# chart_judge_sequencer

[src/rtl/chart_judge_sequencer_pkg.sv]
// Shared types, constants and helpers for the chart judge sequencer.
// Chart ROM word layout, LSB first: time[TIME_W-1:0], lane[1:0], end.
package chart_judge_sequencer_pkg;

    typedef enum logic [1:0] {
        MISS    = 2'd0,
        GOOD    = 2'd1,
        PERFECT = 2'd2
    } judge_result_e;

    typedef enum logic [2:0] {
        IDLE,
        PRIME,
        RUN,
        DRAIN,
        DONE
    } state_e;

    localparam logic [31:0] SCORE_PERFECT = 32'd300;
    localparam logic [31:0] SCORE_GOOD    = 32'd100;

    localparam int TIME_LSB = 0;

    function automatic int lane_lsb(input int time_w);
        return time_w;
    endfunction

    function automatic int end_bit(input int time_w);
        return time_w + 2;
    endfunction

    // Returns {found, lane}: first requesting lane, scanning upward from the one after last.
    function automatic logic [2:0] rr_pick(input logic [3:0] req, input logic [1:0] last);
        logic [2:0] pick;
        logic [1:0] idx;
        pick = 3'b000;
        for (int k = 1; k <= 4; k++) begin
            idx = last + 2'(k);
            if (req[idx] && !pick[2]) begin
                pick = {1'b1, idx};
            end
        end
        return pick;
    endfunction

endpackage

[src/rtl/chart_judge_sequencer_lane_queue.sv]
// Per-lane circular FIFO of pending note times.
// A push into a full queue is accepted when a pop happens in the same cycle.
module lane_queue #(
    parameter int DEPTH = 4,
    parameter int W     = 20
) (
    input  logic         clk,
    input  logic         rst,
    input  logic         push,
    input  logic [W-1:0] push_data,
    input  logic         pop,
    output logic [W-1:0] head,
    output logic         full,
    output logic         empty
);

    localparam int PTR_W = (DEPTH > 1) ? $clog2(DEPTH) : 1;
    localparam int CNT_W = $clog2(DEPTH + 1);

    logic [W-1:0]     mem_q [DEPTH];
    logic [W-1:0]     mem_d [DEPTH];
    logic [PTR_W-1:0] rd_q, rd_d, wr_q, wr_d;
    logic [CNT_W-1:0] cnt_q, cnt_d;
    logic             do_push, do_pop;

    function automatic logic [PTR_W-1:0] next_ptr(input logic [PTR_W-1:0] p);
        return (p == PTR_W'(DEPTH - 1)) ? '0 : p + PTR_W'(1);
    endfunction

    assign empty = (cnt_q == '0);
    assign full  = (cnt_q == CNT_W'(DEPTH));
    assign head  = mem_q[rd_q];

    always_comb begin
        mem_d   = mem_q;
        rd_d    = rd_q;
        wr_d    = wr_q;
        cnt_d   = cnt_q;
        do_pop  = pop && !empty;
        do_push = push && (!full || do_pop);
        if (do_push) begin
            mem_d[wr_q] = push_data;
            wr_d        = next_ptr(wr_q);
        end
        if (do_pop) begin
            rd_d = next_ptr(rd_q);
        end
        case ({do_push, do_pop})
            2'b10:   cnt_d = cnt_q + CNT_W'(1);
            2'b01:   cnt_d = cnt_q - CNT_W'(1);
            default: cnt_d = cnt_q;
        endcase
    end

    always_ff @(posedge clk or posedge rst) begin
        if (rst) begin
            for (int i = 0; i < DEPTH; i++) begin
                mem_q[i] <= '0;
            end
            rd_q  <= '0;
            wr_q  <= '0;
            cnt_q <= '0;
        end else begin
            mem_q <= mem_d;
            rd_q  <= rd_d;
            wr_q  <= wr_d;
            cnt_q <= cnt_d;
        end
    end

endmodule

[src/rtl/chart_judge_sequencer.sv]
// Plays one song chart against a millisecond clock, queues notes per lane and
// judges key presses into score, combo and one-cycle judgement strobes.
module chart_judge_sequencer
    import chart_judge_sequencer_pkg::*;
#(
    parameter int CLK_HZ     = 100000000,
    parameter int ADDR_W     = 10,
    parameter int TIME_W     = 20,
    parameter int PERFECT_MS = 40,
    parameter int GOOD_MS    = 100,
    parameter int MISS_MS    = 150,
    parameter int QDEPTH     = 4
) (
    input  logic                clk,
    input  logic                rst,
    input  logic                start,
    input  logic [ADDR_W-1:0]   chart_base,
    output logic [ADDR_W-1:0]   rom_addr,
    input  logic [TIME_W+2:0]   rom_data,
    input  logic [3:0]          key_press,
    output logic [TIME_W-1:0]   song_time,
    output logic [31:0]         score,
    output logic [15:0]         combo,
    output logic                judge_valid,
    output logic [1:0]          judge_lane,
    output logic [1:0]          judge_result,
    output logic                busy,
    output logic                done
);

    localparam int TICK_DIV = (CLK_HZ / 1000 > 0) ? CLK_HZ / 1000 : 1;
    localparam int TICK_W   = (TICK_DIV > 1) ? $clog2(TICK_DIV) : 1;
    localparam int EW       = TIME_W + 1;
    localparam int LANE_LSB = lane_lsb(TIME_W);
    localparam int END_BIT  = end_bit(TIME_W);

    state_e           state_q, state_d;
    logic [ADDR_W-1:0] rom_addr_q, rom_addr_d;
    logic [TIME_W-1:0] song_time_q, song_time_d;
    logic [TICK_W-1:0] tick_q, tick_d;
    logic [31:0]       score_q, score_d;
    logic [15:0]       combo_q, combo_d;
    logic              judge_valid_q, judge_valid_d;
    logic [1:0]        judge_lane_q, judge_lane_d;
    judge_result_e     judge_result_q, judge_result_d;
    logic [3:0]        pending_q, pending_d;
    logic [1:0]        rr_q, rr_d;
    logic              fetch_wait_q, fetch_wait_d;

    logic [TIME_W-1:0] rom_time;
    logic [1:0]        rom_lane;
    logic              rom_end;
    logic [3:0]        q_push, q_pop, q_full, q_empty, expired;
    logic [TIME_W-1:0] q_head [4];
    logic              active;
    logic [EW-1:0]     now_x, head_x, delta;
    logic [2:0]        exp_pick, prs_pick;
    logic [31:0]       inc;

    assign rom_time = rom_data[TIME_LSB +: TIME_W];
    assign rom_lane = rom_data[LANE_LSB +: 2];
    assign rom_end  = rom_data[END_BIT];
    assign active   = (state_q == RUN) || (state_q == DRAIN);
    assign now_x    = {1'b0, song_time_q};

    for (genvar g = 0; g < 4; g++) begin : g_lane
        lane_queue #(.DEPTH(QDEPTH), .W(TIME_W)) u_queue (
            .clk       (clk),
            .rst       (rst),
            .push      (q_push[g]),
            .push_data (rom_time),
            .pop       (q_pop[g]),
            .head      (q_head[g]),
            .full      (q_full[g]),
            .empty     (q_empty[g])
        );
    end

    always_comb begin
        expired = '0;
        for (int i = 0; i < 4; i++) begin
            expired[i] = active && !q_empty[i] &&
                         (now_x > ({1'b0, q_head[i]} + EW'(MISS_MS)));
        end
    end

    always_comb begin
        state_d        = state_q;
        rom_addr_d     = rom_addr_q;
        song_time_d    = song_time_q;
        tick_d         = tick_q;
        score_d        = score_q;
        combo_d        = combo_q;
        pending_d      = pending_q | key_press;
        rr_d           = rr_q;
        fetch_wait_d   = 1'b0;
        judge_valid_d  = 1'b0;
        judge_lane_d   = judge_lane_q;
        judge_result_d = judge_result_q;
        q_push         = '0;
        q_pop          = '0;
        head_x         = '0;
        delta          = '0;
        inc            = '0;
        exp_pick       = rr_pick(expired, rr_q);
        prs_pick       = rr_pick(pending_q & {4{active}}, rr_q);

        // Expired notes outrank presses; a press landing on a cleared lane stays pending.
        if (exp_pick[2]) begin
            q_pop[exp_pick[1:0]] = 1'b1;
            judge_valid_d        = 1'b1;
            judge_lane_d         = exp_pick[1:0];
            judge_result_d       = MISS;
            rr_d                 = exp_pick[1:0];
        end else if (prs_pick[2]) begin
            pending_d[prs_pick[1:0]] = key_press[prs_pick[1:0]];
            rr_d                     = prs_pick[1:0];
            head_x                   = {1'b0, q_head[prs_pick[1:0]]};
            if (!q_empty[prs_pick[1:0]] && (head_x <= now_x + EW'(GOOD_MS))) begin
                q_pop[prs_pick[1:0]] = 1'b1;
                judge_valid_d        = 1'b1;
                judge_lane_d         = prs_pick[1:0];
                delta                = (now_x >= head_x) ? now_x - head_x : head_x - now_x;
                if (delta <= EW'(PERFECT_MS)) begin
                    judge_result_d = PERFECT;
                end else if (delta <= EW'(GOOD_MS)) begin
                    judge_result_d = GOOD;
                end else begin
                    judge_result_d = MISS;
                end
            end
        end

        if (judge_valid_d) begin
            if (judge_result_d == MISS) begin
                combo_d = '0;
            end else begin
                inc     = (judge_result_d == PERFECT) ? SCORE_PERFECT : SCORE_GOOD;
                score_d = (score_q > 32'hFFFF_FFFF - inc) ? 32'hFFFF_FFFF : score_q + inc;
                combo_d = (combo_q == 16'hFFFF) ? combo_q : combo_q + 16'd1;
            end
        end

        // The word after a push is still the old address's data, so skip one cycle.
        if (state_q == RUN && !fetch_wait_q) begin
            if (rom_end) begin
                state_d = DRAIN;
            end else if (({1'b0, rom_time} <= now_x + EW'(GOOD_MS)) &&
                         (!q_full[rom_lane] || q_pop[rom_lane])) begin
                q_push[rom_lane] = 1'b1;
                rom_addr_d       = rom_addr_q + ADDR_W'(1);
                fetch_wait_d     = 1'b1;
            end
        end

        if (active) begin
            if (tick_q == TICK_W'(TICK_DIV - 1)) begin
                tick_d = '0;
                if (song_time_q != '1) begin
                    song_time_d = song_time_q + TIME_W'(1);
                end
            end else begin
                tick_d = tick_q + TICK_W'(1);
            end
        end

        case (state_q)
            IDLE, DONE: begin
                if (start) begin
                    state_d     = PRIME;
                    rom_addr_d  = chart_base;
                    song_time_d = '0;
                    tick_d      = '0;
                    score_d     = '0;
                    combo_d     = '0;
                    pending_d   = '0;
                    rr_d        = 2'd3;
                end
            end
            PRIME:   state_d = RUN;
            DRAIN:   if (&q_empty) state_d = DONE;
            default: ;
        endcase
    end

    always_ff @(posedge clk or posedge rst) begin
        if (rst) begin
            state_q        <= IDLE;
            rom_addr_q     <= '0;
            song_time_q    <= '0;
            tick_q         <= '0;
            score_q        <= '0;
            combo_q        <= '0;
            judge_valid_q  <= 1'b0;
            judge_lane_q   <= '0;
            judge_result_q <= MISS;
            pending_q      <= '0;
            rr_q           <= 2'd3;
            fetch_wait_q   <= 1'b0;
        end else begin
            state_q        <= state_d;
            rom_addr_q     <= rom_addr_d;
            song_time_q    <= song_time_d;
            tick_q         <= tick_d;
            score_q        <= score_d;
            combo_q        <= combo_d;
            judge_valid_q  <= judge_valid_d;
            judge_lane_q   <= judge_lane_d;
            judge_result_q <= judge_result_d;
            pending_q      <= pending_d;
            rr_q           <= rr_d;
            fetch_wait_q   <= fetch_wait_d;
        end
    end

    assign rom_addr     = rom_addr_q;
    assign song_time    = song_time_q;
    assign score        = score_q;
    assign combo        = combo_q;
    assign judge_valid  = judge_valid_q;
    assign judge_lane   = judge_lane_q;
    assign judge_result = judge_result_q;
    assign busy         = (state_q == PRIME) || active;
    assign done         = (state_q == DONE);

endmodule

[config.mk]
export PLATFORM = sky130hd
export DESIGN_NAME = chart_judge_sequencer
export DESIGN_NICKNAME = d
export VERILOG_FILES = /design/src/rtl/chart_judge_sequencer_pkg.sv /design/src/rtl/chart_judge_sequencer_lane_queue.sv /design/src/rtl/chart_judge_sequencer.sv
export SDC_FILE = /design/constraint.sdc
export NUM_CORES = 1
export LEC_CHECK = 0
export ABC_CLOCK_PERIOD_IN_PS = 24800
export CAP_MARGIN = 15
export CORE_MARGIN = 1.5
export CORE_UTILIZATION = 60
export CTS_BUF_LIST = sky130_fd_sc_hd__clkbuf_4 sky130_fd_sc_hd__clkbuf_8
export CTS_CLUSTER_DIAMETER = 80
export DETAILED_ROUTE_END_ITERATION = 10
export PLACE_DENSITY_LB_ADDON = 0.2
export RECOVER_POWER = 50
export SYNTH_ARGS = -nofsm -noshare
export SYNTH_HDL_FRONTEND = slang
export SYNTH_SLANG_ARGS = --single-unit
[constraint.sdc]
create_clock -name clk -period 24.8 [get_ports clk]
set_input_delay 7.44 -clock clk [delete_from_list [all_inputs] [get_ports clk]]
set_output_delay 7.44 -clock clk [all_outputs]
set_load 0.05 [all_outputs]
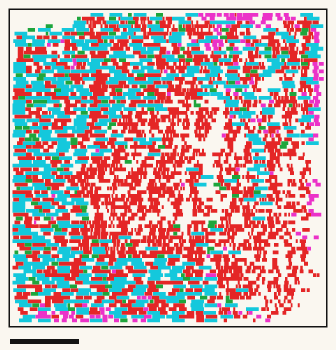
Figure 1: chart_judge_sequencer, cells colored by class.
Bar = 50 µm.
Green shows clock drivers and dummy loads, cells 141, share of their area 5.2%. Magenta shows remaining buffers and delay cells, cells 165, share of their area 4.7%. Red shows remaining logic cells, cells 2152, share of their area 55%. Cyan shows registers, cells 458, share of their area 35%.

==> flow_metrics.rpt <==
PHYSICAL IMPLEMENTATION REPORT
----------------------------------------------------
[Outcome]
  Run status ........................ finished, violations left
  Violations in the final reports ........................ max-capacitance violations, max-slew violations

[STA]
  Final Hold Violating Endpoints ........................ 0
  Final cycle utilization of the critical path ........................ 59.1%
  Final worst setup slack ........................ 10.15 ns
  Total count of max-transition violations in the final report ........................ 362

[Synthesis]
  Basic-gate share of the synthesized area counting and, or, nand and nor cells ........................ 13.2%
  Post-synth tally of flip-flops with integrated enable ........................ 0
  Top cells by instance count after synthesis ........................ sky130_fd_sc_hd__dfrtp_1 (456), sky130_fd_sc_hd__nand2_1 (207), sky130_fd_sc_hd__nor2_1 (199), sky130_fd_sc_hd__ha_1 (194), sky130_fd_sc_hd__mux2_4 (170)
  Yosys cell count ........................ 2739

[Cells and area]
  Post-route core utilization ........................ 67.1%
  Multi-input gate share of the layout cell area ........................ 52.3%
  Sequential portion of the cell area ........................ 34.1%

[Placement]
  HPWL Detailed ........................ 65500 µm
  Post-detailed-placement cell area ........................ 0.0320 mm²

[Power]
  Sequential-cell power consumption ........................ 0.748 mW
  Max IR drop VDD ........................ 0.0000745 V
  Part of the total power dissipated in the clock network ........................ 48.1%
  Comb pwr share ........................ 2.9%

[Detailed routing]
  DR top layer ........................ met5

[GRT]
  Layer carrying the most global-route usage ........................ met2

[Floorplan]
  Floorplan die width ........................ 228 µm

[Job]
  Maximum Capacitance Violations ........................ 8

[Setup path]
  R2r endpoint ........................ score[10]
  Worst setup path category ........................ flip-flop to flip-flop
  Number of cells on the worst reg-to-reg path ........................ 29

----------------------------------------------------
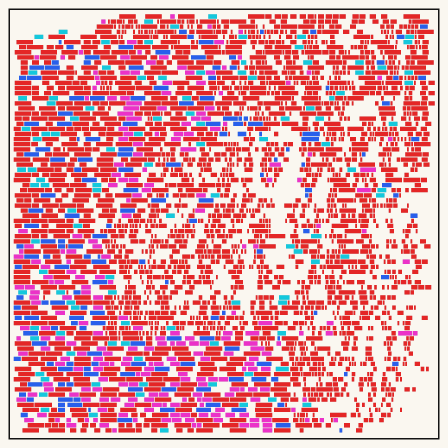
Figure 2: chart_judge_sequencer, sizing map.
Red shows x1 and smaller, cells 2390, share 82%. Magenta shows x3 and x4, cells 251, share 8.6%. Blue shows x2, cells 168, share 5.8%. Cyan shows x6 and larger, cells 107, share 3.7%.


# ellipse_cmd_scheduler

File: config.mk
export PLATFORM = sky130hd
export DESIGN_NAME = ellipse_cmd_scheduler
export DESIGN_NICKNAME = d
export VERILOG_FILES = /design/src/rtl/ellipse_cmd_scheduler.sv
export SDC_FILE = /design/constraint.sdc
export NUM_CORES = 1
export LEC_CHECK = 0
export ABC_AREA = 0
export CAP_MARGIN = 20
export CORE_ASPECT_RATIO = 1.2
export CORE_MARGIN = 4
export CORE_UTILIZATION = 49
export CTS_CLUSTER_SIZE = 30
export DETAILED_ROUTE_END_ITERATION = 8
export PLACE_DENSITY = 0.81
export SETUP_SLACK_MARGIN = 0.02
export SKIP_LAST_GASP = 1
export SLEW_MARGIN = 25
export SYNTH_ARGS = -nofsm -noshare
export SYNTH_HDL_FRONTEND = slang
export SYNTH_SLANG_ARGS = --single-unit
File: constraint.sdc
create_clock -name clk -period 2.25 [get_ports clk]
set_input_delay 0.45 -clock clk [delete_from_list [all_inputs] [get_ports clk]]
set_output_delay 0.45 -clock clk [all_outputs]
set_load 0.1 [all_outputs]
File: src/rtl/ellipse_cmd_scheduler.sv
// Round-robin front end for ellipse_drawer: two requesters feed a small command
// FIFO, and one command at a time is issued to the drawer and retired with a status.
module ellipse_cmd_scheduler #(
  parameter int unsigned DEPTH   = 4,
  parameter int unsigned TIMEOUT = 65536,
  parameter int unsigned CW      = 10
) (
  input  logic                         clk,
  input  logic                         rst_,
  input  logic                         r0_valid,
  output logic                         r0_ready,
  input  logic [4*CW-1:0]              r0_cmd,
  input  logic                         r1_valid,
  output logic                         r1_ready,
  input  logic [4*CW-1:0]              r1_cmd,
  output logic [4*CW-1:0]              drw_cmd,
  output logic                         drw_start,
  input  logic                         drw_done,
  output logic                         cmp_valid,
  output logic                         cmp_src,
  output logic [1:0]                   cmp_err,
  output logic                         busy,
  output logic [$clog2(DEPTH+1)-1:0]   fifo_level
);

  localparam int unsigned AW = $clog2(DEPTH);
  localparam int unsigned LW = $clog2(DEPTH+1);
  localparam int unsigned TW = $clog2(TIMEOUT);
  localparam int unsigned EW = 4*CW + 1;

  typedef enum logic [1:0] {
    S_IDLE,
    S_CHECK,
    S_WAIT,
    S_REPORT
  } state_t;

  state_t           r_state;
  state_t           w_state_nxt;

  logic [EW-1:0]    r_mem [DEPTH];
  logic [AW-1:0]    r_wptr;
  logic [AW-1:0]    r_rptr;
  logic [LW-1:0]    r_count;
  logic             r_pref1;
  logic [4*CW-1:0]  r_drw_cmd;
  logic             r_src;
  logic [1:0]       r_err;
  logic [TW-1:0]    r_cnt;

  logic             w_full;
  logic             w_empty;
  logic             w_grant0;
  logic             w_grant1;
  logic             w_push;
  logic             w_pop;
  logic [EW-1:0]    w_wdata;
  logic [EW-1:0]    w_rdata;
  logic             w_degen;
  logic             w_timeout;
  logic             w_start;
  logic             w_err_load;
  logic [1:0]       w_err_nxt;

  // Arbitration: a lone requester always wins; on contention the rr pointer decides.
  assign w_full   = (r_count == LW'(DEPTH));
  assign w_empty  = (r_count == '0);
  assign w_grant0 = r0_valid & (~r1_valid | ~r_pref1);
  assign w_grant1 = r1_valid & (~r0_valid |  r_pref1);
  assign r0_ready = w_grant0 & ~w_full & ~rst_;
  assign r1_ready = w_grant1 & ~w_full & ~rst_;
  assign w_push   = (r0_valid & r0_ready) | (r1_valid & r1_ready);
  assign w_wdata  = r1_ready ? {1'b1, r1_cmd} : {1'b0, r0_cmd};

  // Pop decision uses registered occupancy, so a fresh push is never popped same cycle.
  assign w_pop    = (r_state == S_IDLE) & ~w_empty;
  assign w_rdata  = r_mem[r_rptr];

  always_ff @(posedge clk) begin
    if (rst_) begin
      r_wptr  <= '0;
      r_rptr  <= '0;
      r_count <= '0;
      r_pref1 <= 1'b0;
    end else begin
      if (w_push) begin
        r_wptr  <= r_wptr + AW'(1);
        r_pref1 <= r0_ready;
      end
      if (w_pop) begin
        r_rptr <= r_rptr + AW'(1);
      end
      if (w_push & ~w_pop) begin
        r_count <= r_count + LW'(1);
      end else if (~w_push & w_pop) begin
        r_count <= r_count - LW'(1);
      end
    end
  end

  always_ff @(posedge clk) begin
    if (w_push) begin
      r_mem[r_wptr] <= w_wdata;
    end
  end

  assign w_degen   = (r_drw_cmd[2*CW-1:CW] == '0) | (r_drw_cmd[CW-1:0] == '0);
  assign w_timeout = (r_cnt == TW'(TIMEOUT - 1));

  always_ff @(posedge clk) begin
    if (rst_) begin
      r_state <= S_IDLE;
    end else begin
      r_state <= w_state_nxt;
    end
  end

  always_comb begin
    w_state_nxt = r_state;
    w_start     = 1'b0;
    w_err_load  = 1'b0;
    w_err_nxt   = r_err;
    case (r_state)
      S_IDLE: begin
        if (~w_empty) begin
          w_state_nxt = S_CHECK;
        end
      end
      S_CHECK: begin
        if (w_degen) begin
          w_err_load  = 1'b1;
          w_err_nxt   = 2'b01;
          w_state_nxt = S_REPORT;
        end else begin
          w_start     = 1'b1;
          w_state_nxt = S_WAIT;
        end
      end
      S_WAIT: begin
        if (drw_done) begin
          w_err_load  = 1'b1;
          w_err_nxt   = 2'b00;
          w_state_nxt = S_REPORT;
        end else if (w_timeout) begin
          w_err_load  = 1'b1;
          w_err_nxt   = 2'b10;
          w_state_nxt = S_REPORT;
        end
      end
      S_REPORT: begin
        w_state_nxt = S_IDLE;
      end
      default: begin
        w_state_nxt = S_IDLE;
      end
    endcase
  end

  always_ff @(posedge clk) begin
    if (rst_) begin
      r_drw_cmd <= '0;
      r_src     <= 1'b0;
      r_err     <= '0;
      r_cnt     <= '0;
    end else begin
      if (w_pop) begin
        {r_src, r_drw_cmd} <= w_rdata;
      end
      if (w_err_load) begin
        r_err <= w_err_nxt;
      end
      if (r_state == S_CHECK) begin
        r_cnt <= '0;
      end else if (r_state == S_WAIT) begin
        r_cnt <= r_cnt + TW'(1);
      end
    end
  end

  // Strobes are gated by reset so nothing escapes on the edge that resets the FSM.
  assign drw_cmd    = r_drw_cmd;
  assign drw_start  = w_start & ~rst_;
  assign cmp_valid  = (r_state == S_REPORT) & ~rst_;
  assign cmp_src    = cmp_valid & r_src;
  assign cmp_err    = cmp_valid ? r_err : 2'b00;
  assign busy       = ((r_state != S_IDLE) | ~w_empty) & ~rst_;
  assign fifo_level = r_count;

endmodule

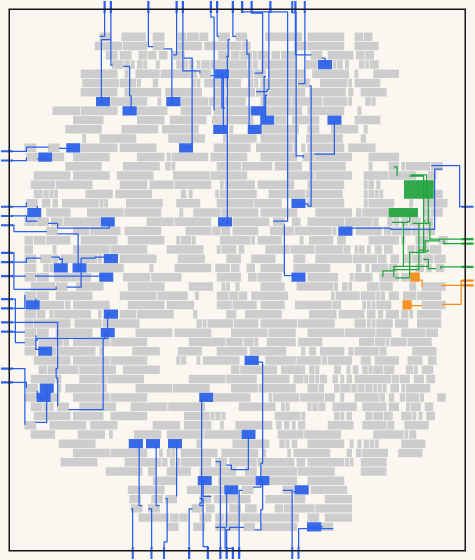
Figure 3: ellipse_cmd_scheduler, port wiring.
Orange shows `cmp_err`, direction output, edge east, end cells 2, buffers 2, wire 25.7 µm. Green shows `fifo_level`, direction output, edge east, end cells 3, buffers 3, wire 177 µm. Blue shows `r0_cmd`, direction input, edge 14 north, 14 west, 11 south, 1 east, end cells 40, buffers 40, wire 1430 µm.

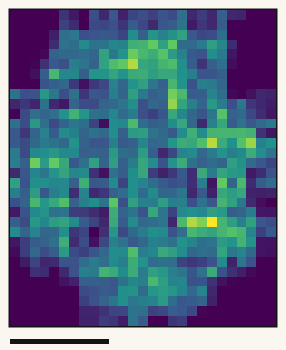
Figure 4: ellipse_cmd_scheduler, wiring heat map.
Bar = 50 µm. 27 x 32 tiles, from dark purple (low) to yellow (high), scaled to the fullest tile. Values are wire area over tile area, all layers added.
19% of the tiles are over half the peak. The densest ninth of the die: north. The mean over all tiles is 0.15.

==> flow_metrics.rpt <==
PHYSICAL IMPLEMENTATION REPORT
----------------------------------------------------
[Outcome]
  Run status ........................ complete, no violations

[STA]
  Post-route setup TNS ........................ 0 ns

[Clock network]
  Post-cts gate resize count ........................ 3
  Clock root buffer master ........................ sky130_fd_sc_hd__clkbuf_16
  Clock buffers created by TritonCTS ........................ 23

[Detailed routing]
  Met3 wire length ........................ 1020 µm
  DR top layer ........................ met4
  Detailed-route wire length per cell ........................ 20.0 µm

[Power]
  Part of the total power dissipated in the clock network ........................ 23.5%
  Sequential power share ........................ 36.1%
  Power consumption ........................ 16.0 mW
  Comb pwr share ........................ 40.4%

[Job]
  Maximum Capacitance Violations ........................ 0

[Cells and area]
  Sequential portion of the cell area ........................ 53.1%
  Most frequent standard cell in the layout excluding fill and tap cells ........................ sky130_fd_sc_hd__edfxtp_1
  Fraction of cell area in non-clock buffers ........................ 13.6%
  Most frequent cells in the layout ........................ sky130_fd_sc_hd__edfxtp_1 (164), sky130_fd_sc_hd__nand2_1 (91), sky130_fd_sc_hd__clkdlybuf4s50_1 (83), sky130_fd_sc_hd__buf_4 (55)

[Synthesis]
  Area leader share ........................ 53.0%
  Post-synth mux share ........................ 15.5%

[Setup path]
  CP endpoint ........................ drw_start

[Floorplan]
  Chip Area ........................ 0.0212 mm²
  Vertical extent of the die ........................ 159 µm
  Std-Cell Rows ........................ 54

----------------------------------------------------

# pipe_adder

Figure 5. Wiring heat map (pipe_adder).
Bar = 20 µm. 14 x 14 tiles, from dark purple (low) to yellow (high), scaled to the fullest tile. Values are wire area over tile area, all layers added.
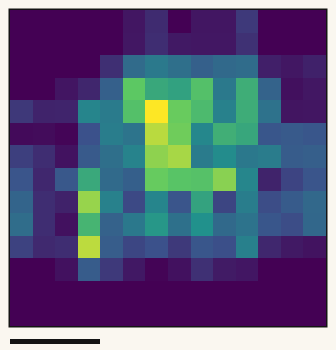
Figure 6. Cells colored by class (pipe_adder).
Bar = 20 µm.
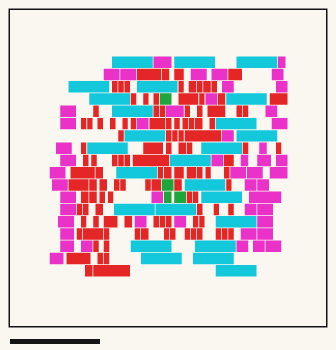
Figure 7. Port wiring (pipe_adder).
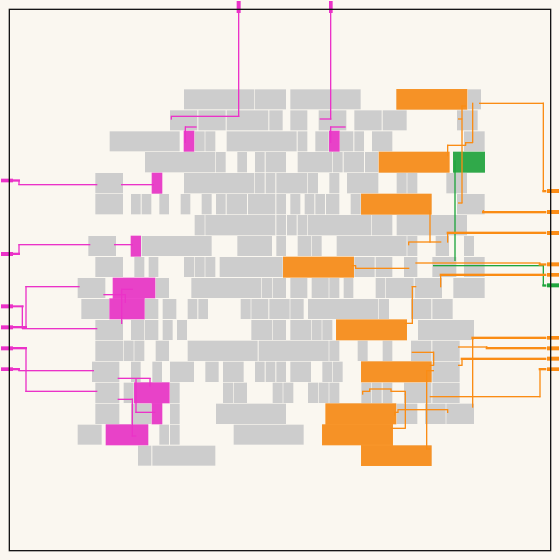
===== src/rtl/pipe_adder_pkg.sv =====
// Shared constants, chunk sizing and the stage-register layout for pipe_adder.
// Operand fields are sized for the widest supported adder; narrower builds leave the upper bits zero.
package pipe_adder_pkg;

   localparam int DEF_WIDTH  = 8;
   localparam int DEF_STAGES = 2;
   localparam int MAX_WIDTH  = 64;

   function automatic int chunk_width(input int width, input int stages);
      return width / stages;
   endfunction

   // One pipeline slot: psum accumulates one chunk per stage while a/b carry the
   // not-yet-added upper chunks forward so every stage sees aligned operands.
   typedef struct packed {
      logic                 valid;
      logic [MAX_WIDTH-1:0] psum;
      logic                 carry;
      logic [MAX_WIDTH-1:0] a;
      logic [MAX_WIDTH-1:0] b;
      logic                 op_sub;
   } stage_t;

endpackage


===== src/rtl/pipe_adder_slice.sv =====
// adder_slice: one chunk-wide combinational adder with carry in and carry out.
module adder_slice #(
   parameter int W = 4
) (
   input  logic [W-1:0] a,
   input  logic [W-1:0] b,
   input  logic         cin,
   output logic [W-1:0] sum,
   output logic         cout
);

   assign {cout, sum} = {1'b0, a} + {1'b0, b} + {{W{1'b0}}, cin};

endmodule


===== src/rtl/pipe_adder.sv =====
// pipe_adder: STAGES-deep chunked ripple adder with valid/ready flow control on both sides.
// Define PIPE_ADDER_SUB_EN to add an op_sub input selecting a - b (computed as a + ~b + 1).
module pipe_adder
   import pipe_adder_pkg::*;
#(
   parameter int WIDTH  = DEF_WIDTH,
   parameter int STAGES = DEF_STAGES
) (
   input  logic             clk,
   input  logic             rst_n,
   input  logic             in_valid,
   output logic             in_ready,
   input  logic [WIDTH-1:0] a,
   input  logic [WIDTH-1:0] b,
`ifdef PIPE_ADDER_SUB_EN
   input  logic             op_sub,
`endif
   output logic             out_valid,
   input  logic             out_ready,
   output logic [WIDTH:0]   s
);

   // Handshake: a beat moves when valid && ready on the same rising edge; valid never
   // waits on ready, and in_ready depends only on stage state and out_ready.

   localparam int CW = chunk_width(WIDTH, STAGES);

   if (WIDTH < 2 || WIDTH > MAX_WIDTH || STAGES < 1 || (WIDTH % STAGES) != 0) begin : g_bad_param
      $error("pipe_adder: WIDTH must be 2..%0d and divisible by STAGES", MAX_WIDTH);
   end

   logic                   op_sub_w;
   logic [WIDTH-1:0]       b_eff;
   logic                   init_q;
   logic [STAGES-1:0]      en;
   stage_t                 stage_q [STAGES];
   stage_t                 stage_d [STAGES];
   logic [STAGES-1:0][CW-1:0] ca;
   logic [STAGES-1:0][CW-1:0] cb;
   logic [STAGES-1:0][CW-1:0] csum;
   logic [STAGES-1:0]      cin;
   logic [STAGES-1:0]      cout;

`ifdef PIPE_ADDER_SUB_EN
   assign op_sub_w = op_sub;
`else
   assign op_sub_w = 1'b0;
`endif

   assign b_eff = op_sub_w ? ~b : b;

   // A stage may load when it is empty or its content leaves this same cycle.
   always_comb begin
      en = '0;
      en[STAGES-1] = !stage_q[STAGES-1].valid || out_ready;
      for (int k = STAGES - 2; k >= 0; k--) begin
         en[k] = !stage_q[k].valid || en[k+1];
      end
   end

   assign in_ready  = init_q && en[0];
   assign out_valid = stage_q[STAGES-1].valid;
   assign s         = {stage_q[STAGES-1].carry, stage_q[STAGES-1].psum[WIDTH-1:0]};

   always_comb begin
      ca  = '0;
      cb  = '0;
      cin = '0;
      ca[0]  = a[CW-1:0];
      cb[0]  = b_eff[CW-1:0];
      cin[0] = op_sub_w;
      for (int k = 1; k < STAGES; k++) begin
         ca[k]  = stage_q[k-1].a[k*CW +: CW];
         cb[k]  = stage_q[k-1].b[k*CW +: CW];
         cin[k] = stage_q[k-1].carry;
      end
   end

   for (genvar k = 0; k < STAGES; k++) begin : g_slice
      adder_slice #(
         .W(CW)
      ) u_slice (
         .a   (ca[k]),
         .b   (cb[k]),
         .cin (cin[k]),
         .sum (csum[k]),
         .cout(cout[k])
      );
   end

   // Stage k inherits everything from stage k-1 and fills in its own sum chunk.
   always_comb begin
      stage_d[0]                  = '0;
      stage_d[0].valid            = in_valid;
      stage_d[0].psum[CW-1:0]     = csum[0];
      stage_d[0].carry            = cout[0];
      stage_d[0].a[WIDTH-1:0]     = a;
      stage_d[0].b[WIDTH-1:0]     = b_eff;
      stage_d[0].op_sub           = op_sub_w;
      for (int k = 1; k < STAGES; k++) begin
         stage_d[k]                   = stage_q[k-1];
         stage_d[k].psum[k*CW +: CW]  = csum[k];
         stage_d[k].carry             = cout[k];
      end
   end

   always_ff @(posedge clk or negedge rst_n) begin
      if (!rst_n) begin
         init_q <= 1'b0;
         for (int k = 0; k < STAGES; k++) begin
            stage_q[k] <= '0;
         end
      end else begin
         init_q <= 1'b1;
         for (int k = 0; k < STAGES; k++) begin
            if (en[k]) begin
               stage_q[k] <= stage_d[k];
            end
         end
      end
   end

endmodule


===== config.mk =====
export PLATFORM = sky130hd
export DESIGN_NAME = pipe_adder
export DESIGN_NICKNAME = d
export VERILOG_FILES = /design/src/rtl/pipe_adder_pkg.sv /design/src/rtl/pipe_adder_slice.sv /design/src/rtl/pipe_adder.sv
export SDC_FILE = /design/constraint.sdc
export NUM_CORES = 1
export LEC_CHECK = 0
export ABC_AREA = 1
export CORE_MARGIN = 8
export CORE_UTILIZATION = 43
export DETAILED_ROUTE_END_ITERATION = 8
export PLACE_DENSITY = 0.8
export SYNTH_ARGS = -nofsm -noshare
export SYNTH_HDL_FRONTEND = slang
export SYNTH_SLANG_ARGS = --single-unit

===== constraint.sdc =====
create_clock -name clk -period 1.4 [get_ports clk]
set_input_delay 0.42 -clock clk [delete_from_list [all_inputs] [get_ports clk]]
set_output_delay 0.42 -clock clk [all_outputs]
set_load 0.005 [all_outputs]

==> flow_metrics.rpt <==
PHYSICAL IMPLEMENTATION REPORT
----------------------------------------------------
[Floorplan]
  Vertical extent of the die ........................ 70.1 µm
  Number of tapcells ........................ 31
  Chip Area ........................ 0.00491 mm²

[Worst hold path]
  Path category of the worst min-delay check ........................ input pin to asynchronous set/reset pin

[Synthesis]
  Count of distinct cell types in the synthesized netlist ........................ 18
  AND-OR/OR-AND Cells, Area Fraction ........................ 4.38%

[STA]
  Number of endpoints failing setup at the final stage ........................ 4
  Final worst setup slack ........................ -0.138 ns

[Cells and area]
  ANT cells ........................ 0
  Layout Area Growth over Synthesis ........................ 41.1%
  FF+latch area ........................ 626 µm²

[Placement]
  Placer Congestion ........................ 0.913
  Worst setup slack before clock tree synthesis ........................ -0.661 ns

[Clock network]
  Hold-fix buffers, CTS ........................ 0
  Post-cts gate resize count ........................ 36

[Outcome]
  Violations in the final reports ........................ negative setup slack
  Run status ........................ finished, violations left

[Setup path]
  Largest stage delay on the critical path ........................ 0.38 ns
  Element type at the critical path start ........................ flip-flop
  Crit. End Element ........................ output port
  Instance count on the critical path ........................ 6

[Detailed routing]
  Detailed-route wire length per cell ........................ 12.8 µm

[Power]
  Internal Pwr Total ........................ 1.32 mW

----------------------------------------------------
Notes on Figure 5 above:
The mean over all tiles is 0.093. The fullest tile reaches 0.41. 13% of the tiles are over half the peak. The emptiest ninth of the die: north-west.

Notes on Figure 6 above:
Red shows remaining logic cells, cells 118, share of their area 36%. Green shows clock drivers and dummy loads, cells 4, share of their area 1.6%. Magenta shows remaining buffers and delay cells, cells 50, share of their area 26%. Cyan shows registers, cells 25, share of their area 36%.

Notes on Figure 7 above:
Green shows `out_ready`, direction input, edge east, end cells 1, buffers 1, wire 30.0 µm. Magenta shows `b`, direction input, edge 6 west, 2 north, end cells 9, buffers 8, wire 157 µm. Orange shows `s`, direction output, edge east, end cells 9, buffers 9, wire 219 µm.


# pipe_ctrl_flat

Figure 8. Sizing map (pipe_ctrl_flat).
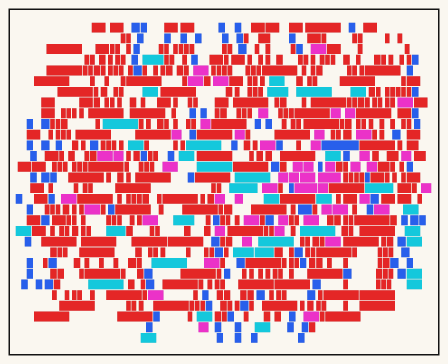
===== config.mk =====
export PLATFORM = sky130hd
export DESIGN_NAME = pipe_ctrl_flat
export DESIGN_NICKNAME = d
export VERILOG_FILES = /design/src/rtl/pipe_ctrl_pkg.sv /design/src/rtl/pipe_ctrl_if.sv /design/src/rtl/pipe_ctrl_exc_target.sv /design/src/rtl/pipe_ctrl.sv /design/src/flat_wrapper.sv
export SDC_FILE = /design/constraint.sdc
export NUM_CORES = 1
export LEC_CHECK = 0
export ABC_AREA = 1
export ABC_CLOCK_PERIOD_IN_PS = 1800
export CAP_MARGIN = 20
export CORE_ASPECT_RATIO = 0.8
export CORE_UTILIZATION = 40
export CTS_CLUSTER_SIZE = 28
export DETAILED_ROUTE_END_ITERATION = 7
export GPL_TIMING_DRIVEN = 0
export PLACE_DENSITY = 0.72
export SLEW_MARGIN = 0
export SYNTH_ARGS = -nofsm -noshare
export SYNTH_HDL_FRONTEND = slang
export SYNTH_SLANG_ARGS = --single-unit

===== constraint.sdc =====
create_clock -name clk -period 1.8 [get_ports clk]
set_input_delay 0.27 -clock clk [delete_from_list [all_inputs] [get_ports clk]]
set_output_delay 0.27 -clock clk [all_outputs]
set_load 0.005 [all_outputs]

===== src/rtl/pipe_ctrl_pkg.sv =====
// Shared definitions for the pipeline controller: exception codes, stall
// patterns, FSM state encoding and the stall priority encoder.
package pipe_ctrl_pkg;

    localparam logic [31:0] EXC_NONE         = 32'h0000_0000;
    localparam logic [31:0] EXC_INT          = 32'h0000_0001;
    localparam logic [31:0] EXC_SYSCALL      = 32'h0000_0008;
    localparam logic [31:0] EXC_INST_INVALID = 32'h0000_000a;
    localparam logic [31:0] EXC_OV           = 32'h0000_000c;
    localparam logic [31:0] EXC_TRAP         = 32'h0000_000d;
    localparam logic [31:0] EXC_ERET         = 32'h0000_000e;

    localparam logic [31:0] EXC_VECTOR_DEFAULT = 32'h0000_0020;

    // bit0 pc, bit1 if, bit2 id, bit3 ex, bit4 mem, bit5 wb; 1 = hold
    localparam logic [5:0] STALL_NONE = 6'b000000;
    localparam logic [5:0] STALL_IF   = 6'b000011;
    localparam logic [5:0] STALL_ID   = 6'b000111;
    localparam logic [5:0] STALL_EX   = 6'b001111;
    localparam logic [5:0] STALL_MEM  = 6'b011111;

    typedef enum logic [1:0] {
        ST_RUN   = 2'd0,
        ST_PEND  = 2'd1,
        ST_FLUSH = 2'd2
    } state_t;

    // The deepest requesting stage wins: it freezes itself and everything
    // upstream of it, while stages downstream keep draining.
    function automatic logic [5:0] stall_encode(input logic req_if,
                                                input logic req_id,
                                                input logic req_ex,
                                                input logic req_mem);
        if (req_mem)     return STALL_MEM;
        else if (req_ex) return STALL_EX;
        else if (req_id) return STALL_ID;
        else if (req_if) return STALL_IF;
        else             return STALL_NONE;
    endfunction

endpackage


===== src/rtl/pipe_ctrl_if.sv =====
// Pipeline <-> controller bundle. master = pipeline stages (raise requests,
// report exceptions), slave = pipe_ctrl (returns stall/flush/redirect).
interface pipe_ctrl_if;
    logic        stallreq_from_if;
    logic        stallreq_from_id;
    logic        stallreq_from_ex;
    logic        stallreq_from_mem;
    logic [31:0] excepttype;
    logic [31:0] cp0_epc;
    logic [5:0]  stall;
    logic        flush;
    logic [31:0] new_pc;

    modport master (
        output stallreq_from_if, stallreq_from_id, stallreq_from_ex,
               stallreq_from_mem, excepttype, cp0_epc,
        input  stall, flush, new_pc
    );

    modport slave (
        input  stallreq_from_if, stallreq_from_id, stallreq_from_ex,
               stallreq_from_mem, excepttype, cp0_epc,
        output stall, flush, new_pc
    );
endinterface


===== src/rtl/pipe_ctrl_exc_target.sv =====
// exc_target: maps an exception code to its redirect address. eret returns
// to EPC; every other nonzero code enters the common exception vector.
module exc_target
    import pipe_ctrl_pkg::*;
#(
    parameter logic [31:0] EXC_VECTOR = EXC_VECTOR_DEFAULT
) (
    input  logic [31:0] excepttype,
    input  logic [31:0] epc,
    output logic [31:0] new_pc
);

    // Redirect target selection; unknown codes fall back to the vector.
    always_comb begin
        new_pc = EXC_VECTOR;
        case (excepttype)
            EXC_ERET:                       new_pc = epc;
            EXC_INT, EXC_SYSCALL,
            EXC_INST_INVALID, EXC_TRAP,
            EXC_OV:                         new_pc = EXC_VECTOR;
            default:                        new_pc = EXC_VECTOR;
        endcase
    end

endmodule


===== src/rtl/pipe_ctrl.sv =====
// pipe_ctrl: merges stage stall requests into the stall vector and
// sequences exception / eret redirection (RUN -> [PEND] -> FLUSH -> RUN).
// An exception seen while mem is stalled is parked in PEND until the
// memory access completes, so the faulting access is not torn down midway.
// Optional build macro PIPE_CTRL_PERF_EN adds stall-cycle and flush counters.
module pipe_ctrl
    import pipe_ctrl_pkg::*;
#(
    parameter logic [31:0] EXC_VECTOR = EXC_VECTOR_DEFAULT
) (
    input  logic         clk,
    input  logic         rst,
    pipe_ctrl_if.slave   bus
`ifdef PIPE_CTRL_PERF_EN
    ,
    output logic [31:0]  perf_stall_cycles,
    output logic [31:0]  perf_flush_count
`endif
);

    state_t      state, state_nxt;
    logic [31:0] pend_code, pend_epc;
    logic        latch_en;
    logic        use_pend;
    logic [5:0]  stall_c;
    logic        flush_c;
    logic [31:0] tgt_code, tgt_epc, tgt_pc;

    // State register; reset lands in RUN from any state.
    always_ff @(posedge clk or posedge rst) begin
        if (rst) state <= ST_RUN;
        else     state <= state_nxt;
    end

    // Park the exception that arrived during a mem stall; later live inputs
    // are ignored until it has been flushed.
    always_ff @(posedge clk or posedge rst) begin
        if (rst) begin
            pend_code <= '0;
            pend_epc  <= '0;
        end else if (latch_en) begin
            pend_code <= bus.excepttype;
            pend_epc  <= bus.cp0_epc;
        end
    end

    // Next-state and Mealy outputs; flush always comes with stall = 0.
    always_comb begin
        state_nxt = state;
        stall_c   = STALL_NONE;
        flush_c   = 1'b0;
        latch_en  = 1'b0;
        use_pend  = 1'b0;
        case (state)
            ST_RUN: begin
                if (bus.excepttype != EXC_NONE) begin
                    if (bus.stallreq_from_mem) begin
                        stall_c   = STALL_MEM;
                        latch_en  = 1'b1;
                        state_nxt = ST_PEND;
                    end else begin
                        flush_c   = 1'b1;
                        state_nxt = ST_FLUSH;
                    end
                end else begin
                    stall_c = stall_encode(bus.stallreq_from_if, bus.stallreq_from_id,
                                           bus.stallreq_from_ex, bus.stallreq_from_mem);
                end
            end
            ST_PEND: begin
                use_pend = 1'b1;
                if (bus.stallreq_from_mem) begin
                    stall_c = STALL_MEM;
                end else begin
                    flush_c   = 1'b1;
                    state_nxt = ST_FLUSH;
                end
            end
            ST_FLUSH: begin
                // Recovery cycle: everything, including excepttype, ignored.
                state_nxt = ST_RUN;
            end
            default: begin
                state_nxt = ST_RUN;
            end
        endcase
    end

    // Target operands: latched in PEND, live otherwise.
    always_comb begin
        tgt_code = use_pend ? pend_code : bus.excepttype;
        tgt_epc  = use_pend ? pend_epc  : bus.cp0_epc;
    end

    exc_target #(.EXC_VECTOR(EXC_VECTOR)) u_exc_target (
        .excepttype (tgt_code),
        .epc        (tgt_epc),
        .new_pc     (tgt_pc)
    );

    // Outputs are quiet while reset is held so pipeline registers see no
    // stray hold/flush; new_pc reads 0 outside a flush.
    assign bus.stall  = rst ? STALL_NONE : stall_c;
    assign bus.flush  = !rst && flush_c;
    assign bus.new_pc = (!rst && flush_c) ? tgt_pc : 32'h0;

`ifdef PIPE_CTRL_PERF_EN
    // Free-running wrap-around counters of pc-stall cycles and flushes.
    always_ff @(posedge clk or posedge rst) begin
        if (rst) begin
            perf_stall_cycles <= '0;
            perf_flush_count  <= '0;
        end else begin
            if (bus.stall[0]) perf_stall_cycles <= perf_stall_cycles + 32'd1;
            if (bus.flush)    perf_flush_count  <= perf_flush_count + 32'd1;
        end
    end
`endif

endmodule


===== src/flat_wrapper.sv =====
// flat-port wrapper written by rule: the top's interface ports become plain ports
module pipe_ctrl_flat import pipe_ctrl_pkg::*;
#(
    parameter logic [31:0] EXC_VECTOR = EXC_VECTOR_DEFAULT
)
  (clk, rst, bus_stallreq_from_if, bus_stallreq_from_id, bus_stallreq_from_ex, bus_stallreq_from_mem, bus_excepttype, bus_cp0_epc, bus_stall, bus_flush, bus_new_pc);
  pipe_ctrl_if bus_i ();
  input  logic clk;
  input  logic rst;
  input wire logic [$bits(bus_i.stallreq_from_if)-1:0] bus_stallreq_from_if;
  input wire logic [$bits(bus_i.stallreq_from_id)-1:0] bus_stallreq_from_id;
  input wire logic [$bits(bus_i.stallreq_from_ex)-1:0] bus_stallreq_from_ex;
  input wire logic [$bits(bus_i.stallreq_from_mem)-1:0] bus_stallreq_from_mem;
  input wire logic [$bits(bus_i.excepttype)-1:0] bus_excepttype;
  input wire logic [$bits(bus_i.cp0_epc)-1:0] bus_cp0_epc;
  output wire logic [$bits(bus_i.stall)-1:0] bus_stall;
  output wire logic [$bits(bus_i.flush)-1:0] bus_flush;
  output wire logic [$bits(bus_i.new_pc)-1:0] bus_new_pc;
  assign bus_i.stallreq_from_if = bus_stallreq_from_if;
  assign bus_i.stallreq_from_id = bus_stallreq_from_id;
  assign bus_i.stallreq_from_ex = bus_stallreq_from_ex;
  assign bus_i.stallreq_from_mem = bus_stallreq_from_mem;
  assign bus_i.excepttype = bus_excepttype;
  assign bus_i.cp0_epc = bus_cp0_epc;
  assign bus_stall = bus_i.stall;
  assign bus_flush = bus_i.flush;
  assign bus_new_pc = bus_i.new_pc;
  pipe_ctrl #(.EXC_VECTOR(EXC_VECTOR)) u_core (.clk(clk), .rst(rst), .bus(bus_i));
endmodule

==> flow_metrics.rpt <==
PHYSICAL IMPLEMENTATION REPORT
----------------------------------------------------
[Setup path]
  R2r endpoint ........................ u_core.pend_code[26]
  Worst setup path category ........................ flip-flop to output port
  Number of cells on the worst reg-to-reg path ........................ 7
  Element type at the critical path start ........................ flip-flop

[Power]
  Clock group power ........................ 1.61 mW
  Part of the total power dissipated in the clock network ........................ 35.1%
  NetSw ........................ 1.35 mW

[Synthesis]
  Top_reg_cell synth ........................ sky130_fd_sc_hd__dfrtp_1
  Post-synthesis share of cell area spent on xor and xnor gates ........................ 0%
  AND-OR/OR-AND Cells, Area Fraction ........................ 1.30%

[Floorplan]
  Pre-Place Util ........................ 42.1%
  Floorplan die width ........................ 109 µm
  Std-Cell Core Area ........................ 0.00867 mm²

[Cells and area]
  Leading cell category by total area ........................ multi-input combinational cells
  Area of all placed cells without fillers ........................ 0.00540 mm²
  Layout Area Growth over Synthesis ........................ 47.8%
  Seq_cells ........................ 66

[GRT]
  Tot GR Track Use ........................ 23.4%

[STA]
  Number of endpoints failing setup at the final stage ........................ 38
  Final worst setup slack ........................ -0.338 ns

[Clock network]
  Hold-fix buffers, CTS ........................ 0

[Job]
  Maximum Capacitance Violations ........................ 0

[Outcome]
  Run status ........................ finished, violations left
  Violations in the final reports ........................ negative setup slack

----------------------------------------------------
About Figure 8:
Red shows x1 and smaller, cells 506, share 73%. Cyan shows x6 and larger, cells 34, share 4.9%. Blue shows x2, cells 103, share 15%. Magenta shows x3 and x4, cells 53, share 7.6%.


# lcv_mac_seq

Figure 9. Track usage over the die (lcv_mac_seq).
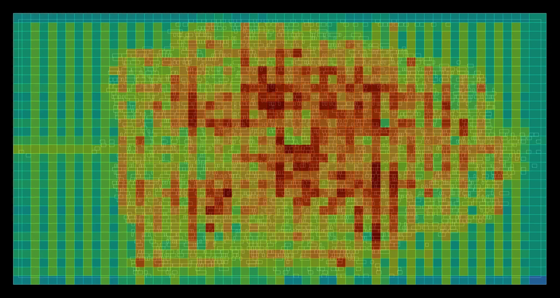
Figure 10. Sizing map (lcv_mac_seq).
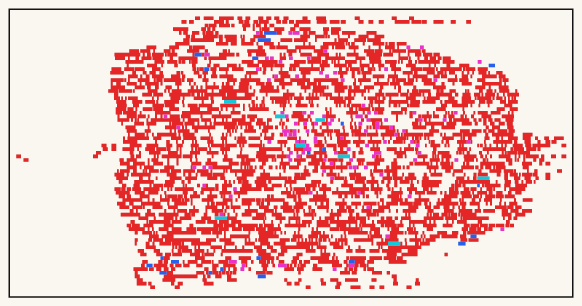
File: src/rtl/lcv_mac_seq_pkg.sv
// Shared types and widths for the lcv_mac_seq packet MAC sequencer.
package lcv_mac_seq_pkg;

   localparam int LCV_MAC_OP_W    = 16;
   localparam int LCV_MAC_ACC_W   = 33;
   localparam int LCV_MAC_EXACT_W = 35;

   typedef enum logic {
      ACCUM = 1'b0,
      DONE  = 1'b1
   } lcv_mac_state_e;

endpackage

File: src/rtl/lcv_mac_seq_mulacc.sv
// DSP slice model: registered p = a*b + c + d + e, modulo 2^33, no reset on the register.
module LcvMulAcc32Del1 (
   input  logic               clk,
   input  logic signed [15:0] a,
   input  logic signed [15:0] b,
   input  logic signed [32:0] c,
   input  logic signed [32:0] d,
   input  logic signed [32:0] e,
   output logic signed [32:0] p
);

   logic signed [31:0] prod;
   logic signed [32:0] p_q;

   assign prod = 32'(a) * 32'(b);

   always_ff @(posedge clk) begin
      p_q <= 33'(prod) + c + d + e;
   end

   assign p = p_q;

endmodule

File: src/rtl/lcv_mac_seq.sv
// Packet-framed signed MAC sequencer wrapped around one LcvMulAcc32Del1 slice,
// with a 35-bit shadow sum for sticky overflow and a saturating term counter.
module lcv_mac_seq
   import lcv_mac_seq_pkg::*;
#(
   parameter int CNT_W = 8
) (
   input  logic                            clk,
   input  logic                            rst,
   input  logic                            inp_valid,
   output logic                            inp_ready,
   input  logic signed [LCV_MAC_OP_W-1:0]  inp_a,
   input  logic signed [LCV_MAC_OP_W-1:0]  inp_b,
   input  logic                            inp_last,
   input  logic signed [LCV_MAC_ACC_W-1:0] inp_bias,
   output logic                            outp_valid,
   input  logic                            outp_ready,
   output logic signed [LCV_MAC_ACC_W-1:0] outp_data,
   output logic                            outp_ovf,
   output logic [CNT_W-1:0]                outp_count
);

   // Handshakes: a beat moves on a port when valid && ready at the rising edge;
   // valid never depends on ready, and a presented result holds until taken.

   lcv_mac_state_e state_q, state_d;
   logic first_q, first_d;
   logic ovf_q, ovf_d;
   logic [CNT_W-1:0] cnt_q, cnt_d;

   logic xfer;
   logic signed [LCV_MAC_OP_W-1:0]    slc_a, slc_b;
   logic signed [LCV_MAC_ACC_W-1:0]   slc_c, slc_d, acc;
   logic signed [31:0]                prod;
   logic signed [LCV_MAC_EXACT_W-1:0] exact;
   logic step_ovf;

   assign inp_ready = (state_q == ACCUM);
   assign xfer      = inp_valid && inp_ready;

   // Without a transfer the slice is fed its own output, so the register holds.
   always_comb begin
      slc_a = '0;
      slc_b = '0;
      slc_c = acc;
      slc_d = '0;
      if (xfer) begin
         slc_a = inp_a;
         slc_b = inp_b;
         slc_c = first_q ? '0 : acc;
         slc_d = first_q ? inp_bias : '0;
      end
   end

   LcvMulAcc32Del1 u_slice (
      .clk (clk),
      .a   (slc_a),
      .b   (slc_b),
      .c   (slc_c),
      .d   (slc_d),
      .e   ('0),
      .p   (acc)
   );

   assign prod     = 32'(slc_a) * 32'(slc_b);
   assign exact    = 35'(prod) + 35'(slc_c) + 35'(slc_d);
   assign step_ovf = (exact != {{2{exact[32]}}, exact[32:0]});

   always_comb begin
      state_d = state_q;
      first_d = first_q;
      ovf_d   = ovf_q;
      cnt_d   = cnt_q;
      case (state_q)
         ACCUM: begin
            if (xfer) begin
               first_d = 1'b0;
               ovf_d   = first_q ? step_ovf : (ovf_q | step_ovf);
               if (first_q) begin
                  cnt_d = CNT_W'(1);
               end else if (cnt_q != '1) begin
                  cnt_d = cnt_q + CNT_W'(1);
               end
               if (inp_last) begin
                  state_d = DONE;
               end
            end
         end
         DONE: begin
            if (outp_ready) begin
               state_d = ACCUM;
               first_d = 1'b1;
            end
         end
         default: state_d = ACCUM;
      endcase
   end

   always_ff @(posedge clk or negedge rst) begin
      if (!rst) begin
         state_q <= ACCUM;
         first_q <= 1'b1;
         ovf_q   <= 1'b0;
         cnt_q   <= '0;
      end else begin
         state_q <= state_d;
         first_q <= first_d;
         ovf_q   <= ovf_d;
         cnt_q   <= cnt_d;
      end
   end

   assign outp_valid = (state_q == DONE);
   assign outp_data  = outp_valid ? acc : '0;
   assign outp_ovf   = outp_valid ? ovf_q : 1'b0;
   assign outp_count = outp_valid ? cnt_q : '0;

endmodule

File: config.mk
export PLATFORM = sky130hd
export DESIGN_NAME = lcv_mac_seq
export DESIGN_NICKNAME = d
export VERILOG_FILES = /design/src/rtl/lcv_mac_seq_pkg.sv /design/src/rtl/lcv_mac_seq_mulacc.sv /design/src/rtl/lcv_mac_seq.sv
export SDC_FILE = /design/constraint.sdc
export NUM_CORES = 1
export LEC_CHECK = 0
export CORE_ASPECT_RATIO = 0.5
export CORE_MARGIN = 4
export CORE_UTILIZATION = 31
export CTS_CLUSTER_DIAMETER = 120
export DETAILED_ROUTE_END_ITERATION = 7
export PLACE_DENSITY = 0.52
export SETUP_SLACK_MARGIN = 0.3
export SLEW_MARGIN = 20
export SYNTH_ARGS = -nofsm -noshare
export SYNTH_HDL_FRONTEND = slang
export SYNTH_HIERARCHICAL = 1
export SYNTH_SLANG_ARGS = --single-unit
File: constraint.sdc
create_clock -name clk -period 9.85 [get_ports clk]
set_clock_uncertainty 0.2 [all_clocks]
set_input_delay 1.97 -clock clk [delete_from_list [all_inputs] [get_ports clk]]
set_output_delay 1.97 -clock clk [all_outputs]
set_load 0.1 [all_outputs]
==> flow_metrics.rpt <==
PHYSICAL IMPLEMENTATION REPORT
----------------------------------------------------
[Synthesis]
  Prevailing logic family in the synthesized netlist ........................ adder cells
  Area fraction in full adders, half adders and majority gates ........................ 62.7%
  Netlist Area Pre-Place ........................ 0.0264 mm²
  Yosys-reported design area after synthesis ........................ 0.0264 mm²
  Post-synth tally of flip-flops with integrated enable ........................ 0

[Power]
  P_leak ........................ 15.7 nW
  Biggest consumer ........................ combinational cells
  Sequential-cell power consumption ........................ 0.443 mW
  Clock group power ........................ 0.197 mW
  Combinational Power ........................ 8.72 mW

[Setup path]
  Slowest cell on the critical path ........................ sky130_fd_sc_hd__fa_1
  Number of cells on the worst reg-to-reg path ........................ 23
  Ordered list of cells on the worst path ........................ clkdlybuf4s50_1 > nor2b_4 > buf_12 > and2_1 > buf_4 > and2_1 > fa_1 > inv_1 > fa_1 > fa_1 > inv_1 > fa_1 > fa_1 > fa_1 > ha_1 > ha_1 > a21oi_1 > o21bai_1 > a21oi_1 > o22ai_1 > a31oi_1 > o21bai_1 > a21oi_1 > xnor2_1

[STA]
  Worst relative slew slack ........................ 33.2%
  Final worst setup slack ........................ 0.582 ns

[Cells and area]
  Final Non-Filler Cells ........................ 4157
  Most frequent cells in the layout ........................ sky130_fd_sc_hd__inv_1 (886), sky130_fd_sc_hd__fa_1 (702), sky130_fd_sc_hd__nand2_1 (338), sky130_fd_sc_hd__ha_1 (199), sky130_fd_sc_hd__and2_1 (189)

[Worst hold path]
  Launch instance of the worst min-delay path ........................ cnt_q[6]
  Path category of the worst min-delay check ........................ flip-flop to flip-flop

[Placement]
  Tally of buffers added on design ports ........................ 113
  HPWL Detailed ........................ 66300 µm
  Worst setup slack before clock tree synthesis ........................ 0.162 ns

[Clock network]
  Post-cts gate resize count ........................ 0

[Outcome]
  Run status ........................ complete, no violations

[Detailed routing]
  Final wirelength ........................ 75200 µm

----------------------------------------------------
## Picture notes: Figure 9
met2 track utilization from global routing: 28.5%
detailed-route wire length per cell: 18.1 µm

## Picture notes: Figure 10
Red shows x1 and smaller, cells 2896, share 95%. Cyan shows x6 and larger, cells 8, share 0.26%. Blue shows x2, cells 21, share 0.69%. Magenta shows x3 and x4, cells 115, share 3.8%.


# cdb_arbiter

Figure 11. Sizing map (cdb_arbiter).
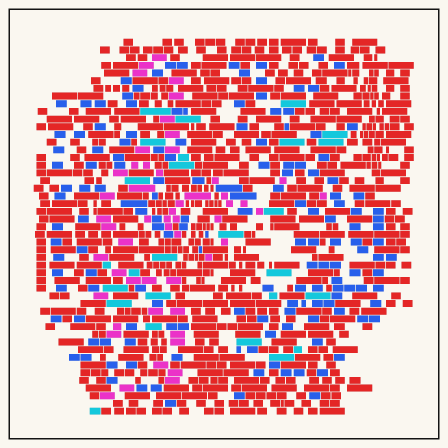
### config.mk
export PLATFORM = sky130hd
export DESIGN_NAME = cdb_arbiter
export DESIGN_NICKNAME = d
export VERILOG_FILES = /design/src/rtl/cdb_arbiter.sv
export SDC_FILE = /design/constraint.sdc
export NUM_CORES = 1
export LEC_CHECK = 0
export CORE_MARGIN = 8
export CORE_UTILIZATION = 53
export DETAILED_ROUTE_END_ITERATION = 7
export PLACE_DENSITY = 0.81
export SLEW_MARGIN = 0
export SYNTH_ARGS = -nofsm -noshare
export SYNTH_HDL_FRONTEND = slang
export SYNTH_SLANG_ARGS = --single-unit
### constraint.sdc
create_clock -name clk -period 4.7 [get_ports clk]
set_input_delay 0.94 -clock clk [delete_from_list [all_inputs] [get_ports clk]]
set_output_delay 0.94 -clock clk [all_outputs]
set_load 0.005 [all_outputs]
### src/rtl/cdb_arbiter.sv
// Round-robin CDB arbiter: one registered grant per cycle, one-entry holding buffer per FU.
// Latency 1 cycle uncontended; a source is back-pressured (req_ready low) while its buffer is full.
module cdb_arbiter #(
    parameter int NUM_SRC = 4,
    parameter int PKT_W   = 32,
    parameter int SRC_W   = $clog2(NUM_SRC)
) (
    input  logic                     clk,
    input  logic                     rst_n,
    input  logic                     flush,
    input  logic [NUM_SRC-1:0]       req_valid,
    input  logic [NUM_SRC*PKT_W-1:0] req_data,
    output logic [NUM_SRC-1:0]       req_ready,
    output logic                     cdb_valid,
    output logic [PKT_W-1:0]         cdb_data,
    output logic [SRC_W-1:0]         cdb_src,
    output logic [15:0]              conflict_cnt
);

    typedef logic [PKT_W-1:0] cdb_t;

    logic [NUM_SRC-1:0] buf_valid;
    cdb_t               buf_data [NUM_SRC];
    logic [SRC_W-1:0]   rr_ptr;

    logic [NUM_SRC-1:0] accept;
    logic [NUM_SRC-1:0] cand;
    logic [NUM_SRC-1:0] gnt;
    cdb_t               cand_pkt [NUM_SRC];
    logic               any_cand;
    logic               multi_cand;
    logic [SRC_W-1:0]   win;
    logic [SRC_W-1:0]   rr_next;
    logic [SRC_W:0]     idx_sum;
    logic [SRC_W-1:0]   idx;

    assign req_ready  = ~buf_valid;
    assign accept     = req_valid & req_ready;
    assign cand       = buf_valid | accept;
    assign multi_cand = |(cand & (cand - NUM_SRC'(1)));

    always_comb begin
        for (int i = 0; i < NUM_SRC; i++) begin
            cand_pkt[i] = buf_valid[i] ? buf_data[i] : req_data[i*PKT_W +: PKT_W];
        end
    end

    // Scan from the farthest offset down so the candidate closest to rr_ptr is the last one written.
    always_comb begin
        any_cand = 1'b0;
        win      = '0;
        idx_sum  = '0;
        idx      = '0;
        for (int k = NUM_SRC - 1; k >= 0; k--) begin
            idx_sum = {1'b0, rr_ptr} + (SRC_W+1)'(k);
            if (idx_sum >= (SRC_W+1)'(NUM_SRC)) begin
                idx_sum = idx_sum - (SRC_W+1)'(NUM_SRC);
            end
            idx = idx_sum[SRC_W-1:0];
            if (cand[idx]) begin
                any_cand = 1'b1;
                win      = idx;
            end
        end
    end

    always_comb begin
        gnt     = any_cand ? (NUM_SRC'(1) << win) : '0;
        rr_next = (win == SRC_W'(NUM_SRC - 1)) ? '0 : win + SRC_W'(1);
    end

    always_ff @(posedge clk or negedge rst_n) begin
        if (!rst_n) begin
            buf_valid    <= '0;
            cdb_valid    <= 1'b0;
            cdb_data     <= '0;
            cdb_src      <= '0;
            rr_ptr       <= '0;
            conflict_cnt <= '0;
            for (int i = 0; i < NUM_SRC; i++) begin
                buf_data[i] <= '0;
            end
        end else if (flush) begin
            buf_valid <= '0;
            cdb_valid <= 1'b0;
        end else begin
            cdb_valid <= any_cand;
            if (any_cand) begin
                cdb_data <= cand_pkt[win];
                cdb_src  <= win;
                rr_ptr   <= rr_next;
            end
            // Losing fresh packets park in the buffer; losing buffered packets simply stay.
            for (int i = 0; i < NUM_SRC; i++) begin
                if (gnt[i]) begin
                    buf_valid[i] <= 1'b0;
                end else if (accept[i]) begin
                    buf_valid[i] <= 1'b1;
                    buf_data[i]  <= req_data[i*PKT_W +: PKT_W];
                end
            end
            if (multi_cand && (conflict_cnt != 16'hFFFF)) begin
                conflict_cnt <= conflict_cnt + 16'd1;
            end
        end
    end

endmodule

==> flow_metrics.rpt <==
PHYSICAL IMPLEMENTATION REPORT
----------------------------------------------------
[Synthesis]
  Area fraction in full adders, half adders and majority gates ........................ 0.257%
  Yosys-reported design area after synthesis ........................ 0.00973 mm²
  Yosys cell count ........................ 769
  Prevailing logic family in the synthesized netlist ........................ multiplexers
  Fraction of registers with async set/reset ........................ 100%

[Worst hold path]
  Worst Hold Depth ........................ 2

[Detailed routing]
  Antenna-violating nets left ........................ 0

[Setup path]
  Slowest cell on the critical path ........................ sky130_fd_sc_hd__dfrtp_2
  CP Data Arrival Time ........................ 3.87 ns
  Data required time at the worst endpoint ........................ 5.01 ns
  Worst setup path category ........................ flip-flop to flip-flop
  Critical path buffers and inverters ........................ 1
  R2r endpoint ........................ buf_data[76]

[Power]
  Combinational Power ........................ 2.99 mW
  Biggest consumer ........................ combinational cells

[GRT]
  Tot GR Track Use ........................ 22.5%
  Overflow left after global routing ........................ 0

[STA]
  Final Hold Violating Endpoints ........................ 0
  Final worst setup slack ........................ 1.14 ns

[Job]
  Stage-log warning count ........................ 26
  Maximum Capacitance Violations ........................ 0

[Cells and area]
  FF+latch area ........................ 0.00463 mm²
  ANT cells ........................ 3

[Outcome]
  Run status ........................ complete, no violations

----------------------------------------------------
Notes on Figure 11 above:
Red shows x1 and smaller, cells 713, share 75%. Blue shows x2, cells 156, share 16%. Cyan shows x6 and larger, cells 26, share 2.7%. Magenta shows x3 and x4, cells 53, share 5.6%.


# muldiv_seq_unit

Figure 12. Track usage over the die (muldiv_seq_unit).
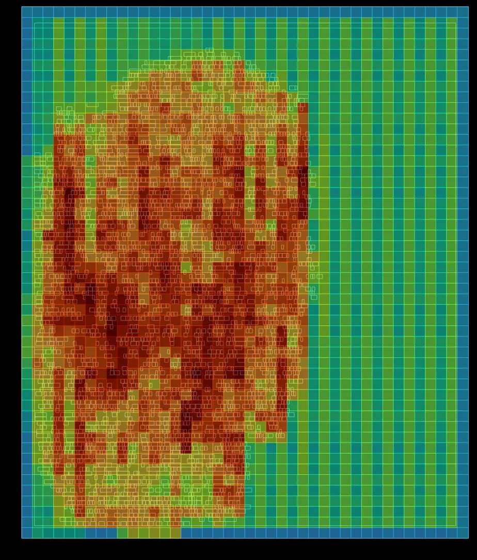
Figure 13. Port wiring (muldiv_seq_unit).
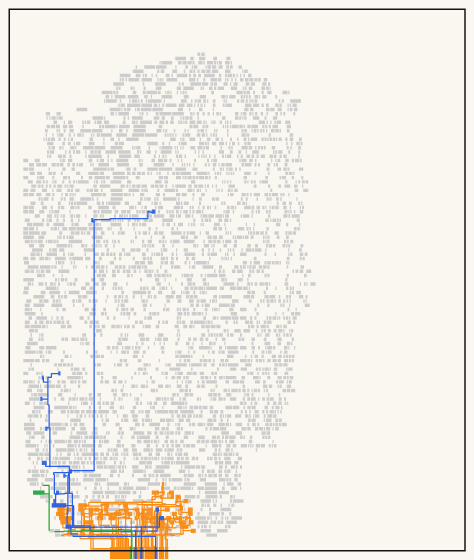
Figure 14. Wiring heat map (muldiv_seq_unit).
Bar = 100 µm. 29 x 35 tiles, from dark purple (low) to yellow (high), scaled to the fullest tile. Values are wire area over tile area, all layers added.
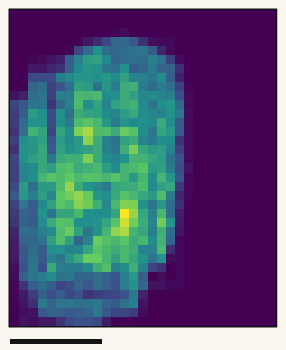
## src/rtl/muldiv_seq_unit.sv

```systemverilog
// muldiv_seq_unit: iterative RISC-V M-extension multiply/divide unit with valid/ready handshake
// Ports: clk, rst (sync, active-high), flush; request side in_valid/in_ready, op, operand_a, operand_b;
// response side out_valid/out_ready, result, zero, overflow; busy while not idle.
// Optional MULDIV_FAST_MUL_EN: MUL* ops use a single-cycle multiplier instead of the shift-add loop.
module muldiv_seq_unit #(
  parameter int WIDTH = 32
) (
  input  logic             clk,
  input  logic             rst,
  input  logic             flush,
  input  logic             in_valid,
  output logic             in_ready,
  input  logic [2:0]       op,
  input  logic [WIDTH-1:0] operand_a,
  input  logic [WIDTH-1:0] operand_b,
  output logic             out_valid,
  input  logic             out_ready,
  output logic [WIDTH-1:0] result,
  output logic             zero,
  output logic             overflow,
  output logic             busy
);
  localparam int CNT_W = $clog2(WIDTH) + 1;
  localparam int IDX_W = $clog2(WIDTH);
  localparam logic [WIDTH-1:0] INT_MIN = {1'b1, {(WIDTH-1){1'b0}}};
  typedef enum logic [1:0] {IDLE, CALC, DONE} state_t;
  state_t             state_q;
  logic [2:0]         op_q;
  logic [WIDTH-1:0]   a_abs_q, b_abs_q, result_q;
  logic               neg_q, out_valid_q, zero_q, ovf_q;
  logic [2*WIDTH-1:0] acc_q, acc_d, shl;
  logic [CNT_W-1:0]   cnt_q;
  logic [IDX_W-1:0]   idx;
  logic [WIDTH:0]     trial;
  logic               sa, sb, neg_d, div_zero, div_ovf, fast_go;
  logic [WIDTH-1:0]   a_abs_d, b_abs_d, spec_res, calc_res, fast_res, res_now;
  function automatic logic [WIDTH-1:0] finish_res(input logic [2*WIDTH-1:0] acc, input logic neg,
                                                  input logic [2:0] o);
    logic [2*WIDTH-1:0] p;
    logic [WIDTH-1:0]   q, r;
    p = neg ? -acc : acc;
    q = neg ? -acc[WIDTH-1:0] : acc[WIDTH-1:0];
    r = neg ? -acc[2*WIDTH-1:WIDTH] : acc[2*WIDTH-1:WIDTH];
    return o[2] ? (o[1] ? r : q) : (o[1:0] == 2'b00 ? p[WIDTH-1:0] : p[2*WIDTH-1:WIDTH]);
  endfunction
  // Operand signedness: divides are signed unless op[0]; MULHSU has only rs1 signed, MULHU neither.
  always_comb begin
    sa       = operand_a[WIDTH-1] & (op[2] ? !op[0] : op != 3'b011);
    sb       = operand_b[WIDTH-1] & (op[2] ? !op[0] : !op[1]);
    a_abs_d  = sa ? -operand_a : operand_a;
    b_abs_d  = sb ? -operand_b : operand_b;
    neg_d    = (op[2] && op[1]) ? sa : sa ^ sb;
    div_zero = op[2] && operand_b == '0;
    div_ovf  = op[2] && !op[0] && operand_a == INT_MIN && operand_b == '1;
    spec_res = div_zero ? (op[1] ? operand_a : '1) : (op[1] ? '0 : operand_a);
  end
  // acc holds the product for multiplies and {remainder, dividend/quotient} for divides.
  // The trial subtract keeps the bit shifted out of the remainder so large divisors stay exact.
  always_comb begin
    idx   = IDX_W'(WIDTH-1) - cnt_q[IDX_W-1:0];
    shl   = acc_q << 1;
    trial = {acc_q[2*WIDTH-1], shl[2*WIDTH-1:WIDTH]} - {1'b0, b_abs_q};
    acc_d = op_q[2] ? (trial[WIDTH] ? shl : {trial[WIDTH-1:0], shl[WIDTH-1:1], 1'b1})
                    : acc_q + (b_abs_q[idx] ? ({{WIDTH{1'b0}}, a_abs_q} << idx) : '0);
  end
  assign calc_res = finish_res(acc_d, neg_q, op_q);
`ifdef MULDIV_FAST_MUL_EN
  assign fast_go  = !op[2];
  assign fast_res = finish_res({{WIDTH{1'b0}}, a_abs_d} * {{WIDTH{1'b0}}, b_abs_d}, neg_d, op);
`else
  assign fast_go  = 1'b0;
  assign fast_res = '0;
`endif
  assign res_now = fast_go ? fast_res : spec_res;
  always_ff @(posedge clk) begin
    if (rst) begin
      state_q     <= IDLE;
      op_q        <= '0;
      a_abs_q     <= '0;
      b_abs_q     <= '0;
      neg_q       <= 1'b0;
      acc_q       <= '0;
      cnt_q       <= '0;
      out_valid_q <= 1'b0;
      result_q    <= '0;
      zero_q      <= 1'b0;
      ovf_q       <= 1'b0;
    end else begin
      case (state_q)
        IDLE: if (in_valid && in_ready) begin
          op_q    <= op;
          a_abs_q <= a_abs_d;
          b_abs_q <= b_abs_d;
          neg_q   <= neg_d;
          acc_q   <= op[2] ? {{WIDTH{1'b0}}, a_abs_d} : '0;
          cnt_q   <= CNT_W'(WIDTH-1);
          if (div_zero || div_ovf || fast_go) begin
            state_q     <= DONE;
            out_valid_q <= 1'b1;
            result_q    <= res_now;
            zero_q      <= res_now == '0;
            ovf_q       <= div_zero || (div_ovf && !op[1]);
          end else begin
            state_q <= CALC;
          end
        end
        CALC: if (flush) begin
          state_q <= IDLE;
        end else begin
          acc_q <= acc_d;
          cnt_q <= cnt_q - 1'b1;
          if (cnt_q == '0) begin
            state_q     <= DONE;
            out_valid_q <= 1'b1;
            result_q    <= calc_res;
            zero_q      <= calc_res == '0;
            ovf_q       <= 1'b0;
          end
        end
        DONE: if (flush || out_ready) begin
          state_q     <= IDLE;
          out_valid_q <= 1'b0;
          zero_q      <= 1'b0;
          ovf_q       <= 1'b0;
        end
        default: state_q <= IDLE;
      endcase
    end
  end
  assign in_ready  = state_q == IDLE && !flush && !rst;
  assign out_valid = out_valid_q;
  assign result    = result_q;
  assign zero      = zero_q;
  assign overflow  = ovf_q;
  assign busy      = state_q != IDLE;
endmodule

```

## config.mk

```make
export PLATFORM = sky130hd
export DESIGN_NAME = muldiv_seq_unit
export DESIGN_NICKNAME = d
export VERILOG_FILES = /design/src/rtl/muldiv_seq_unit.sv
export SDC_FILE = /design/constraint.sdc
export NUM_CORES = 1
export LEC_CHECK = 0
export CORE_ASPECT_RATIO = 1.2
export CORE_MARGIN = 8
export CORE_UTILIZATION = 25
export CTS_CLUSTER_DIAMETER = 150
export CTS_CLUSTER_SIZE = 12
export DETAILED_ROUTE_END_ITERATION = 8
export GPL_TIMING_DRIVEN = 1
export SLEW_MARGIN = 10
export SYNTH_ARGS = -nofsm -noshare
export SYNTH_HDL_FRONTEND = slang
export SYNTH_SLANG_ARGS = --single-unit
```

## constraint.sdc

```tcl
create_clock -name clk -period 15.65 [get_ports clk]
set_clock_uncertainty 0.1 [all_clocks]
set_input_delay 3.13 -clock clk [delete_from_list [all_inputs] [get_ports clk]]
set_output_delay 3.13 -clock clk [all_outputs]
set_load 0.1 [all_outputs]
```

==> flow_metrics.rpt <==
PHYSICAL IMPLEMENTATION REPORT
----------------------------------------------------
[Power]
  Power consumption ........................ 3.33 mW
  Comb pwr share ........................ 68.5%

[Setup path]
  Start point of the critical path ........................ cnt_q[1]
  Largest stage delay on the critical path ........................ 0.92 ns
  Setup slack, reg-to-reg ........................ 5.96 ns

[Cells and area]
  Number of inserted filler cells in the final layout ........................ 9865
  Comb gates ........................ 2802
  Net count of the finished layout ........................ 3440
  Final Non-Filler Cells ........................ 4434

[GRT]
  Tot GR Track Use ........................ 21.5%
  Number of global-route vias before repair ........................ 25.0k
  Initial antenna violation count ........................ 1
  Maximum number of pins on one net before global-route repair ........................ 89

[Synthesis]
  Dominant cell type by area after synthesis ........................ sky130_fd_sc_hd__dfxtp_1
  Synth Register Bits ........................ 175

[Clock network]
  Clock root buffer master ........................ sky130_fd_sc_hd__clkbuf_16
  Number of sinks on the clock net ........................ 175
  Setup bufs post-CTS ........................ 0

[STA]
  Number of endpoints failing setup at the final stage ........................ 0

[Job]
  Maximum Capacitance Violations ........................ 0

[Worst hold path]
  Hold Path End ........................ result[23]

[Floorplan]
  Std-Cell Core Area ........................ 0.0893 mm²
  Std-Cell Rows ........................ 120
  Floorplan die width ........................ 290 µm

[Outcome]
  Run status ........................ complete, no violations

[Detailed routing]
  Met3 wire length ........................ 9230 µm

----------------------------------------------------
About Figure 12:
GR Layer Usage met3: 2.91%
layer carrying the most global-route usage: met2

About Figure 13:
Blue shows `op`, direction input, edge south, end cells 15, buffers 3, wire 714 µm. Orange shows `operand_b`, direction input, edge south, end cells 80, buffers 32, wire 1820 µm. Green shows `overflow`, direction output, edge south, end cells 1, buffers 1, wire 101 µm.

About Figure 14:
21% of the tiles are over half the peak. 45% of the tiles are nearly empty. The fullest tile reaches 0.83.


# call_register

Figure 15. Sizing map (call_register).
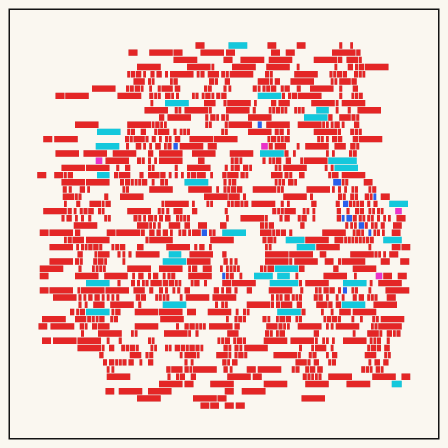
Figure 16. Track usage over the die (call_register).
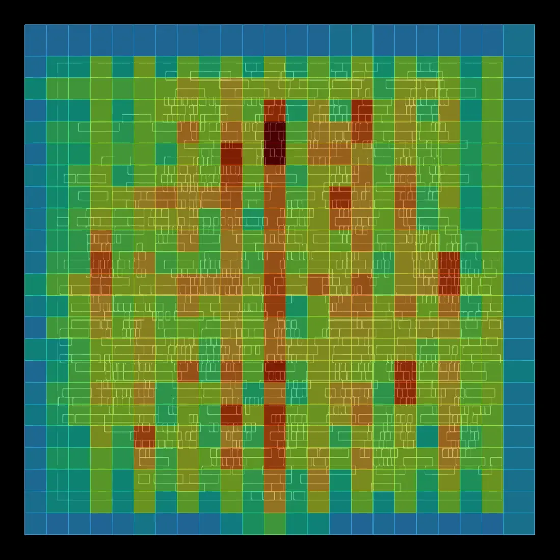
==> src/rtl/elevator_pkg.sv <==
// Shared elevator constants: floor index width, direction encoding and call-register defaults.
`default_nettype none
package elevator_pkg;
  localparam int FLOOR_W = 3;
  localparam logic DIR_UP = 1'b1;
  localparam logic DIR_DOWN = 1'b0;
  localparam int DEFAULT_BUTTONS_WIDTH = 8;
  localparam int DEFAULT_DEBOUNCE = 4;
endpackage
`default_nettype wire

==> src/rtl/btn_filter.sv <==
// One raw button: 2-flop synchronizer, saturating debounce counter, single accept pulse per press.
`default_nettype none
module btn_filter
  import elevator_pkg::*;
#(
  parameter int DEBOUNCE = DEFAULT_DEBOUNCE
) (
  input  logic clock,
  input  logic reset,
  input  logic raw,
  output logic accept
);
  localparam logic [3:0] CNT_MAX = 4'(DEBOUNCE);
  localparam logic [3:0] CNT_PRE = 4'(DEBOUNCE - 1);

  logic       sync_a;
  logic       sync_b;
  logic [3:0] cnt;

  always_ff @(posedge clock or negedge reset) begin
    if (!reset) begin
      sync_a <= 1'b0;
      sync_b <= 1'b0;
      cnt    <= '0;
    end else begin
      sync_a <= raw;
      sync_b <= sync_a;
      if (!sync_b)
        cnt <= '0;
      else if (cnt != CNT_MAX)
        cnt <= cnt + 4'd1;
    end
  end

  // Fires only on the DEBOUNCE-1 -> DEBOUNCE step; saturation blocks re-accept until seen low.
  assign accept = sync_b && (cnt == CNT_PRE);
endmodule
`default_nettype wire

==> src/rtl/call_register.sv <==
// Latches car and hall calls from debounced buttons, clears them on serve, and summarizes
// pending calls relative to the car position.
`default_nettype none
module call_register
  import elevator_pkg::*;
#(
  parameter int BUTTONS_WIDTH = DEFAULT_BUTTONS_WIDTH,
  parameter int DEBOUNCE      = DEFAULT_DEBOUNCE
) (
  input  logic                     clock,
  input  logic                     reset,
  input  logic [BUTTONS_WIDTH-1:0] btn_in,
  input  logic [BUTTONS_WIDTH-2:0] btn_up_out,
  input  logic [BUTTONS_WIDTH-1:1] btn_down_out,
  input  logic                     serve_valid,
  input  logic [FLOOR_W-1:0]       serve_floor,
  input  logic                     serve_dir,
  input  logic [FLOOR_W-1:0]       current_floor,
  output logic [BUTTONS_WIDTH-1:0] req_in,
  output logic [BUTTONS_WIDTH-2:0] req_up,
  output logic [BUTTONS_WIDTH-1:1] req_down,
  output logic                     req_any,
  output logic                     req_above,
  output logic                     req_below,
  output logic                     req_here
);
  logic [BUTTONS_WIDTH-1:0] acc_in, clr_in, req_at;
  logic [BUTTONS_WIDTH-2:0] acc_up, clr_up;
  logic [BUTTONS_WIDTH-1:1] acc_down, clr_down;

  for (genvar i = 0; i < BUTTONS_WIDTH; i++) begin : g_car
    btn_filter #(.DEBOUNCE(DEBOUNCE)) u_flt (
      .clock(clock), .reset(reset), .raw(btn_in[i]), .accept(acc_in[i]));
  end

  for (genvar i = 0; i < BUTTONS_WIDTH - 1; i++) begin : g_hall_up
    btn_filter #(.DEBOUNCE(DEBOUNCE)) u_flt (
      .clock(clock), .reset(reset), .raw(btn_up_out[i]), .accept(acc_up[i]));
  end

  for (genvar i = 1; i < BUTTONS_WIDTH; i++) begin : g_hall_down
    btn_filter #(.DEBOUNCE(DEBOUNCE)) u_flt (
      .clock(clock), .reset(reset), .raw(btn_down_out[i]), .accept(acc_down[i]));
  end

  // End floors have only one hall button, so a serve there clears it whatever the direction.
  always_comb begin
    clr_in   = '0;
    clr_up   = '0;
    clr_down = '0;
    for (int f = 0; f < BUTTONS_WIDTH; f++)
      if (serve_valid && int'(serve_floor) == f)
        clr_in[f] = 1'b1;
    for (int f = 0; f < BUTTONS_WIDTH - 1; f++)
      if (serve_valid && int'(serve_floor) == f && (serve_dir == DIR_UP || f == 0))
        clr_up[f] = 1'b1;
    for (int f = 1; f < BUTTONS_WIDTH; f++)
      if (serve_valid && int'(serve_floor) == f &&
          (serve_dir == DIR_DOWN || f == BUTTONS_WIDTH - 1))
        clr_down[f] = 1'b1;
  end

  always_ff @(posedge clock or negedge reset) begin
    if (!reset) begin
      req_in   <= '0;
      req_up   <= '0;
      req_down <= '0;
    end else begin
      req_in   <= (req_in | acc_in) & ~clr_in;
      req_up   <= (req_up | acc_up) & ~clr_up;
      req_down <= (req_down | acc_down) & ~clr_down;
    end
  end

  assign req_at  = req_in | {1'b0, req_up} | {req_down, 1'b0};
  assign req_any = |req_at;

  always_comb begin
    req_above = 1'b0;
    req_below = 1'b0;
    req_here  = 1'b0;
    if (int'(current_floor) < BUTTONS_WIDTH) begin
      for (int f = 0; f < BUTTONS_WIDTH; f++) begin
        if (req_at[f]) begin
          if (f > int'(current_floor))      req_above = 1'b1;
          else if (f < int'(current_floor)) req_below = 1'b1;
          else                              req_here  = 1'b1;
        end
      end
    end
  end
endmodule
`default_nettype wire

==> config.mk <==
export PLATFORM = sky130hd
export DESIGN_NAME = call_register
export DESIGN_NICKNAME = d
export VERILOG_FILES = /design/src/rtl/elevator_pkg.sv /design/src/rtl/btn_filter.sv /design/src/rtl/call_register.sv
export SDC_FILE = /design/constraint.sdc
export NUM_CORES = 1
export LEC_CHECK = 0
export ABC_AREA = 1
export CORE_MARGIN = 10
export CORE_UTILIZATION = 40
export CTS_CLUSTER_DIAMETER = 30
export CTS_CLUSTER_SIZE = 8
export DETAILED_ROUTE_END_ITERATION = 12
export PLACE_DENSITY = 0.59
export SLEW_MARGIN = 20
export SYNTH_ARGS = -nofsm -noshare
export SYNTH_HDL_FRONTEND = slang
export SYNTH_HIERARCHICAL = 1
export SYNTH_SLANG_ARGS = --single-unit
export TNS_END_PERCENT = 20
==> constraint.sdc <==
create_clock -name clock -period 2.1 [get_ports clock]
set_input_delay 0.21 -clock clock [delete_from_list [all_inputs] [get_ports clock]]
set_output_delay 0.21 -clock clock [all_outputs]
set_load 0.05 [all_outputs]
==> flow_metrics.rpt <==
PHYSICAL IMPLEMENTATION REPORT
----------------------------------------------------
[Setup path]
  Critical path buffers and inverters ........................ 1
  Instance count on the critical path ........................ 7
  Worst setup path category ........................ flip-flop to output port

[Outcome]
  Run status ........................ complete, no violations

[Synthesis]
  Area leader share ........................ 48.0%

[Worst hold path]
  Path category of the worst min-delay check ........................ input pin to flip-flop

[Detailed routing]
  Detailed-route wire length per cell ........................ 12.2 µm
  Antenna-violating nets left ........................ 0

[STA]
  Final Hold Violating Endpoints ........................ 0
  Worst relative slew slack ........................ 51.9%

[Clock network]
  Clock root buffer master ........................ sky130_fd_sc_hd__clkbuf_16

[Floorplan]
  Number of tapcells ........................ 265
  Chip Area ........................ 0.0261 mm²

[Cells and area]
  Combined area of the multi-input logic cells ........................ 0.00327 mm²

[GRT]
  Layer carrying the most global-route usage ........................ met2

----------------------------------------------------
About Figure 15:
Red shows x1 and smaller, cells 980, share 96%. Magenta shows x3 and x4, cells 4, share 0.39%. Cyan shows x6 and larger, cells 30, share 2.9%. Blue shows x2, cells 12, share 1.2%.

About Figure 16:
Tot GR Track Use: 12.7%
met2 track utilization from global routing: 19.3%
post-route core utilization: 47.3%


# jk_exc_driver_flat

`src/rtl/jk_exc_driver_if.sv`:
```
// jk_exc_driver_if: request handshake plus JK bank excitation/feedback bundle.
// Revision: 1.0
`default_nettype none

interface jk_exc_driver_if #(
    parameter int WIDTH = 8
);
    logic             req_v;
    logic             req_rdy;
    logic             mode;
    logic [WIDTH-1:0] target;
    logic [WIDTH-1:0] q_fb;
    logic [WIDTH-1:0] j;
    logic [WIDTH-1:0] k;
    logic             ce;
    logic             busy;
    logic             done;
    logic             err;

    modport master (
        output req_v, mode, target, q_fb,
        input  req_rdy, j, k, ce, busy, done, err
    );

    modport slave (
        input  req_v, mode, target, q_fb,
        output req_rdy, j, k, ce, busy, done, err
    );
endinterface

`default_nettype wire

```
`src/rtl/jk_exc_driver.sv`:
```
// jk_exc_driver: drives a JK flip-flop bank toward a word, verifies Q, reports DONE/ERR.
// Revision: 1.0 -- optional retry path selected by JK_DRV_RETRY_EN.
`default_nettype none

module jk_exc_driver #(
    parameter int WIDTH     = 8,
    parameter int MAX_RETRY = 3
) (
    input  logic                 clk,
    input  logic                 rst,
    jk_exc_driver_if.slave       bus
);
    if (WIDTH < 1 || MAX_RETRY < 0) begin : g_bad_cfg
        $error("jk_exc_driver: WIDTH must be >= 1 and MAX_RETRY >= 0");
    end

    typedef enum logic [1:0] {
        IDLE  = 2'd0,
        DRIVE = 2'd1,
        CHECK = 2'd2,
        FIN   = 2'd3
    } state_t;

    state_t           state;
    logic [WIDTH-1:0] exp_word;
    logic [WIDTH-1:0] j_q;
    logic [WIDTH-1:0] k_q;
    logic             ce_q;
    logic             done_q;
    logic             err_q;
    logic             mismatch;

`ifdef JK_DRV_RETRY_EN
    localparam int RCW = (MAX_RETRY < 1) ? 1 : $clog2(MAX_RETRY + 1);
    localparam logic [RCW-1:0] RETRY_INIT = RCW'(MAX_RETRY);
    logic [RCW-1:0] retry_cnt;
`endif

    assign mismatch    = (bus.q_fb != exp_word);
    assign bus.req_rdy = (state == IDLE) && !rst;
    assign bus.busy    = (state != IDLE);
    assign bus.j       = j_q;
    assign bus.k       = k_q;
    assign bus.ce      = ce_q;
    assign bus.done    = done_q;
    assign bus.err     = err_q;

    always_ff @(posedge clk or posedge rst) begin
        if (rst) begin
            state    <= IDLE;
            exp_word <= '0;
            j_q      <= '0;
            k_q      <= '0;
            ce_q     <= 1'b0;
            done_q   <= 1'b0;
            err_q    <= 1'b0;
`ifdef JK_DRV_RETRY_EN
            retry_cnt <= RETRY_INIT;
`endif
        end else begin
            // Excitation and status are pulses: cleared unless a transition sets them.
            j_q    <= '0;
            k_q    <= '0;
            ce_q   <= 1'b0;
            done_q <= 1'b0;
            err_q  <= 1'b0;
            case (state)
                IDLE: begin
                    if (bus.req_v) begin
                        if (bus.mode) begin
                            exp_word <= bus.q_fb ^ bus.target;
                            j_q      <= bus.target;
                            k_q      <= bus.target;
                        end else begin
                            exp_word <= bus.target;
                            j_q      <= bus.target & ~bus.q_fb;
                            k_q      <= ~bus.target & bus.q_fb;
                        end
                        ce_q  <= 1'b1;
                        state <= DRIVE;
`ifdef JK_DRV_RETRY_EN
                        retry_cnt <= RETRY_INIT;
`endif
                    end
                end
                DRIVE: begin
                    state <= CHECK;
                end
                CHECK: begin
                    if (!mismatch) begin
                        done_q <= 1'b1;
                        state  <= FIN;
                    end
`ifdef JK_DRV_RETRY_EN
                    // Retries always steer toward the expected word with load excitation.
                    else if (retry_cnt != '0) begin
                        retry_cnt <= retry_cnt - 1'b1;
                        j_q       <= exp_word & ~bus.q_fb;
                        k_q       <= ~exp_word & bus.q_fb;
                        ce_q      <= 1'b1;
                        state     <= DRIVE;
                    end
`endif
                    else begin
                        err_q <= 1'b1;
                        state <= FIN;
                    end
                end
                FIN: begin
                    state <= IDLE;
                end
                default: begin
                    state <= IDLE;
                end
            endcase
        end
    end
endmodule

`default_nettype wire

```
`src/flat_wrapper.sv`:
```
// flat-port wrapper written by rule: the top's interface ports become plain ports
module jk_exc_driver_flat 
#(
    parameter int WIDTH     = 8,
    parameter int MAX_RETRY = 3
)
  (clk, rst, bus_req_v, bus_mode, bus_target, bus_q_fb, bus_req_rdy, bus_j, bus_k, bus_ce, bus_busy, bus_done, bus_err);
  jk_exc_driver_if #(.WIDTH(WIDTH)) bus_i ();
  input  logic clk;
  input  logic rst;
  input wire logic [$bits(bus_i.req_v)-1:0] bus_req_v;
  input wire logic [$bits(bus_i.mode)-1:0] bus_mode;
  input wire logic [$bits(bus_i.target)-1:0] bus_target;
  input wire logic [$bits(bus_i.q_fb)-1:0] bus_q_fb;
  output wire logic [$bits(bus_i.req_rdy)-1:0] bus_req_rdy;
  output wire logic [$bits(bus_i.j)-1:0] bus_j;
  output wire logic [$bits(bus_i.k)-1:0] bus_k;
  output wire logic [$bits(bus_i.ce)-1:0] bus_ce;
  output wire logic [$bits(bus_i.busy)-1:0] bus_busy;
  output wire logic [$bits(bus_i.done)-1:0] bus_done;
  output wire logic [$bits(bus_i.err)-1:0] bus_err;
  assign bus_i.req_v = bus_req_v;
  assign bus_i.mode = bus_mode;
  assign bus_i.target = bus_target;
  assign bus_i.q_fb = bus_q_fb;
  assign bus_req_rdy = bus_i.req_rdy;
  assign bus_j = bus_i.j;
  assign bus_k = bus_i.k;
  assign bus_ce = bus_i.ce;
  assign bus_busy = bus_i.busy;
  assign bus_done = bus_i.done;
  assign bus_err = bus_i.err;
  jk_exc_driver #(.WIDTH(WIDTH), .MAX_RETRY(MAX_RETRY)) u_core (.clk(clk), .rst(rst), .bus(bus_i));
endmodule
```
`config.mk`:
```
export PLATFORM = sky130hd
export DESIGN_NAME = jk_exc_driver_flat
export DESIGN_NICKNAME = d
export VERILOG_FILES = /design/src/rtl/jk_exc_driver_if.sv /design/src/rtl/jk_exc_driver.sv /design/src/flat_wrapper.sv
export SDC_FILE = /design/constraint.sdc
export NUM_CORES = 1
export LEC_CHECK = 0
export CELL_PAD_IN_SITES_DETAIL_PLACEMENT = 1
export CELL_PAD_IN_SITES_GLOBAL_PLACEMENT = 1
export CORE_ASPECT_RATIO = 0.5
export CORE_MARGIN = 8
export CORE_UTILIZATION = 36
export CTS_CLUSTER_DIAMETER = 50
export DETAILED_ROUTE_END_ITERATION = 16
export HOLD_SLACK_MARGIN = 0.05
export PLACE_DENSITY = 0.9
export REMOVE_ABC_BUFFERS = 1
export SLEW_MARGIN = 20
export SYNTH_ARGS = -nofsm -noshare
export SYNTH_HDL_FRONTEND = slang
export SYNTH_SLANG_ARGS = --single-unit
```
`constraint.sdc`:
```
create_clock -name clk -period 1.65 [get_ports clk]
set_clock_uncertainty 0.1 [all_clocks]
set_input_delay 0.33 -clock clk [delete_from_list [all_inputs] [get_ports clk]]
set_output_delay 0.33 -clock clk [all_outputs]
set_load 0.01 [all_outputs]
```
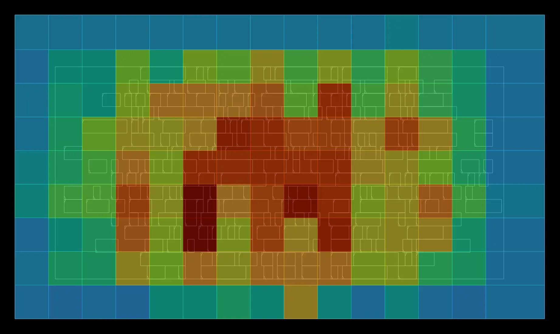
Figure 17: jk_exc_driver_flat, track usage over the die.
met2 track utilization from global routing: 25.9%
Tot GR Track Use: 14.0%
post-route core utilization: 56.3%
GR Layer Usage met3: 4.22%

==> flow_metrics.rpt <==
PHYSICAL IMPLEMENTATION REPORT
----------------------------------------------------
[Outcome]
  Run status ........................ complete, no violations

[Synthesis]
  Post-synth mux share ........................ 2.19%
  Basic-gate share of the synthesized area counting and, or, nand and nor cells ........................ 13.9%
  Count of distinct cell types in the synthesized netlist ........................ 16

[Cells and area]
  Non-clk bufs ........................ 55
  Fraction of cell area in non-clock buffers ........................ 23.8%
  Sequential portion of the cell area ........................ 32.2%

[STA]
  Final Hold Violating Endpoints ........................ 0
  Worst relative slew slack ........................ 69.6%
  Number of endpoints failing setup at the final stage ........................ 0

[Setup path]
  Crit. End Element ........................ output port

[Power]
  Combinational Power ........................ 0.985 mW

[Detailed routing]
  Starting DRT DRC Count ........................ 27
  Routed vias/inst ........................ 4.77

[Clock network]
  Setup bufs post-CTS ........................ 1

----------------------------------------------------

# grayscale_convert

$ cat src/rtl/grayscale_convert.sv
// grayscale_convert: RGB byte stream to 8-bit grayscale pixel stream.
//
// Bytes arrive R, G, B per pixel on a one-cycle strobe. Each completed
// triple goes through a two-stage pipeline: a weighted sum is registered,
// then its top byte becomes the output pixel with a one-cycle ready pulse.
// A pixel is presented two edges after its B byte is sampled.
//
// Optional build macro: GRAY_FAST_APPROX_EN
//   undefined (default) : gray = (R*R_COEF + G*G_COEF + B*B_COEF + 128) >> 8
//   defined             : gray = (R + 2*G + B + 2) >> 2, multiplier-free;
//                         the coefficient parameters are then ignored.
//
// Handshake: a byte is taken on a rising edge only when start_gray_i and
// in_byte_rdy_i are both high; there is no backpressure. px_rdy_o is high
// for exactly one cycle per pixel and out_px_gray_o holds between pulses.

module grayscale_convert #(
    parameter int unsigned R_COEF = 77,   // red weight
    parameter int unsigned G_COEF = 150,  // green weight
    parameter int unsigned B_COEF = 29    // blue weight, R+G+B weights sum to 256
) (
    input  logic        clk_i,
    input  logic        nreset_i,
    input  logic        start_gray_i,
    input  logic        in_byte_rdy_i,
    input  logic [7:0]  in_byte_i,
    output logic [7:0]  out_px_gray_o,
    output logic        px_rdy_o,
    output logic [23:0] frame_px_cnt_o
);

    // Byte phase within the current pixel; this is the block's only FSM.
    typedef enum logic [1:0] {
        PH_R = 2'd0,
        PH_G = 2'd1,
        PH_B = 2'd2
    } phase_e;

    phase_e      phase_q;
    logic [7:0]  r_q;
    logic [7:0]  g_q;
    logic [7:0]  b_q;
    logic        s1_valid_q;   // triple in r_q/g_q/b_q is complete, one cycle
    logic [15:0] sum_d;
    logic [15:0] sum_q;
    logic        s2_valid_q;   // sum_q holds a new pixel, one cycle
    logic [7:0]  gray_d;
    logic [7:0]  out_px_q;
    logic        px_rdy_q;
    logic [23:0] cnt_d;
    logic [23:0] cnt_q;
    logic        byte_take;

    assign byte_take = start_gray_i & in_byte_rdy_i;

    // Byte capture FSM: route each accepted byte by phase, realign on idle.
    // The B byte raises s1_valid_q for a single cycle; the next R byte may
    // land on the same edge that stage 1 consumes the triple, which is safe
    // because stage 1 samples the pre-edge register values.
    always_ff @(posedge clk_i or negedge nreset_i) begin
        if (!nreset_i) begin
            phase_q    <= PH_R;
            r_q        <= 8'd0;
            g_q        <= 8'd0;
            b_q        <= 8'd0;
            s1_valid_q <= 1'b0;
        end else begin
            s1_valid_q <= 1'b0;
            if (!start_gray_i) begin
                // Partial R/G bytes are abandoned simply by restarting at R.
                phase_q <= PH_R;
            end else if (byte_take) begin
                case (phase_q)
                    PH_R: begin
                        r_q     <= in_byte_i;
                        phase_q <= PH_G;
                    end
                    PH_G: begin
                        g_q     <= in_byte_i;
                        phase_q <= PH_B;
                    end
                    PH_B: begin
                        b_q        <= in_byte_i;
                        s1_valid_q <= 1'b1;
                        phase_q    <= PH_R;
                    end
                    default: begin
                        phase_q <= PH_R;
                    end
                endcase
            end
        end
    end

`ifdef GRAY_FAST_APPROX_EN
    // Coefficients are not used in this build; keep them referenced.
    localparam int unsigned COEF_SUM_UNUSED = R_COEF + G_COEF + B_COEF;

    // Stage 1 arithmetic, approximation: R + 2G + B + 2 (fits in 10 bits).
    always_comb begin
        sum_d = {8'd0, r_q} + {7'd0, g_q, 1'b0} + {8'd0, b_q} + 16'd2;
    end

    // Stage 2 selection: divide by four.
    always_comb begin
        gray_d = sum_q[9:2];
    end

    logic sum_bits_unused;
    assign sum_bits_unused = ^{sum_q[15:10], sum_q[1:0]};
`else
    localparam logic [15:0] R_W = 16'(R_COEF);
    localparam logic [15:0] G_W = 16'(G_COEF);
    localparam logic [15:0] B_W = 16'(B_COEF);

    // Stage 1 arithmetic: weighted sum with rounding; max 255*256+128 < 2^16.
    always_comb begin
        sum_d = ({8'd0, r_q} * R_W)
              + ({8'd0, g_q} * G_W)
              + ({8'd0, b_q} * B_W)
              + 16'd128;
    end

    // Stage 2 selection: divide by 256; weights summing to 256 keep it <= 255.
    always_comb begin
        gray_d = sum_q[15:8];
    end

    logic sum_bits_unused;
    assign sum_bits_unused = ^sum_q[7:0];
`endif

    // Stage 1 register: capture the sum when a full triple is present.
    always_ff @(posedge clk_i or negedge nreset_i) begin
        if (!nreset_i) begin
            sum_q      <= 16'd0;
            s2_valid_q <= 1'b0;
        end else begin
            s2_valid_q <= s1_valid_q;
            if (s1_valid_q) begin
                sum_q <= sum_d;
            end
        end
    end

    // Stage 2 register: publish the pixel, hold it between pulses.
    always_ff @(posedge clk_i or negedge nreset_i) begin
        if (!nreset_i) begin
            out_px_q <= 8'd0;
            px_rdy_q <= 1'b0;
        end else begin
            px_rdy_q <= s2_valid_q;
            if (s2_valid_q) begin
                out_px_q <= gray_d;
            end
        end
    end

    // Frame counter next state: a pulse on this edge always counts, even
    // while idle, so an idle cycle that emits a pixel leaves the count at 1.
    always_comb begin
        cnt_d = cnt_q;
        if (!start_gray_i) begin
            cnt_d = s2_valid_q ? 24'd1 : 24'd0;
        end else if (s2_valid_q) begin
            cnt_d = cnt_q + 24'd1;   // wraps 0xFFFFFF -> 0 naturally
        end
    end

    // Frame counter register, updated on the same edge as px_rdy_o.
    always_ff @(posedge clk_i or negedge nreset_i) begin
        if (!nreset_i) begin
            cnt_q <= 24'd0;
        end else begin
            cnt_q <= cnt_d;
        end
    end

    assign out_px_gray_o  = out_px_q;
    assign px_rdy_o       = px_rdy_q;
    assign frame_px_cnt_o = cnt_q;

endmodule

$ cat config.mk
export PLATFORM = sky130hd
export DESIGN_NAME = grayscale_convert
export DESIGN_NICKNAME = d
export VERILOG_FILES = /design/src/rtl/grayscale_convert.sv
export SDC_FILE = /design/constraint.sdc
export NUM_CORES = 1
export LEC_CHECK = 0
export CORE_MARGIN = 3
export CORE_UTILIZATION = 61
export DETAILED_ROUTE_END_ITERATION = 12
export PLACE_DENSITY = 0.78
export REMOVE_ABC_BUFFERS = 1
export SYNTH_ARGS = -nofsm -noshare
export SYNTH_HDL_FRONTEND = slang
export SYNTH_SLANG_ARGS = --single-unit
export TNS_END_PERCENT = 20
$ cat constraint.sdc
create_clock -name clk_i -period 13.2 [get_ports clk_i]
set_clock_uncertainty 0.2 [all_clocks]
set_input_delay 1.32 -clock clk_i [delete_from_list [all_inputs] [get_ports clk_i]]
set_output_delay 1.32 -clock clk_i [all_outputs]
set_load 0.05 [all_outputs]
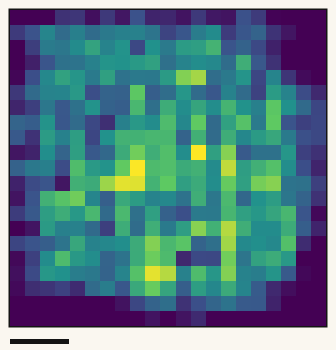
Figure 18: grayscale_convert, wiring heat map.
Bar = 20 µm. 21 x 21 tiles, from dark purple (low) to yellow (high), scaled to the fullest tile. Values are wire area over tile area, all layers added.
The densest ninth of the die: center. 32% of the tiles are over half the peak. 12% of the tiles are nearly empty. The mean over all tiles is 0.16. The fullest tile reaches 0.44.

==> flow_metrics.rpt <==
PHYSICAL IMPLEMENTATION REPORT
----------------------------------------------------
[Clock network]
  Setup bufs post-CTS ........................ 0
  Clock network latency to the later pin of the worst-skew pair ........................ 0.35 ns

[Worst hold path]
  Path category of the worst min-delay check ........................ flip-flop to flip-flop
  Hold Path End ........................ out_px_gray_o[6]

[Cells and area]
  Largest register FFs ........................ 24
  Most frequent standard cell in the layout excluding fill and tap cells ........................ sky130_fd_sc_hd__inv_1
  Combined area of the multi-input logic cells ........................ 0.00409 mm²
  Fraction of cell area in non-clock buffers ........................ 6.42%
  Number of inserted filler cells in the final layout ........................ 727
  ANT cells ........................ 0
  Net count of the finished layout ........................ 803

[Synthesis]
  Share of the yosys chip area belonging to registers ........................ 27.5%
  Post-synth mux share ........................ 5.35%

[STA]
  Total count of max-transition violations in the final report ........................ 0
  Post-route setup TNS ........................ 0 ns
  Final Hold Violating Endpoints ........................ 0

[Placement]
  Post-detailed-placement cell area ........................ 0.00685 mm²
  HPWL Detailed ........................ 9890 µm

[Outcome]
  Run status ........................ complete, no violations

[Setup path]
  Crit. End Element ........................ flip-flop
  Number of cells on the worst reg-to-reg path ........................ 22

[Floorplan]
  Pre-Place Util ........................ 63.6%
  Vertical extent of the die ........................ 107 µm

[Job]
  Maximum Capacitance Violations ........................ 0

[GRT]
  Overflow left after global routing ........................ 0

----------------------------------------------------

# switch_debouncer

**src/rtl/debounce_pkg.sv**
```systemverilog
// Shared constants for the switch debouncer: default widths and the counter size.
package debounce_pkg;

  localparam int unsigned DEFAULT_WIDTH           = 7;
  // 10 ms at 100 MHz. Legal range is 2 .. 2^24-1, bounded by CNT_W.
  localparam int unsigned DEFAULT_DEBOUNCE_CYCLES = 1000000;
  localparam int unsigned CNT_W                   = 24;

endpackage

```
**src/rtl/debounce_bit.sv**
```systemverilog
// One switch bit: 2-flop synchronizer, stability counter, debounced level and edge pulses.
module debounce_bit
  import debounce_pkg::*;
#(
  parameter int unsigned DEBOUNCE_CYCLES = DEFAULT_DEBOUNCE_CYCLES
) (
  input  logic clk,
  input  logic rst_n,
  input  logic raw_i,
  output logic clean_o,
  output logic rise_o,
  output logic fall_o
);

  localparam logic [CNT_W-1:0] LAST_CNT = CNT_W'(DEBOUNCE_CYCLES - 1);

  logic             sync1_q;
  logic             sync2_q;
  logic             clean_q;
  logic             clean_d;
  logic             rise_q;
  logic             fall_q;
  logic [CNT_W-1:0] cnt_q;
  logic [CNT_W-1:0] cnt_d;

  // Counter only runs while the synchronized level disagrees with the accepted one.
  always_comb begin
    clean_d = clean_q;
    cnt_d   = '0;
    if (sync2_q != clean_q) begin
      if (cnt_q == LAST_CNT) begin
        clean_d = sync2_q;
      end else begin
        cnt_d = cnt_q + 1'b1;
      end
    end
  end

  always_ff @(posedge clk or negedge rst_n) begin
    if (!rst_n) begin
      sync1_q <= 1'b0;
      sync2_q <= 1'b0;
      clean_q <= 1'b0;
      rise_q  <= 1'b0;
      fall_q  <= 1'b0;
      cnt_q   <= '0;
    end else begin
      sync1_q <= raw_i;
      sync2_q <= sync1_q;
      clean_q <= clean_d;
      rise_q  <= clean_d & ~clean_q;
      fall_q  <= ~clean_d & clean_q;
      cnt_q   <= cnt_d;
    end
  end

  assign clean_o = clean_q;
  assign rise_o  = rise_q;
  assign fall_o  = fall_q;

endmodule

```
**src/rtl/switch_debouncer.sv**
```systemverilog
// Debounces WIDTH board switches and reports each change of the clean word
// through a single-entry valid/ready event register with a sticky overrun flag.
module switch_debouncer
  import debounce_pkg::*;
#(
  parameter int unsigned WIDTH           = DEFAULT_WIDTH,
  parameter int unsigned DEBOUNCE_CYCLES = DEFAULT_DEBOUNCE_CYCLES
) (
  input  logic             clk,
  input  logic             rst_n,
  input  logic [WIDTH-1:0] sw_raw,
  output logic [WIDTH-1:0] sw_clean,
  output logic [WIDTH-1:0] sw_rise,
  output logic [WIDTH-1:0] sw_fall,
  output logic             chg_valid,
  input  logic             chg_ready,
  output logic [WIDTH-1:0] chg_data,
  output logic             chg_overrun
);

  for (genvar i = 0; i < WIDTH; i++) begin : g_bit
    debounce_bit #(
      .DEBOUNCE_CYCLES(DEBOUNCE_CYCLES)
    ) u_bit (
      .clk    (clk),
      .rst_n  (rst_n),
      .raw_i  (sw_raw[i]),
      .clean_o(sw_clean[i]),
      .rise_o (sw_rise[i]),
      .fall_o (sw_fall[i])
    );
  end

  logic             change;
  logic             valid_q;
  logic             valid_d;
  logic [WIDTH-1:0] data_q;
  logic [WIDTH-1:0] data_d;
  logic             ovr_q;
  logic             ovr_d;

  assign change = |(sw_rise | sw_fall);

  // Handshake: an event transfers on a cycle with chg_valid && chg_ready.
  // chg_valid/chg_data never drop or change while unaccepted, except that a
  // newer change replaces the word (and flags overrun if it was not being taken).
  always_comb begin
    valid_d = valid_q;
    data_d  = data_q;
    ovr_d   = ovr_q;
    if (change) begin
      valid_d = 1'b1;
      data_d  = sw_clean;
      if (valid_q && !chg_ready) begin
        ovr_d = 1'b1;
      end
    end else if (valid_q && chg_ready) begin
      valid_d = 1'b0;
    end
  end

  always_ff @(posedge clk or negedge rst_n) begin
    if (!rst_n) begin
      valid_q <= 1'b0;
      data_q  <= '0;
      ovr_q   <= 1'b0;
    end else begin
      valid_q <= valid_d;
      data_q  <= data_d;
      ovr_q   <= ovr_d;
    end
  end

  assign chg_valid   = valid_q;
  assign chg_data    = data_q;
  assign chg_overrun = ovr_q;

endmodule

```
**config.mk**
```make
export PLATFORM = sky130hd
export DESIGN_NAME = switch_debouncer
export DESIGN_NICKNAME = d
export VERILOG_FILES = /design/src/rtl/debounce_pkg.sv /design/src/rtl/debounce_bit.sv /design/src/rtl/switch_debouncer.sv
export SDC_FILE = /design/constraint.sdc
export NUM_CORES = 1
export LEC_CHECK = 0
export CAP_MARGIN = 20
export CORE_ASPECT_RATIO = 1.25
export CORE_MARGIN = 3
export CORE_UTILIZATION = 35
export DETAILED_ROUTE_END_ITERATION = 10
export GPL_ROUTABILITY_DRIVEN = 0
export HOLD_SLACK_MARGIN = 0.15
export SYNTH_ARGS = -nofsm -noshare
export SYNTH_HDL_FRONTEND = slang
export SYNTH_SLANG_ARGS = --single-unit
```
**constraint.sdc**
```tcl
create_clock -name clk -period 2.8 [get_ports clk]
set_clock_uncertainty 0.2 [all_clocks]
set_input_delay 0.7 -clock clk [delete_from_list [all_inputs] [get_ports clk]]
set_output_delay 0.7 -clock clk [all_outputs]
set_load 0.02 [all_outputs]
```
==> flow_metrics.rpt <==
PHYSICAL IMPLEMENTATION REPORT
----------------------------------------------------
[Detailed routing]
  Met3 wire length ........................ 637 µm
  Routed vias/inst ........................ 5.33
  DR pass1 iterations ........................ 4
  # DRC ........................ 0
  Final wirelength ........................ 21700 µm

[Setup path]
  Start point of the critical path ........................ g_bit[5].u_bit.clean_o
  Crit-path leading delay family ........................ buffers and inverters
  Crit. End Element ........................ output port
  Data required time at the worst endpoint ........................ 1.90 ns
  CP Data Arrival Time ........................ 1.67 ns
  Element type at the critical path start ........................ flip-flop

[Job]
  Maximum Capacitance Violations ........................ 0

[Power]
  Internal Pwr Total ........................ 5.02 mW
  Clock group power ........................ 3.05 mW
  Share of total power consumed by net switching ........................ 21.3%
  Power consumption ........................ 6.37 mW
  Combinational Power ........................ 0.189 mW

[Synthesis]
  Share of the yosys chip area belonging to registers ........................ 51.6%
  Dominant cell type by area after synthesis ........................ sky130_fd_sc_hd__dfrtp_1
  Post-synth mux share ........................ 1.53%
  Area leader share ........................ 51.6%
  Synth Register Bits ........................ 212
  Yosys cell count ........................ 1024

[Floorplan]
  Std-Cell Core Area ........................ 0.0287 mm²
  I/O pin count ........................ 40

[Cells and area]
  Share of cells above drive strength 1 ........................ 8.59%
  Comb gates ........................ 729
  Combined area of the multi-input logic cells ........................ 0.00459 mm²

[GRT]
  Overflow left after global routing ........................ 0
  Number of global-route vias before repair ........................ 7745
  Met1 GRT Util ........................ 18.9%

[Worst hold path]
  Hold Path End ........................ g_bit[1].u_bit.sync2_q
  Worst Hold Depth ........................ 0

[Clock network]
  Clock tree from TritonCTS ........................ done
  Number of sinks on the clock net ........................ 212
  Clock network latency to the later pin of the worst-skew pair ........................ 0.50 ns

[STA]
  Final Hold Violating Endpoints ........................ 0
  Transition time at the pin with the least slew margin ........................ 0.560 ns
  Post-layout min period ........................ 2.57 ns

[Outcome]
  Run status ........................ complete, no violations

----------------------------------------------------
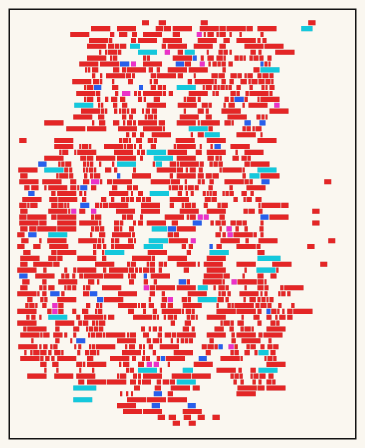
Figure 19: switch_debouncer, sizing map.
Magenta shows x3 and x4, cells 22, share 2.1%. Red shows x1 and smaller, cells 979, share 91%. Cyan shows x6 and larger, cells 35, share 3.3%. Blue shows x2, cells 35, share 3.3%.


# fp_mul_arbiter

Figure 20. Cells colored by class (fp_mul_arbiter).
Bar = 50 µm.
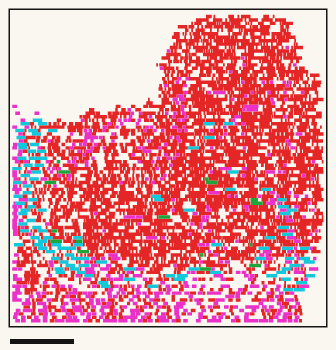
Figure 21. Port wiring (fp_mul_arbiter).
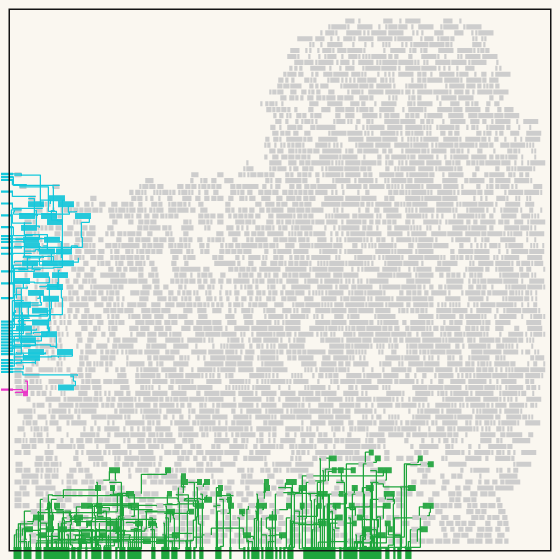
==> config.mk <==
export PLATFORM = sky130hd
export DESIGN_NAME = fp_mul_arbiter
export DESIGN_NICKNAME = d
export VERILOG_FILES = /design/src/rtl/fp_mul_pkg.sv /design/src/rtl/floating_point_spmul.sv /design/src/rtl/rr_pick.sv /design/src/rtl/fp_mul_arbiter.sv
export SDC_FILE = /design/constraint.sdc
export NUM_CORES = 2
export LEC_CHECK = 0
export CAP_MARGIN = 20
export CORE_MARGIN = 1.5
export CORE_UTILIZATION = 45
export DETAILED_ROUTE_END_ITERATION = 10
export MAX_ROUTING_LAYER = met4
export PLACE_DENSITY = 0.7
export SLEW_MARGIN = 25
export SYNTH_ARGS = -nofsm -noshare
export SYNTH_HDL_FRONTEND = slang
export SYNTH_SLANG_ARGS = --single-unit
==> constraint.sdc <==
create_clock -name clk -period 10.2 [get_ports clk]
set_input_delay 1.02 -clock clk [delete_from_list [all_inputs] [get_ports clk]]
set_output_delay 1.02 -clock clk [all_outputs]
set_load 0.05 [all_outputs]
==> src/rtl/fp_mul_pkg.sv <==
// Shared types and widths for the FP multiplier arbiter.
// Holds the sequencer state encoding and datapath/counter widths.
package fp_mul_pkg;

  localparam int FP_W  = 32;
  localparam int CNT_W = 16;

  typedef enum logic [1:0] {
    ST_IDLE,
    ST_CALC,
    ST_HOLD
  } state_e;

endpackage

==> src/rtl/floating_point_spmul.sv <==
// Combinational single-precision multiplier, round-to-nearest-even.
// Subnormal inputs/outputs flush to zero; out-of-range results raise u_flow/o_flow.
module floating_point_spmul (
  input  logic [31:0] a,
  input  logic [31:0] b,
  output logic [31:0] y,
  output logic        u_flow,
  output logic        o_flow
);

  logic        s;
  logic [7:0]  ea;
  logic [7:0]  eb;
  logic [47:0] prod;
  logic [46:0] frac_n;
  logic        rnd;
  logic [23:0] mant_r;
  logic [9:0]  es;

  assign s  = a[31] ^ b[31];
  assign ea = a[30:23];
  assign eb = b[30:23];

  always_comb begin
    prod   = {1'b1, a[22:0]} * {1'b1, b[22:0]};
    frac_n = prod[47] ? prod[46:0] : {prod[45:0], 1'b0};
    rnd    = frac_n[23] & ((|frac_n[22:0]) | frac_n[24]);
    mant_r = {1'b0, frac_n[46:24]} + {23'b0, rnd};
    // es carries the +127 bias twice; valid exponents span 128..381
    es     = {2'b0, ea} + {2'b0, eb} + {9'b0, prod[47]}
           + {9'b0, mant_r[23]};
    y      = '0;
    u_flow = 1'b0;
    o_flow = 1'b0;
    if (ea == 8'hFF || eb == 8'hFF) begin
      y = {s, 8'hFF, 23'b0};
    end else if (ea == 8'h00 || eb == 8'h00) begin
      y = {s, 31'b0};
    end else if (es >= 10'd382) begin
      y      = {s, 8'hFF, 23'b0};
      o_flow = 1'b1;
    end else if (es <= 10'd127) begin
      y      = {s, 31'b0};
      u_flow = 1'b1;
    end else begin
      y = {s, 8'(es - 10'd127), mant_r[22:0]};
    end
  end

endmodule

==> src/rtl/rr_pick.sv <==
// Round-robin picker: first set bit of req searching upward from last+1.
// Combinational; gnt is one-hot (or zero when req is empty).
module rr_pick #(
  parameter int N = 4,
  parameter int W = 2
) (
  input  logic [N-1:0] req,
  input  logic [W-1:0] last,
  output logic [N-1:0] gnt,
  output logic [W-1:0] idx
);

  logic found;

  always_comb begin
    gnt   = '0;
    idx   = '0;
    found = 1'b0;
    for (int k = 1; k <= N; k++) begin
      if (!found && req[(int'(last) + k) % N]) begin
        found = 1'b1;
        gnt[(int'(last) + k) % N] = 1'b1;
        idx = W'((int'(last) + k) % N);
      end
    end
  end

endmodule

==> src/rtl/fp_mul_arbiter.sv <==
// Round-robin sequencer sharing one FP multiplier among NUM_REQ requesters.
// Optional flag counters (ovf_cnt/udf_cnt) enabled by FPMUL_ARB_STATS_EN.
module fp_mul_arbiter
  import fp_mul_pkg::*;
#(
  parameter int NUM_REQ = 4,
  parameter int ID_W    = 2
) (
  input  logic                    clk,
  input  logic                    rst,
  input  logic [NUM_REQ-1:0]      req_valid,
  output logic [NUM_REQ-1:0]      req_ready,
  input  logic [NUM_REQ*FP_W-1:0] req_a,
  input  logic [NUM_REQ*FP_W-1:0] req_b,
  output logic                    rsp_valid,
  input  logic                    rsp_ready,
  output logic [ID_W-1:0]         rsp_id,
  output logic [FP_W-1:0]         rsp_y,
  output logic                    rsp_uflow,
  output logic                    rsp_oflow
`ifdef FPMUL_ARB_STATS_EN
  ,
  output logic [CNT_W-1:0]        ovf_cnt,
  output logic [CNT_W-1:0]        udf_cnt
`endif
);

  state_e state_q, state_d;

  logic [FP_W-1:0] op_a_q, op_a_d;
  logic [FP_W-1:0] op_b_q, op_b_d;
  logic [ID_W-1:0] id_q, id_d;
  logic [ID_W-1:0] last_q, last_d;
  logic [ID_W-1:0] rid_q, rid_d;
  logic [FP_W-1:0] y_q, y_d;
  logic            uf_q, uf_d;
  logic            of_q, of_d;

  logic [NUM_REQ-1:0] pick_gnt;
  logic [ID_W-1:0]    pick_idx;
  logic               accept;
  logic               calc;
  logic [FP_W-1:0]    mul_y;
  logic               mul_u;
  logic               mul_o;

  rr_pick #(
    .N (NUM_REQ),
    .W (ID_W)
  ) u_pick (
    .req  (req_valid),
    .last (last_q),
    .gnt  (pick_gnt),
    .idx  (pick_idx)
  );

  floating_point_spmul u_mul (
    .a      (op_a_q),
    .b      (op_b_q),
    .y      (mul_y),
    .u_flow (mul_u),
    .o_flow (mul_o)
  );

  always_ff @(posedge clk) begin
    if (rst) state_q <= ST_IDLE;
    else     state_q <= state_d;
  end

  always_comb begin
    state_d = state_q;
    unique case (state_q)
      ST_IDLE: if (|req_valid) state_d = ST_CALC;
      ST_CALC: state_d = ST_HOLD;
      ST_HOLD: if (rsp_ready) state_d = ST_IDLE;
      default: state_d = ST_IDLE;
    endcase
  end

  always_comb begin
    req_ready = '0;
    if (state_q == ST_IDLE && !rst) req_ready = pick_gnt;
    rsp_valid = (state_q == ST_HOLD);
  end

  assign accept = (state_q == ST_IDLE) && (|req_valid);
  assign calc   = (state_q == ST_CALC);

  always_comb begin
    op_a_d = op_a_q;
    op_b_d = op_b_q;
    id_d   = id_q;
    last_d = last_q;
    rid_d  = rid_q;
    y_d    = y_q;
    uf_d   = uf_q;
    of_d   = of_q;
    if (accept) begin
      op_a_d = req_a[FP_W*int'(pick_idx) +: FP_W];
      op_b_d = req_b[FP_W*int'(pick_idx) +: FP_W];
      id_d   = pick_idx;
      last_d = pick_idx;
    end
    if (calc) begin
      y_d   = mul_y;
      uf_d  = mul_u;
      of_d  = mul_o;
      rid_d = id_q;
    end
  end

  always_ff @(posedge clk) begin
    if (rst) begin
      op_a_q <= '0;
      op_b_q <= '0;
      id_q   <= '0;
      last_q <= ID_W'(NUM_REQ - 1);
      rid_q  <= '0;
      y_q    <= '0;
      uf_q   <= 1'b0;
      of_q   <= 1'b0;
    end else begin
      op_a_q <= op_a_d;
      op_b_q <= op_b_d;
      id_q   <= id_d;
      last_q <= last_d;
      rid_q  <= rid_d;
      y_q    <= y_d;
      uf_q   <= uf_d;
      of_q   <= of_d;
    end
  end

  assign rsp_id    = rid_q;
  assign rsp_y     = y_q;
  assign rsp_uflow = uf_q;
  assign rsp_oflow = of_q;

`ifdef FPMUL_ARB_STATS_EN
  logic [CNT_W-1:0] ovf_q, ovf_d;
  logic [CNT_W-1:0] udf_q, udf_d;

  always_comb begin
    ovf_d = ovf_q;
    udf_d = udf_q;
    if (calc && mul_o && ovf_q != '1) ovf_d = ovf_q + 1'b1;
    if (calc && mul_u && udf_q != '1) udf_d = udf_q + 1'b1;
  end

  always_ff @(posedge clk) begin
    if (rst) begin
      ovf_q <= '0;
      udf_q <= '0;
    end else begin
      ovf_q <= ovf_d;
      udf_q <= udf_d;
    end
  end

  assign ovf_cnt = ovf_q;
  assign udf_cnt = udf_q;
`endif

endmodule

==> flow_metrics.rpt <==
PHYSICAL IMPLEMENTATION REPORT
----------------------------------------------------
[Outcome]
  Run status ........................ complete, no violations

[Detailed routing]
  Met3 wire length ........................ 6590 µm
  Routed metal-1 wirelength ........................ 39200 µm
  Antenna-violating nets left ........................ 0

[Synthesis]
  Yosys cell count ........................ 3241
  Dominant cell type by area after synthesis ........................ sky130_fd_sc_hd__fa_1
  Synth Register Bits ........................ 106

[Cells and area]
  Layout Area Growth over Synthesis ........................ 25.5%
  Number of inserted filler cells in the final layout ........................ 5265
  Final Non-Filler Cells ........................ 4425

[Setup path]
  Number of cells on the worst reg-to-reg path ........................ 38
  Crit. End Element ........................ flip-flop
  R2r endpoint ........................ rsp_y[16]

[GRT]
  Number of global-route vias before repair ........................ 24.5k
  Tot GR Track Use ........................ 29.7%

[STA]
  Total count of max-transition violations in the final report ........................ 0
  Post-layout min period ........................ 10.01 ns
  RSZ-0062 raised after global routing ........................ yes

[Floorplan]
  Chip Area ........................ 0.0618 mm²

[Clock network]
  Post-cts gate resize count ........................ 28

----------------------------------------------------
## Picture notes: Figure 20
Cyan shows registers, cells 106, share of their area 6.8%. Red shows remaining logic cells, cells 2950, share of their area 76%. Magenta shows remaining buffers and delay cells, cells 574, share of their area 17%. Green shows clock drivers and dummy loads, cells 16, share of their area 0.90%.

## Picture notes: Figure 21
Magenta shows `rsp_valid`, direction output, edge west, end cells 1, buffers 1, wire 18.2 µm. Green shows `req_a`, direction input, edge south, end cells 95, buffers 128, wire 3820 µm. Cyan shows `rsp_y`, direction output, edge west, end cells 32, buffers 32, wire 1270 µm.



==> gallery <==
Wiring heat map.
panel A
Bar = 20 µm. 22 x 17 tiles, from dark purple (low) to yellow (high), scaled to the fullest tile. Values are wire area over tile area, all layers added.
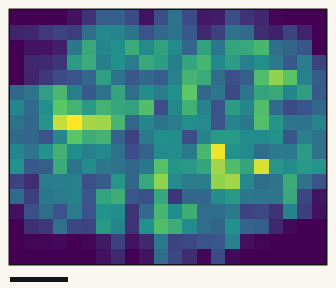
panel B
Bar = 50 µm. 23 x 23 tiles, from dark purple (low) to yellow (high), scaled to the fullest tile. Values are wire area over tile area, all layers added.
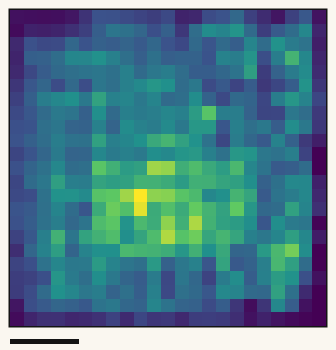
panel C
Bar = 50 µm. 32 x 40 tiles, from dark purple (low) to yellow (high), scaled to the fullest tile. Values are wire area over tile area, all layers added.
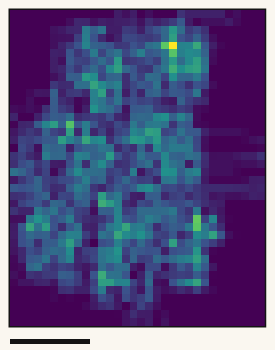
panel D
Bar = 50 µm. 32 x 32 tiles, from dark purple (low) to yellow (high), scaled to the fullest tile. Values are wire area over tile area, all layers added.
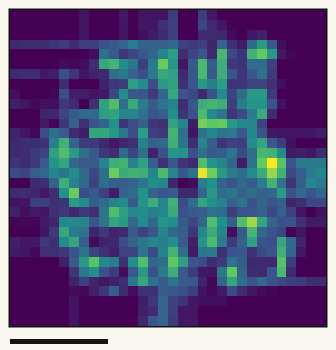
panel E
Bar = 20 µm. 22 x 12 tiles, from dark purple (low) to yellow (high), scaled to the fullest tile. Values are wire area over tile area, all layers added.
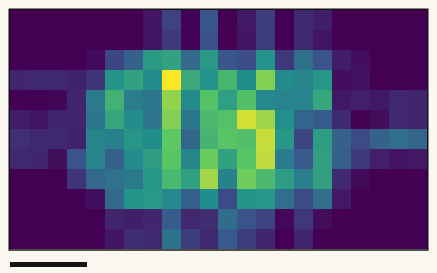
panel F
Bar = 50 µm. 25 x 25 tiles, from dark purple (low) to yellow (high), scaled to the fullest tile. Values are wire area over tile area, all layers added.
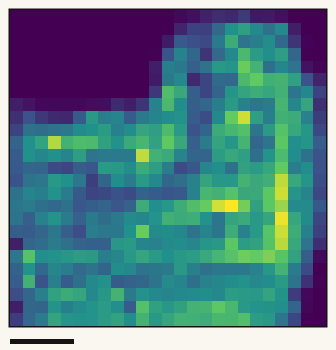
Of these, smallest die: panel E
Panel A comes from pipe_ctrl_flat.
Panel B comes from chart_judge_sequencer.
Panel D comes from call_register.
Panel F comes from fp_mul_arbiter.
Panel C comes from switch_debouncer.
Panel E comes from jk_exc_driver_flat.


==> screenshots <==
Port wiring.
(a)
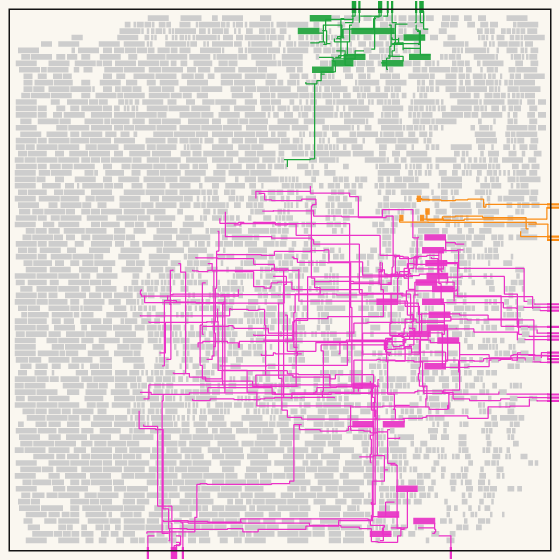
(b)
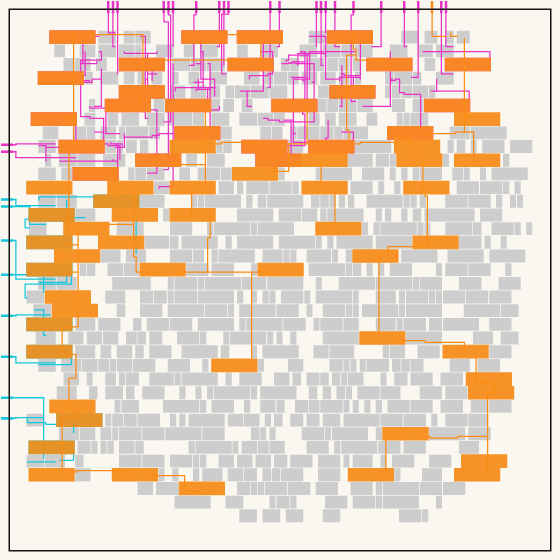
(c)
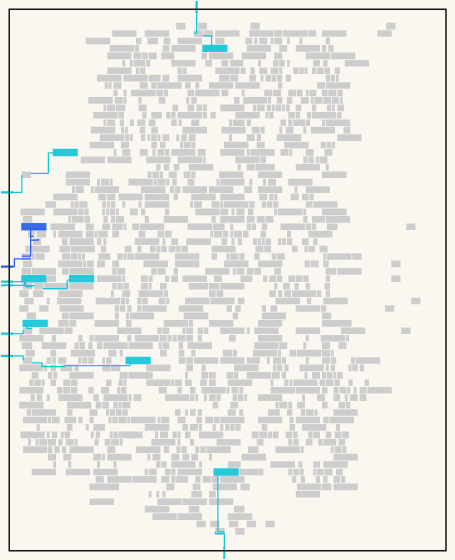
(d)
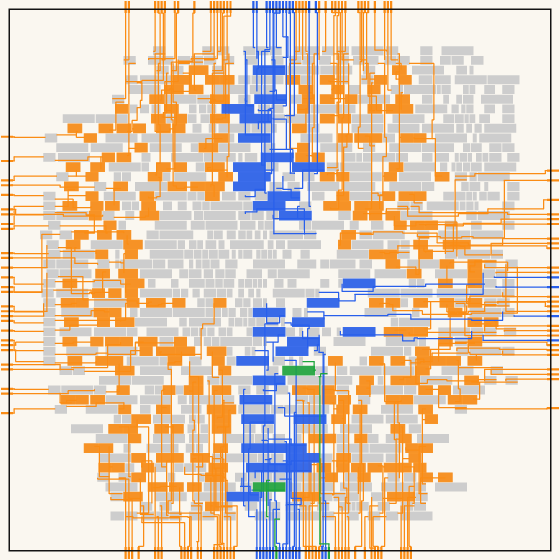
(e)
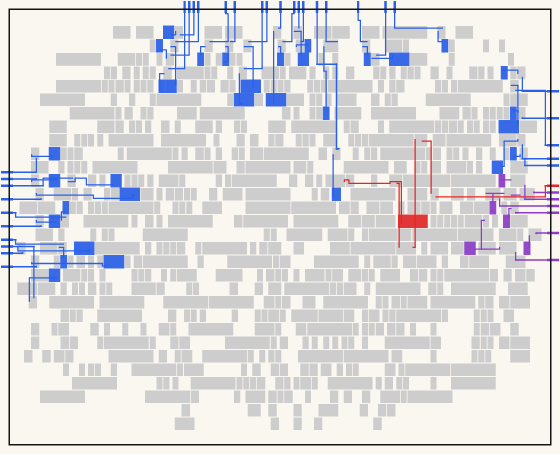
(f)
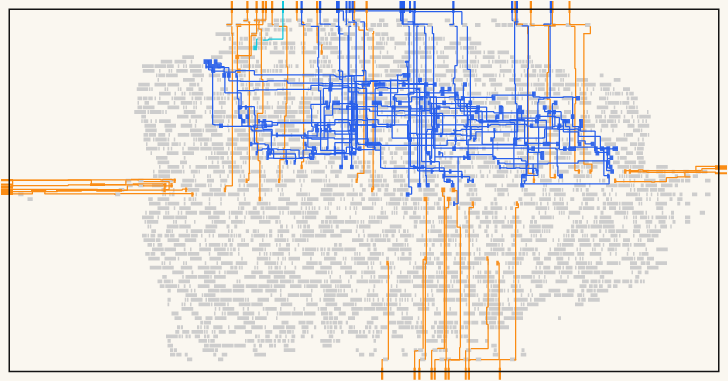
(d): cdb_arbiter
(a): chart_judge_sequencer
(e): pipe_ctrl_flat
(c): switch_debouncer
(f): lcv_mac_seq
(b): grayscale_convert
Of these, most cells: (f)

Power and IR drop assume default switching activity.
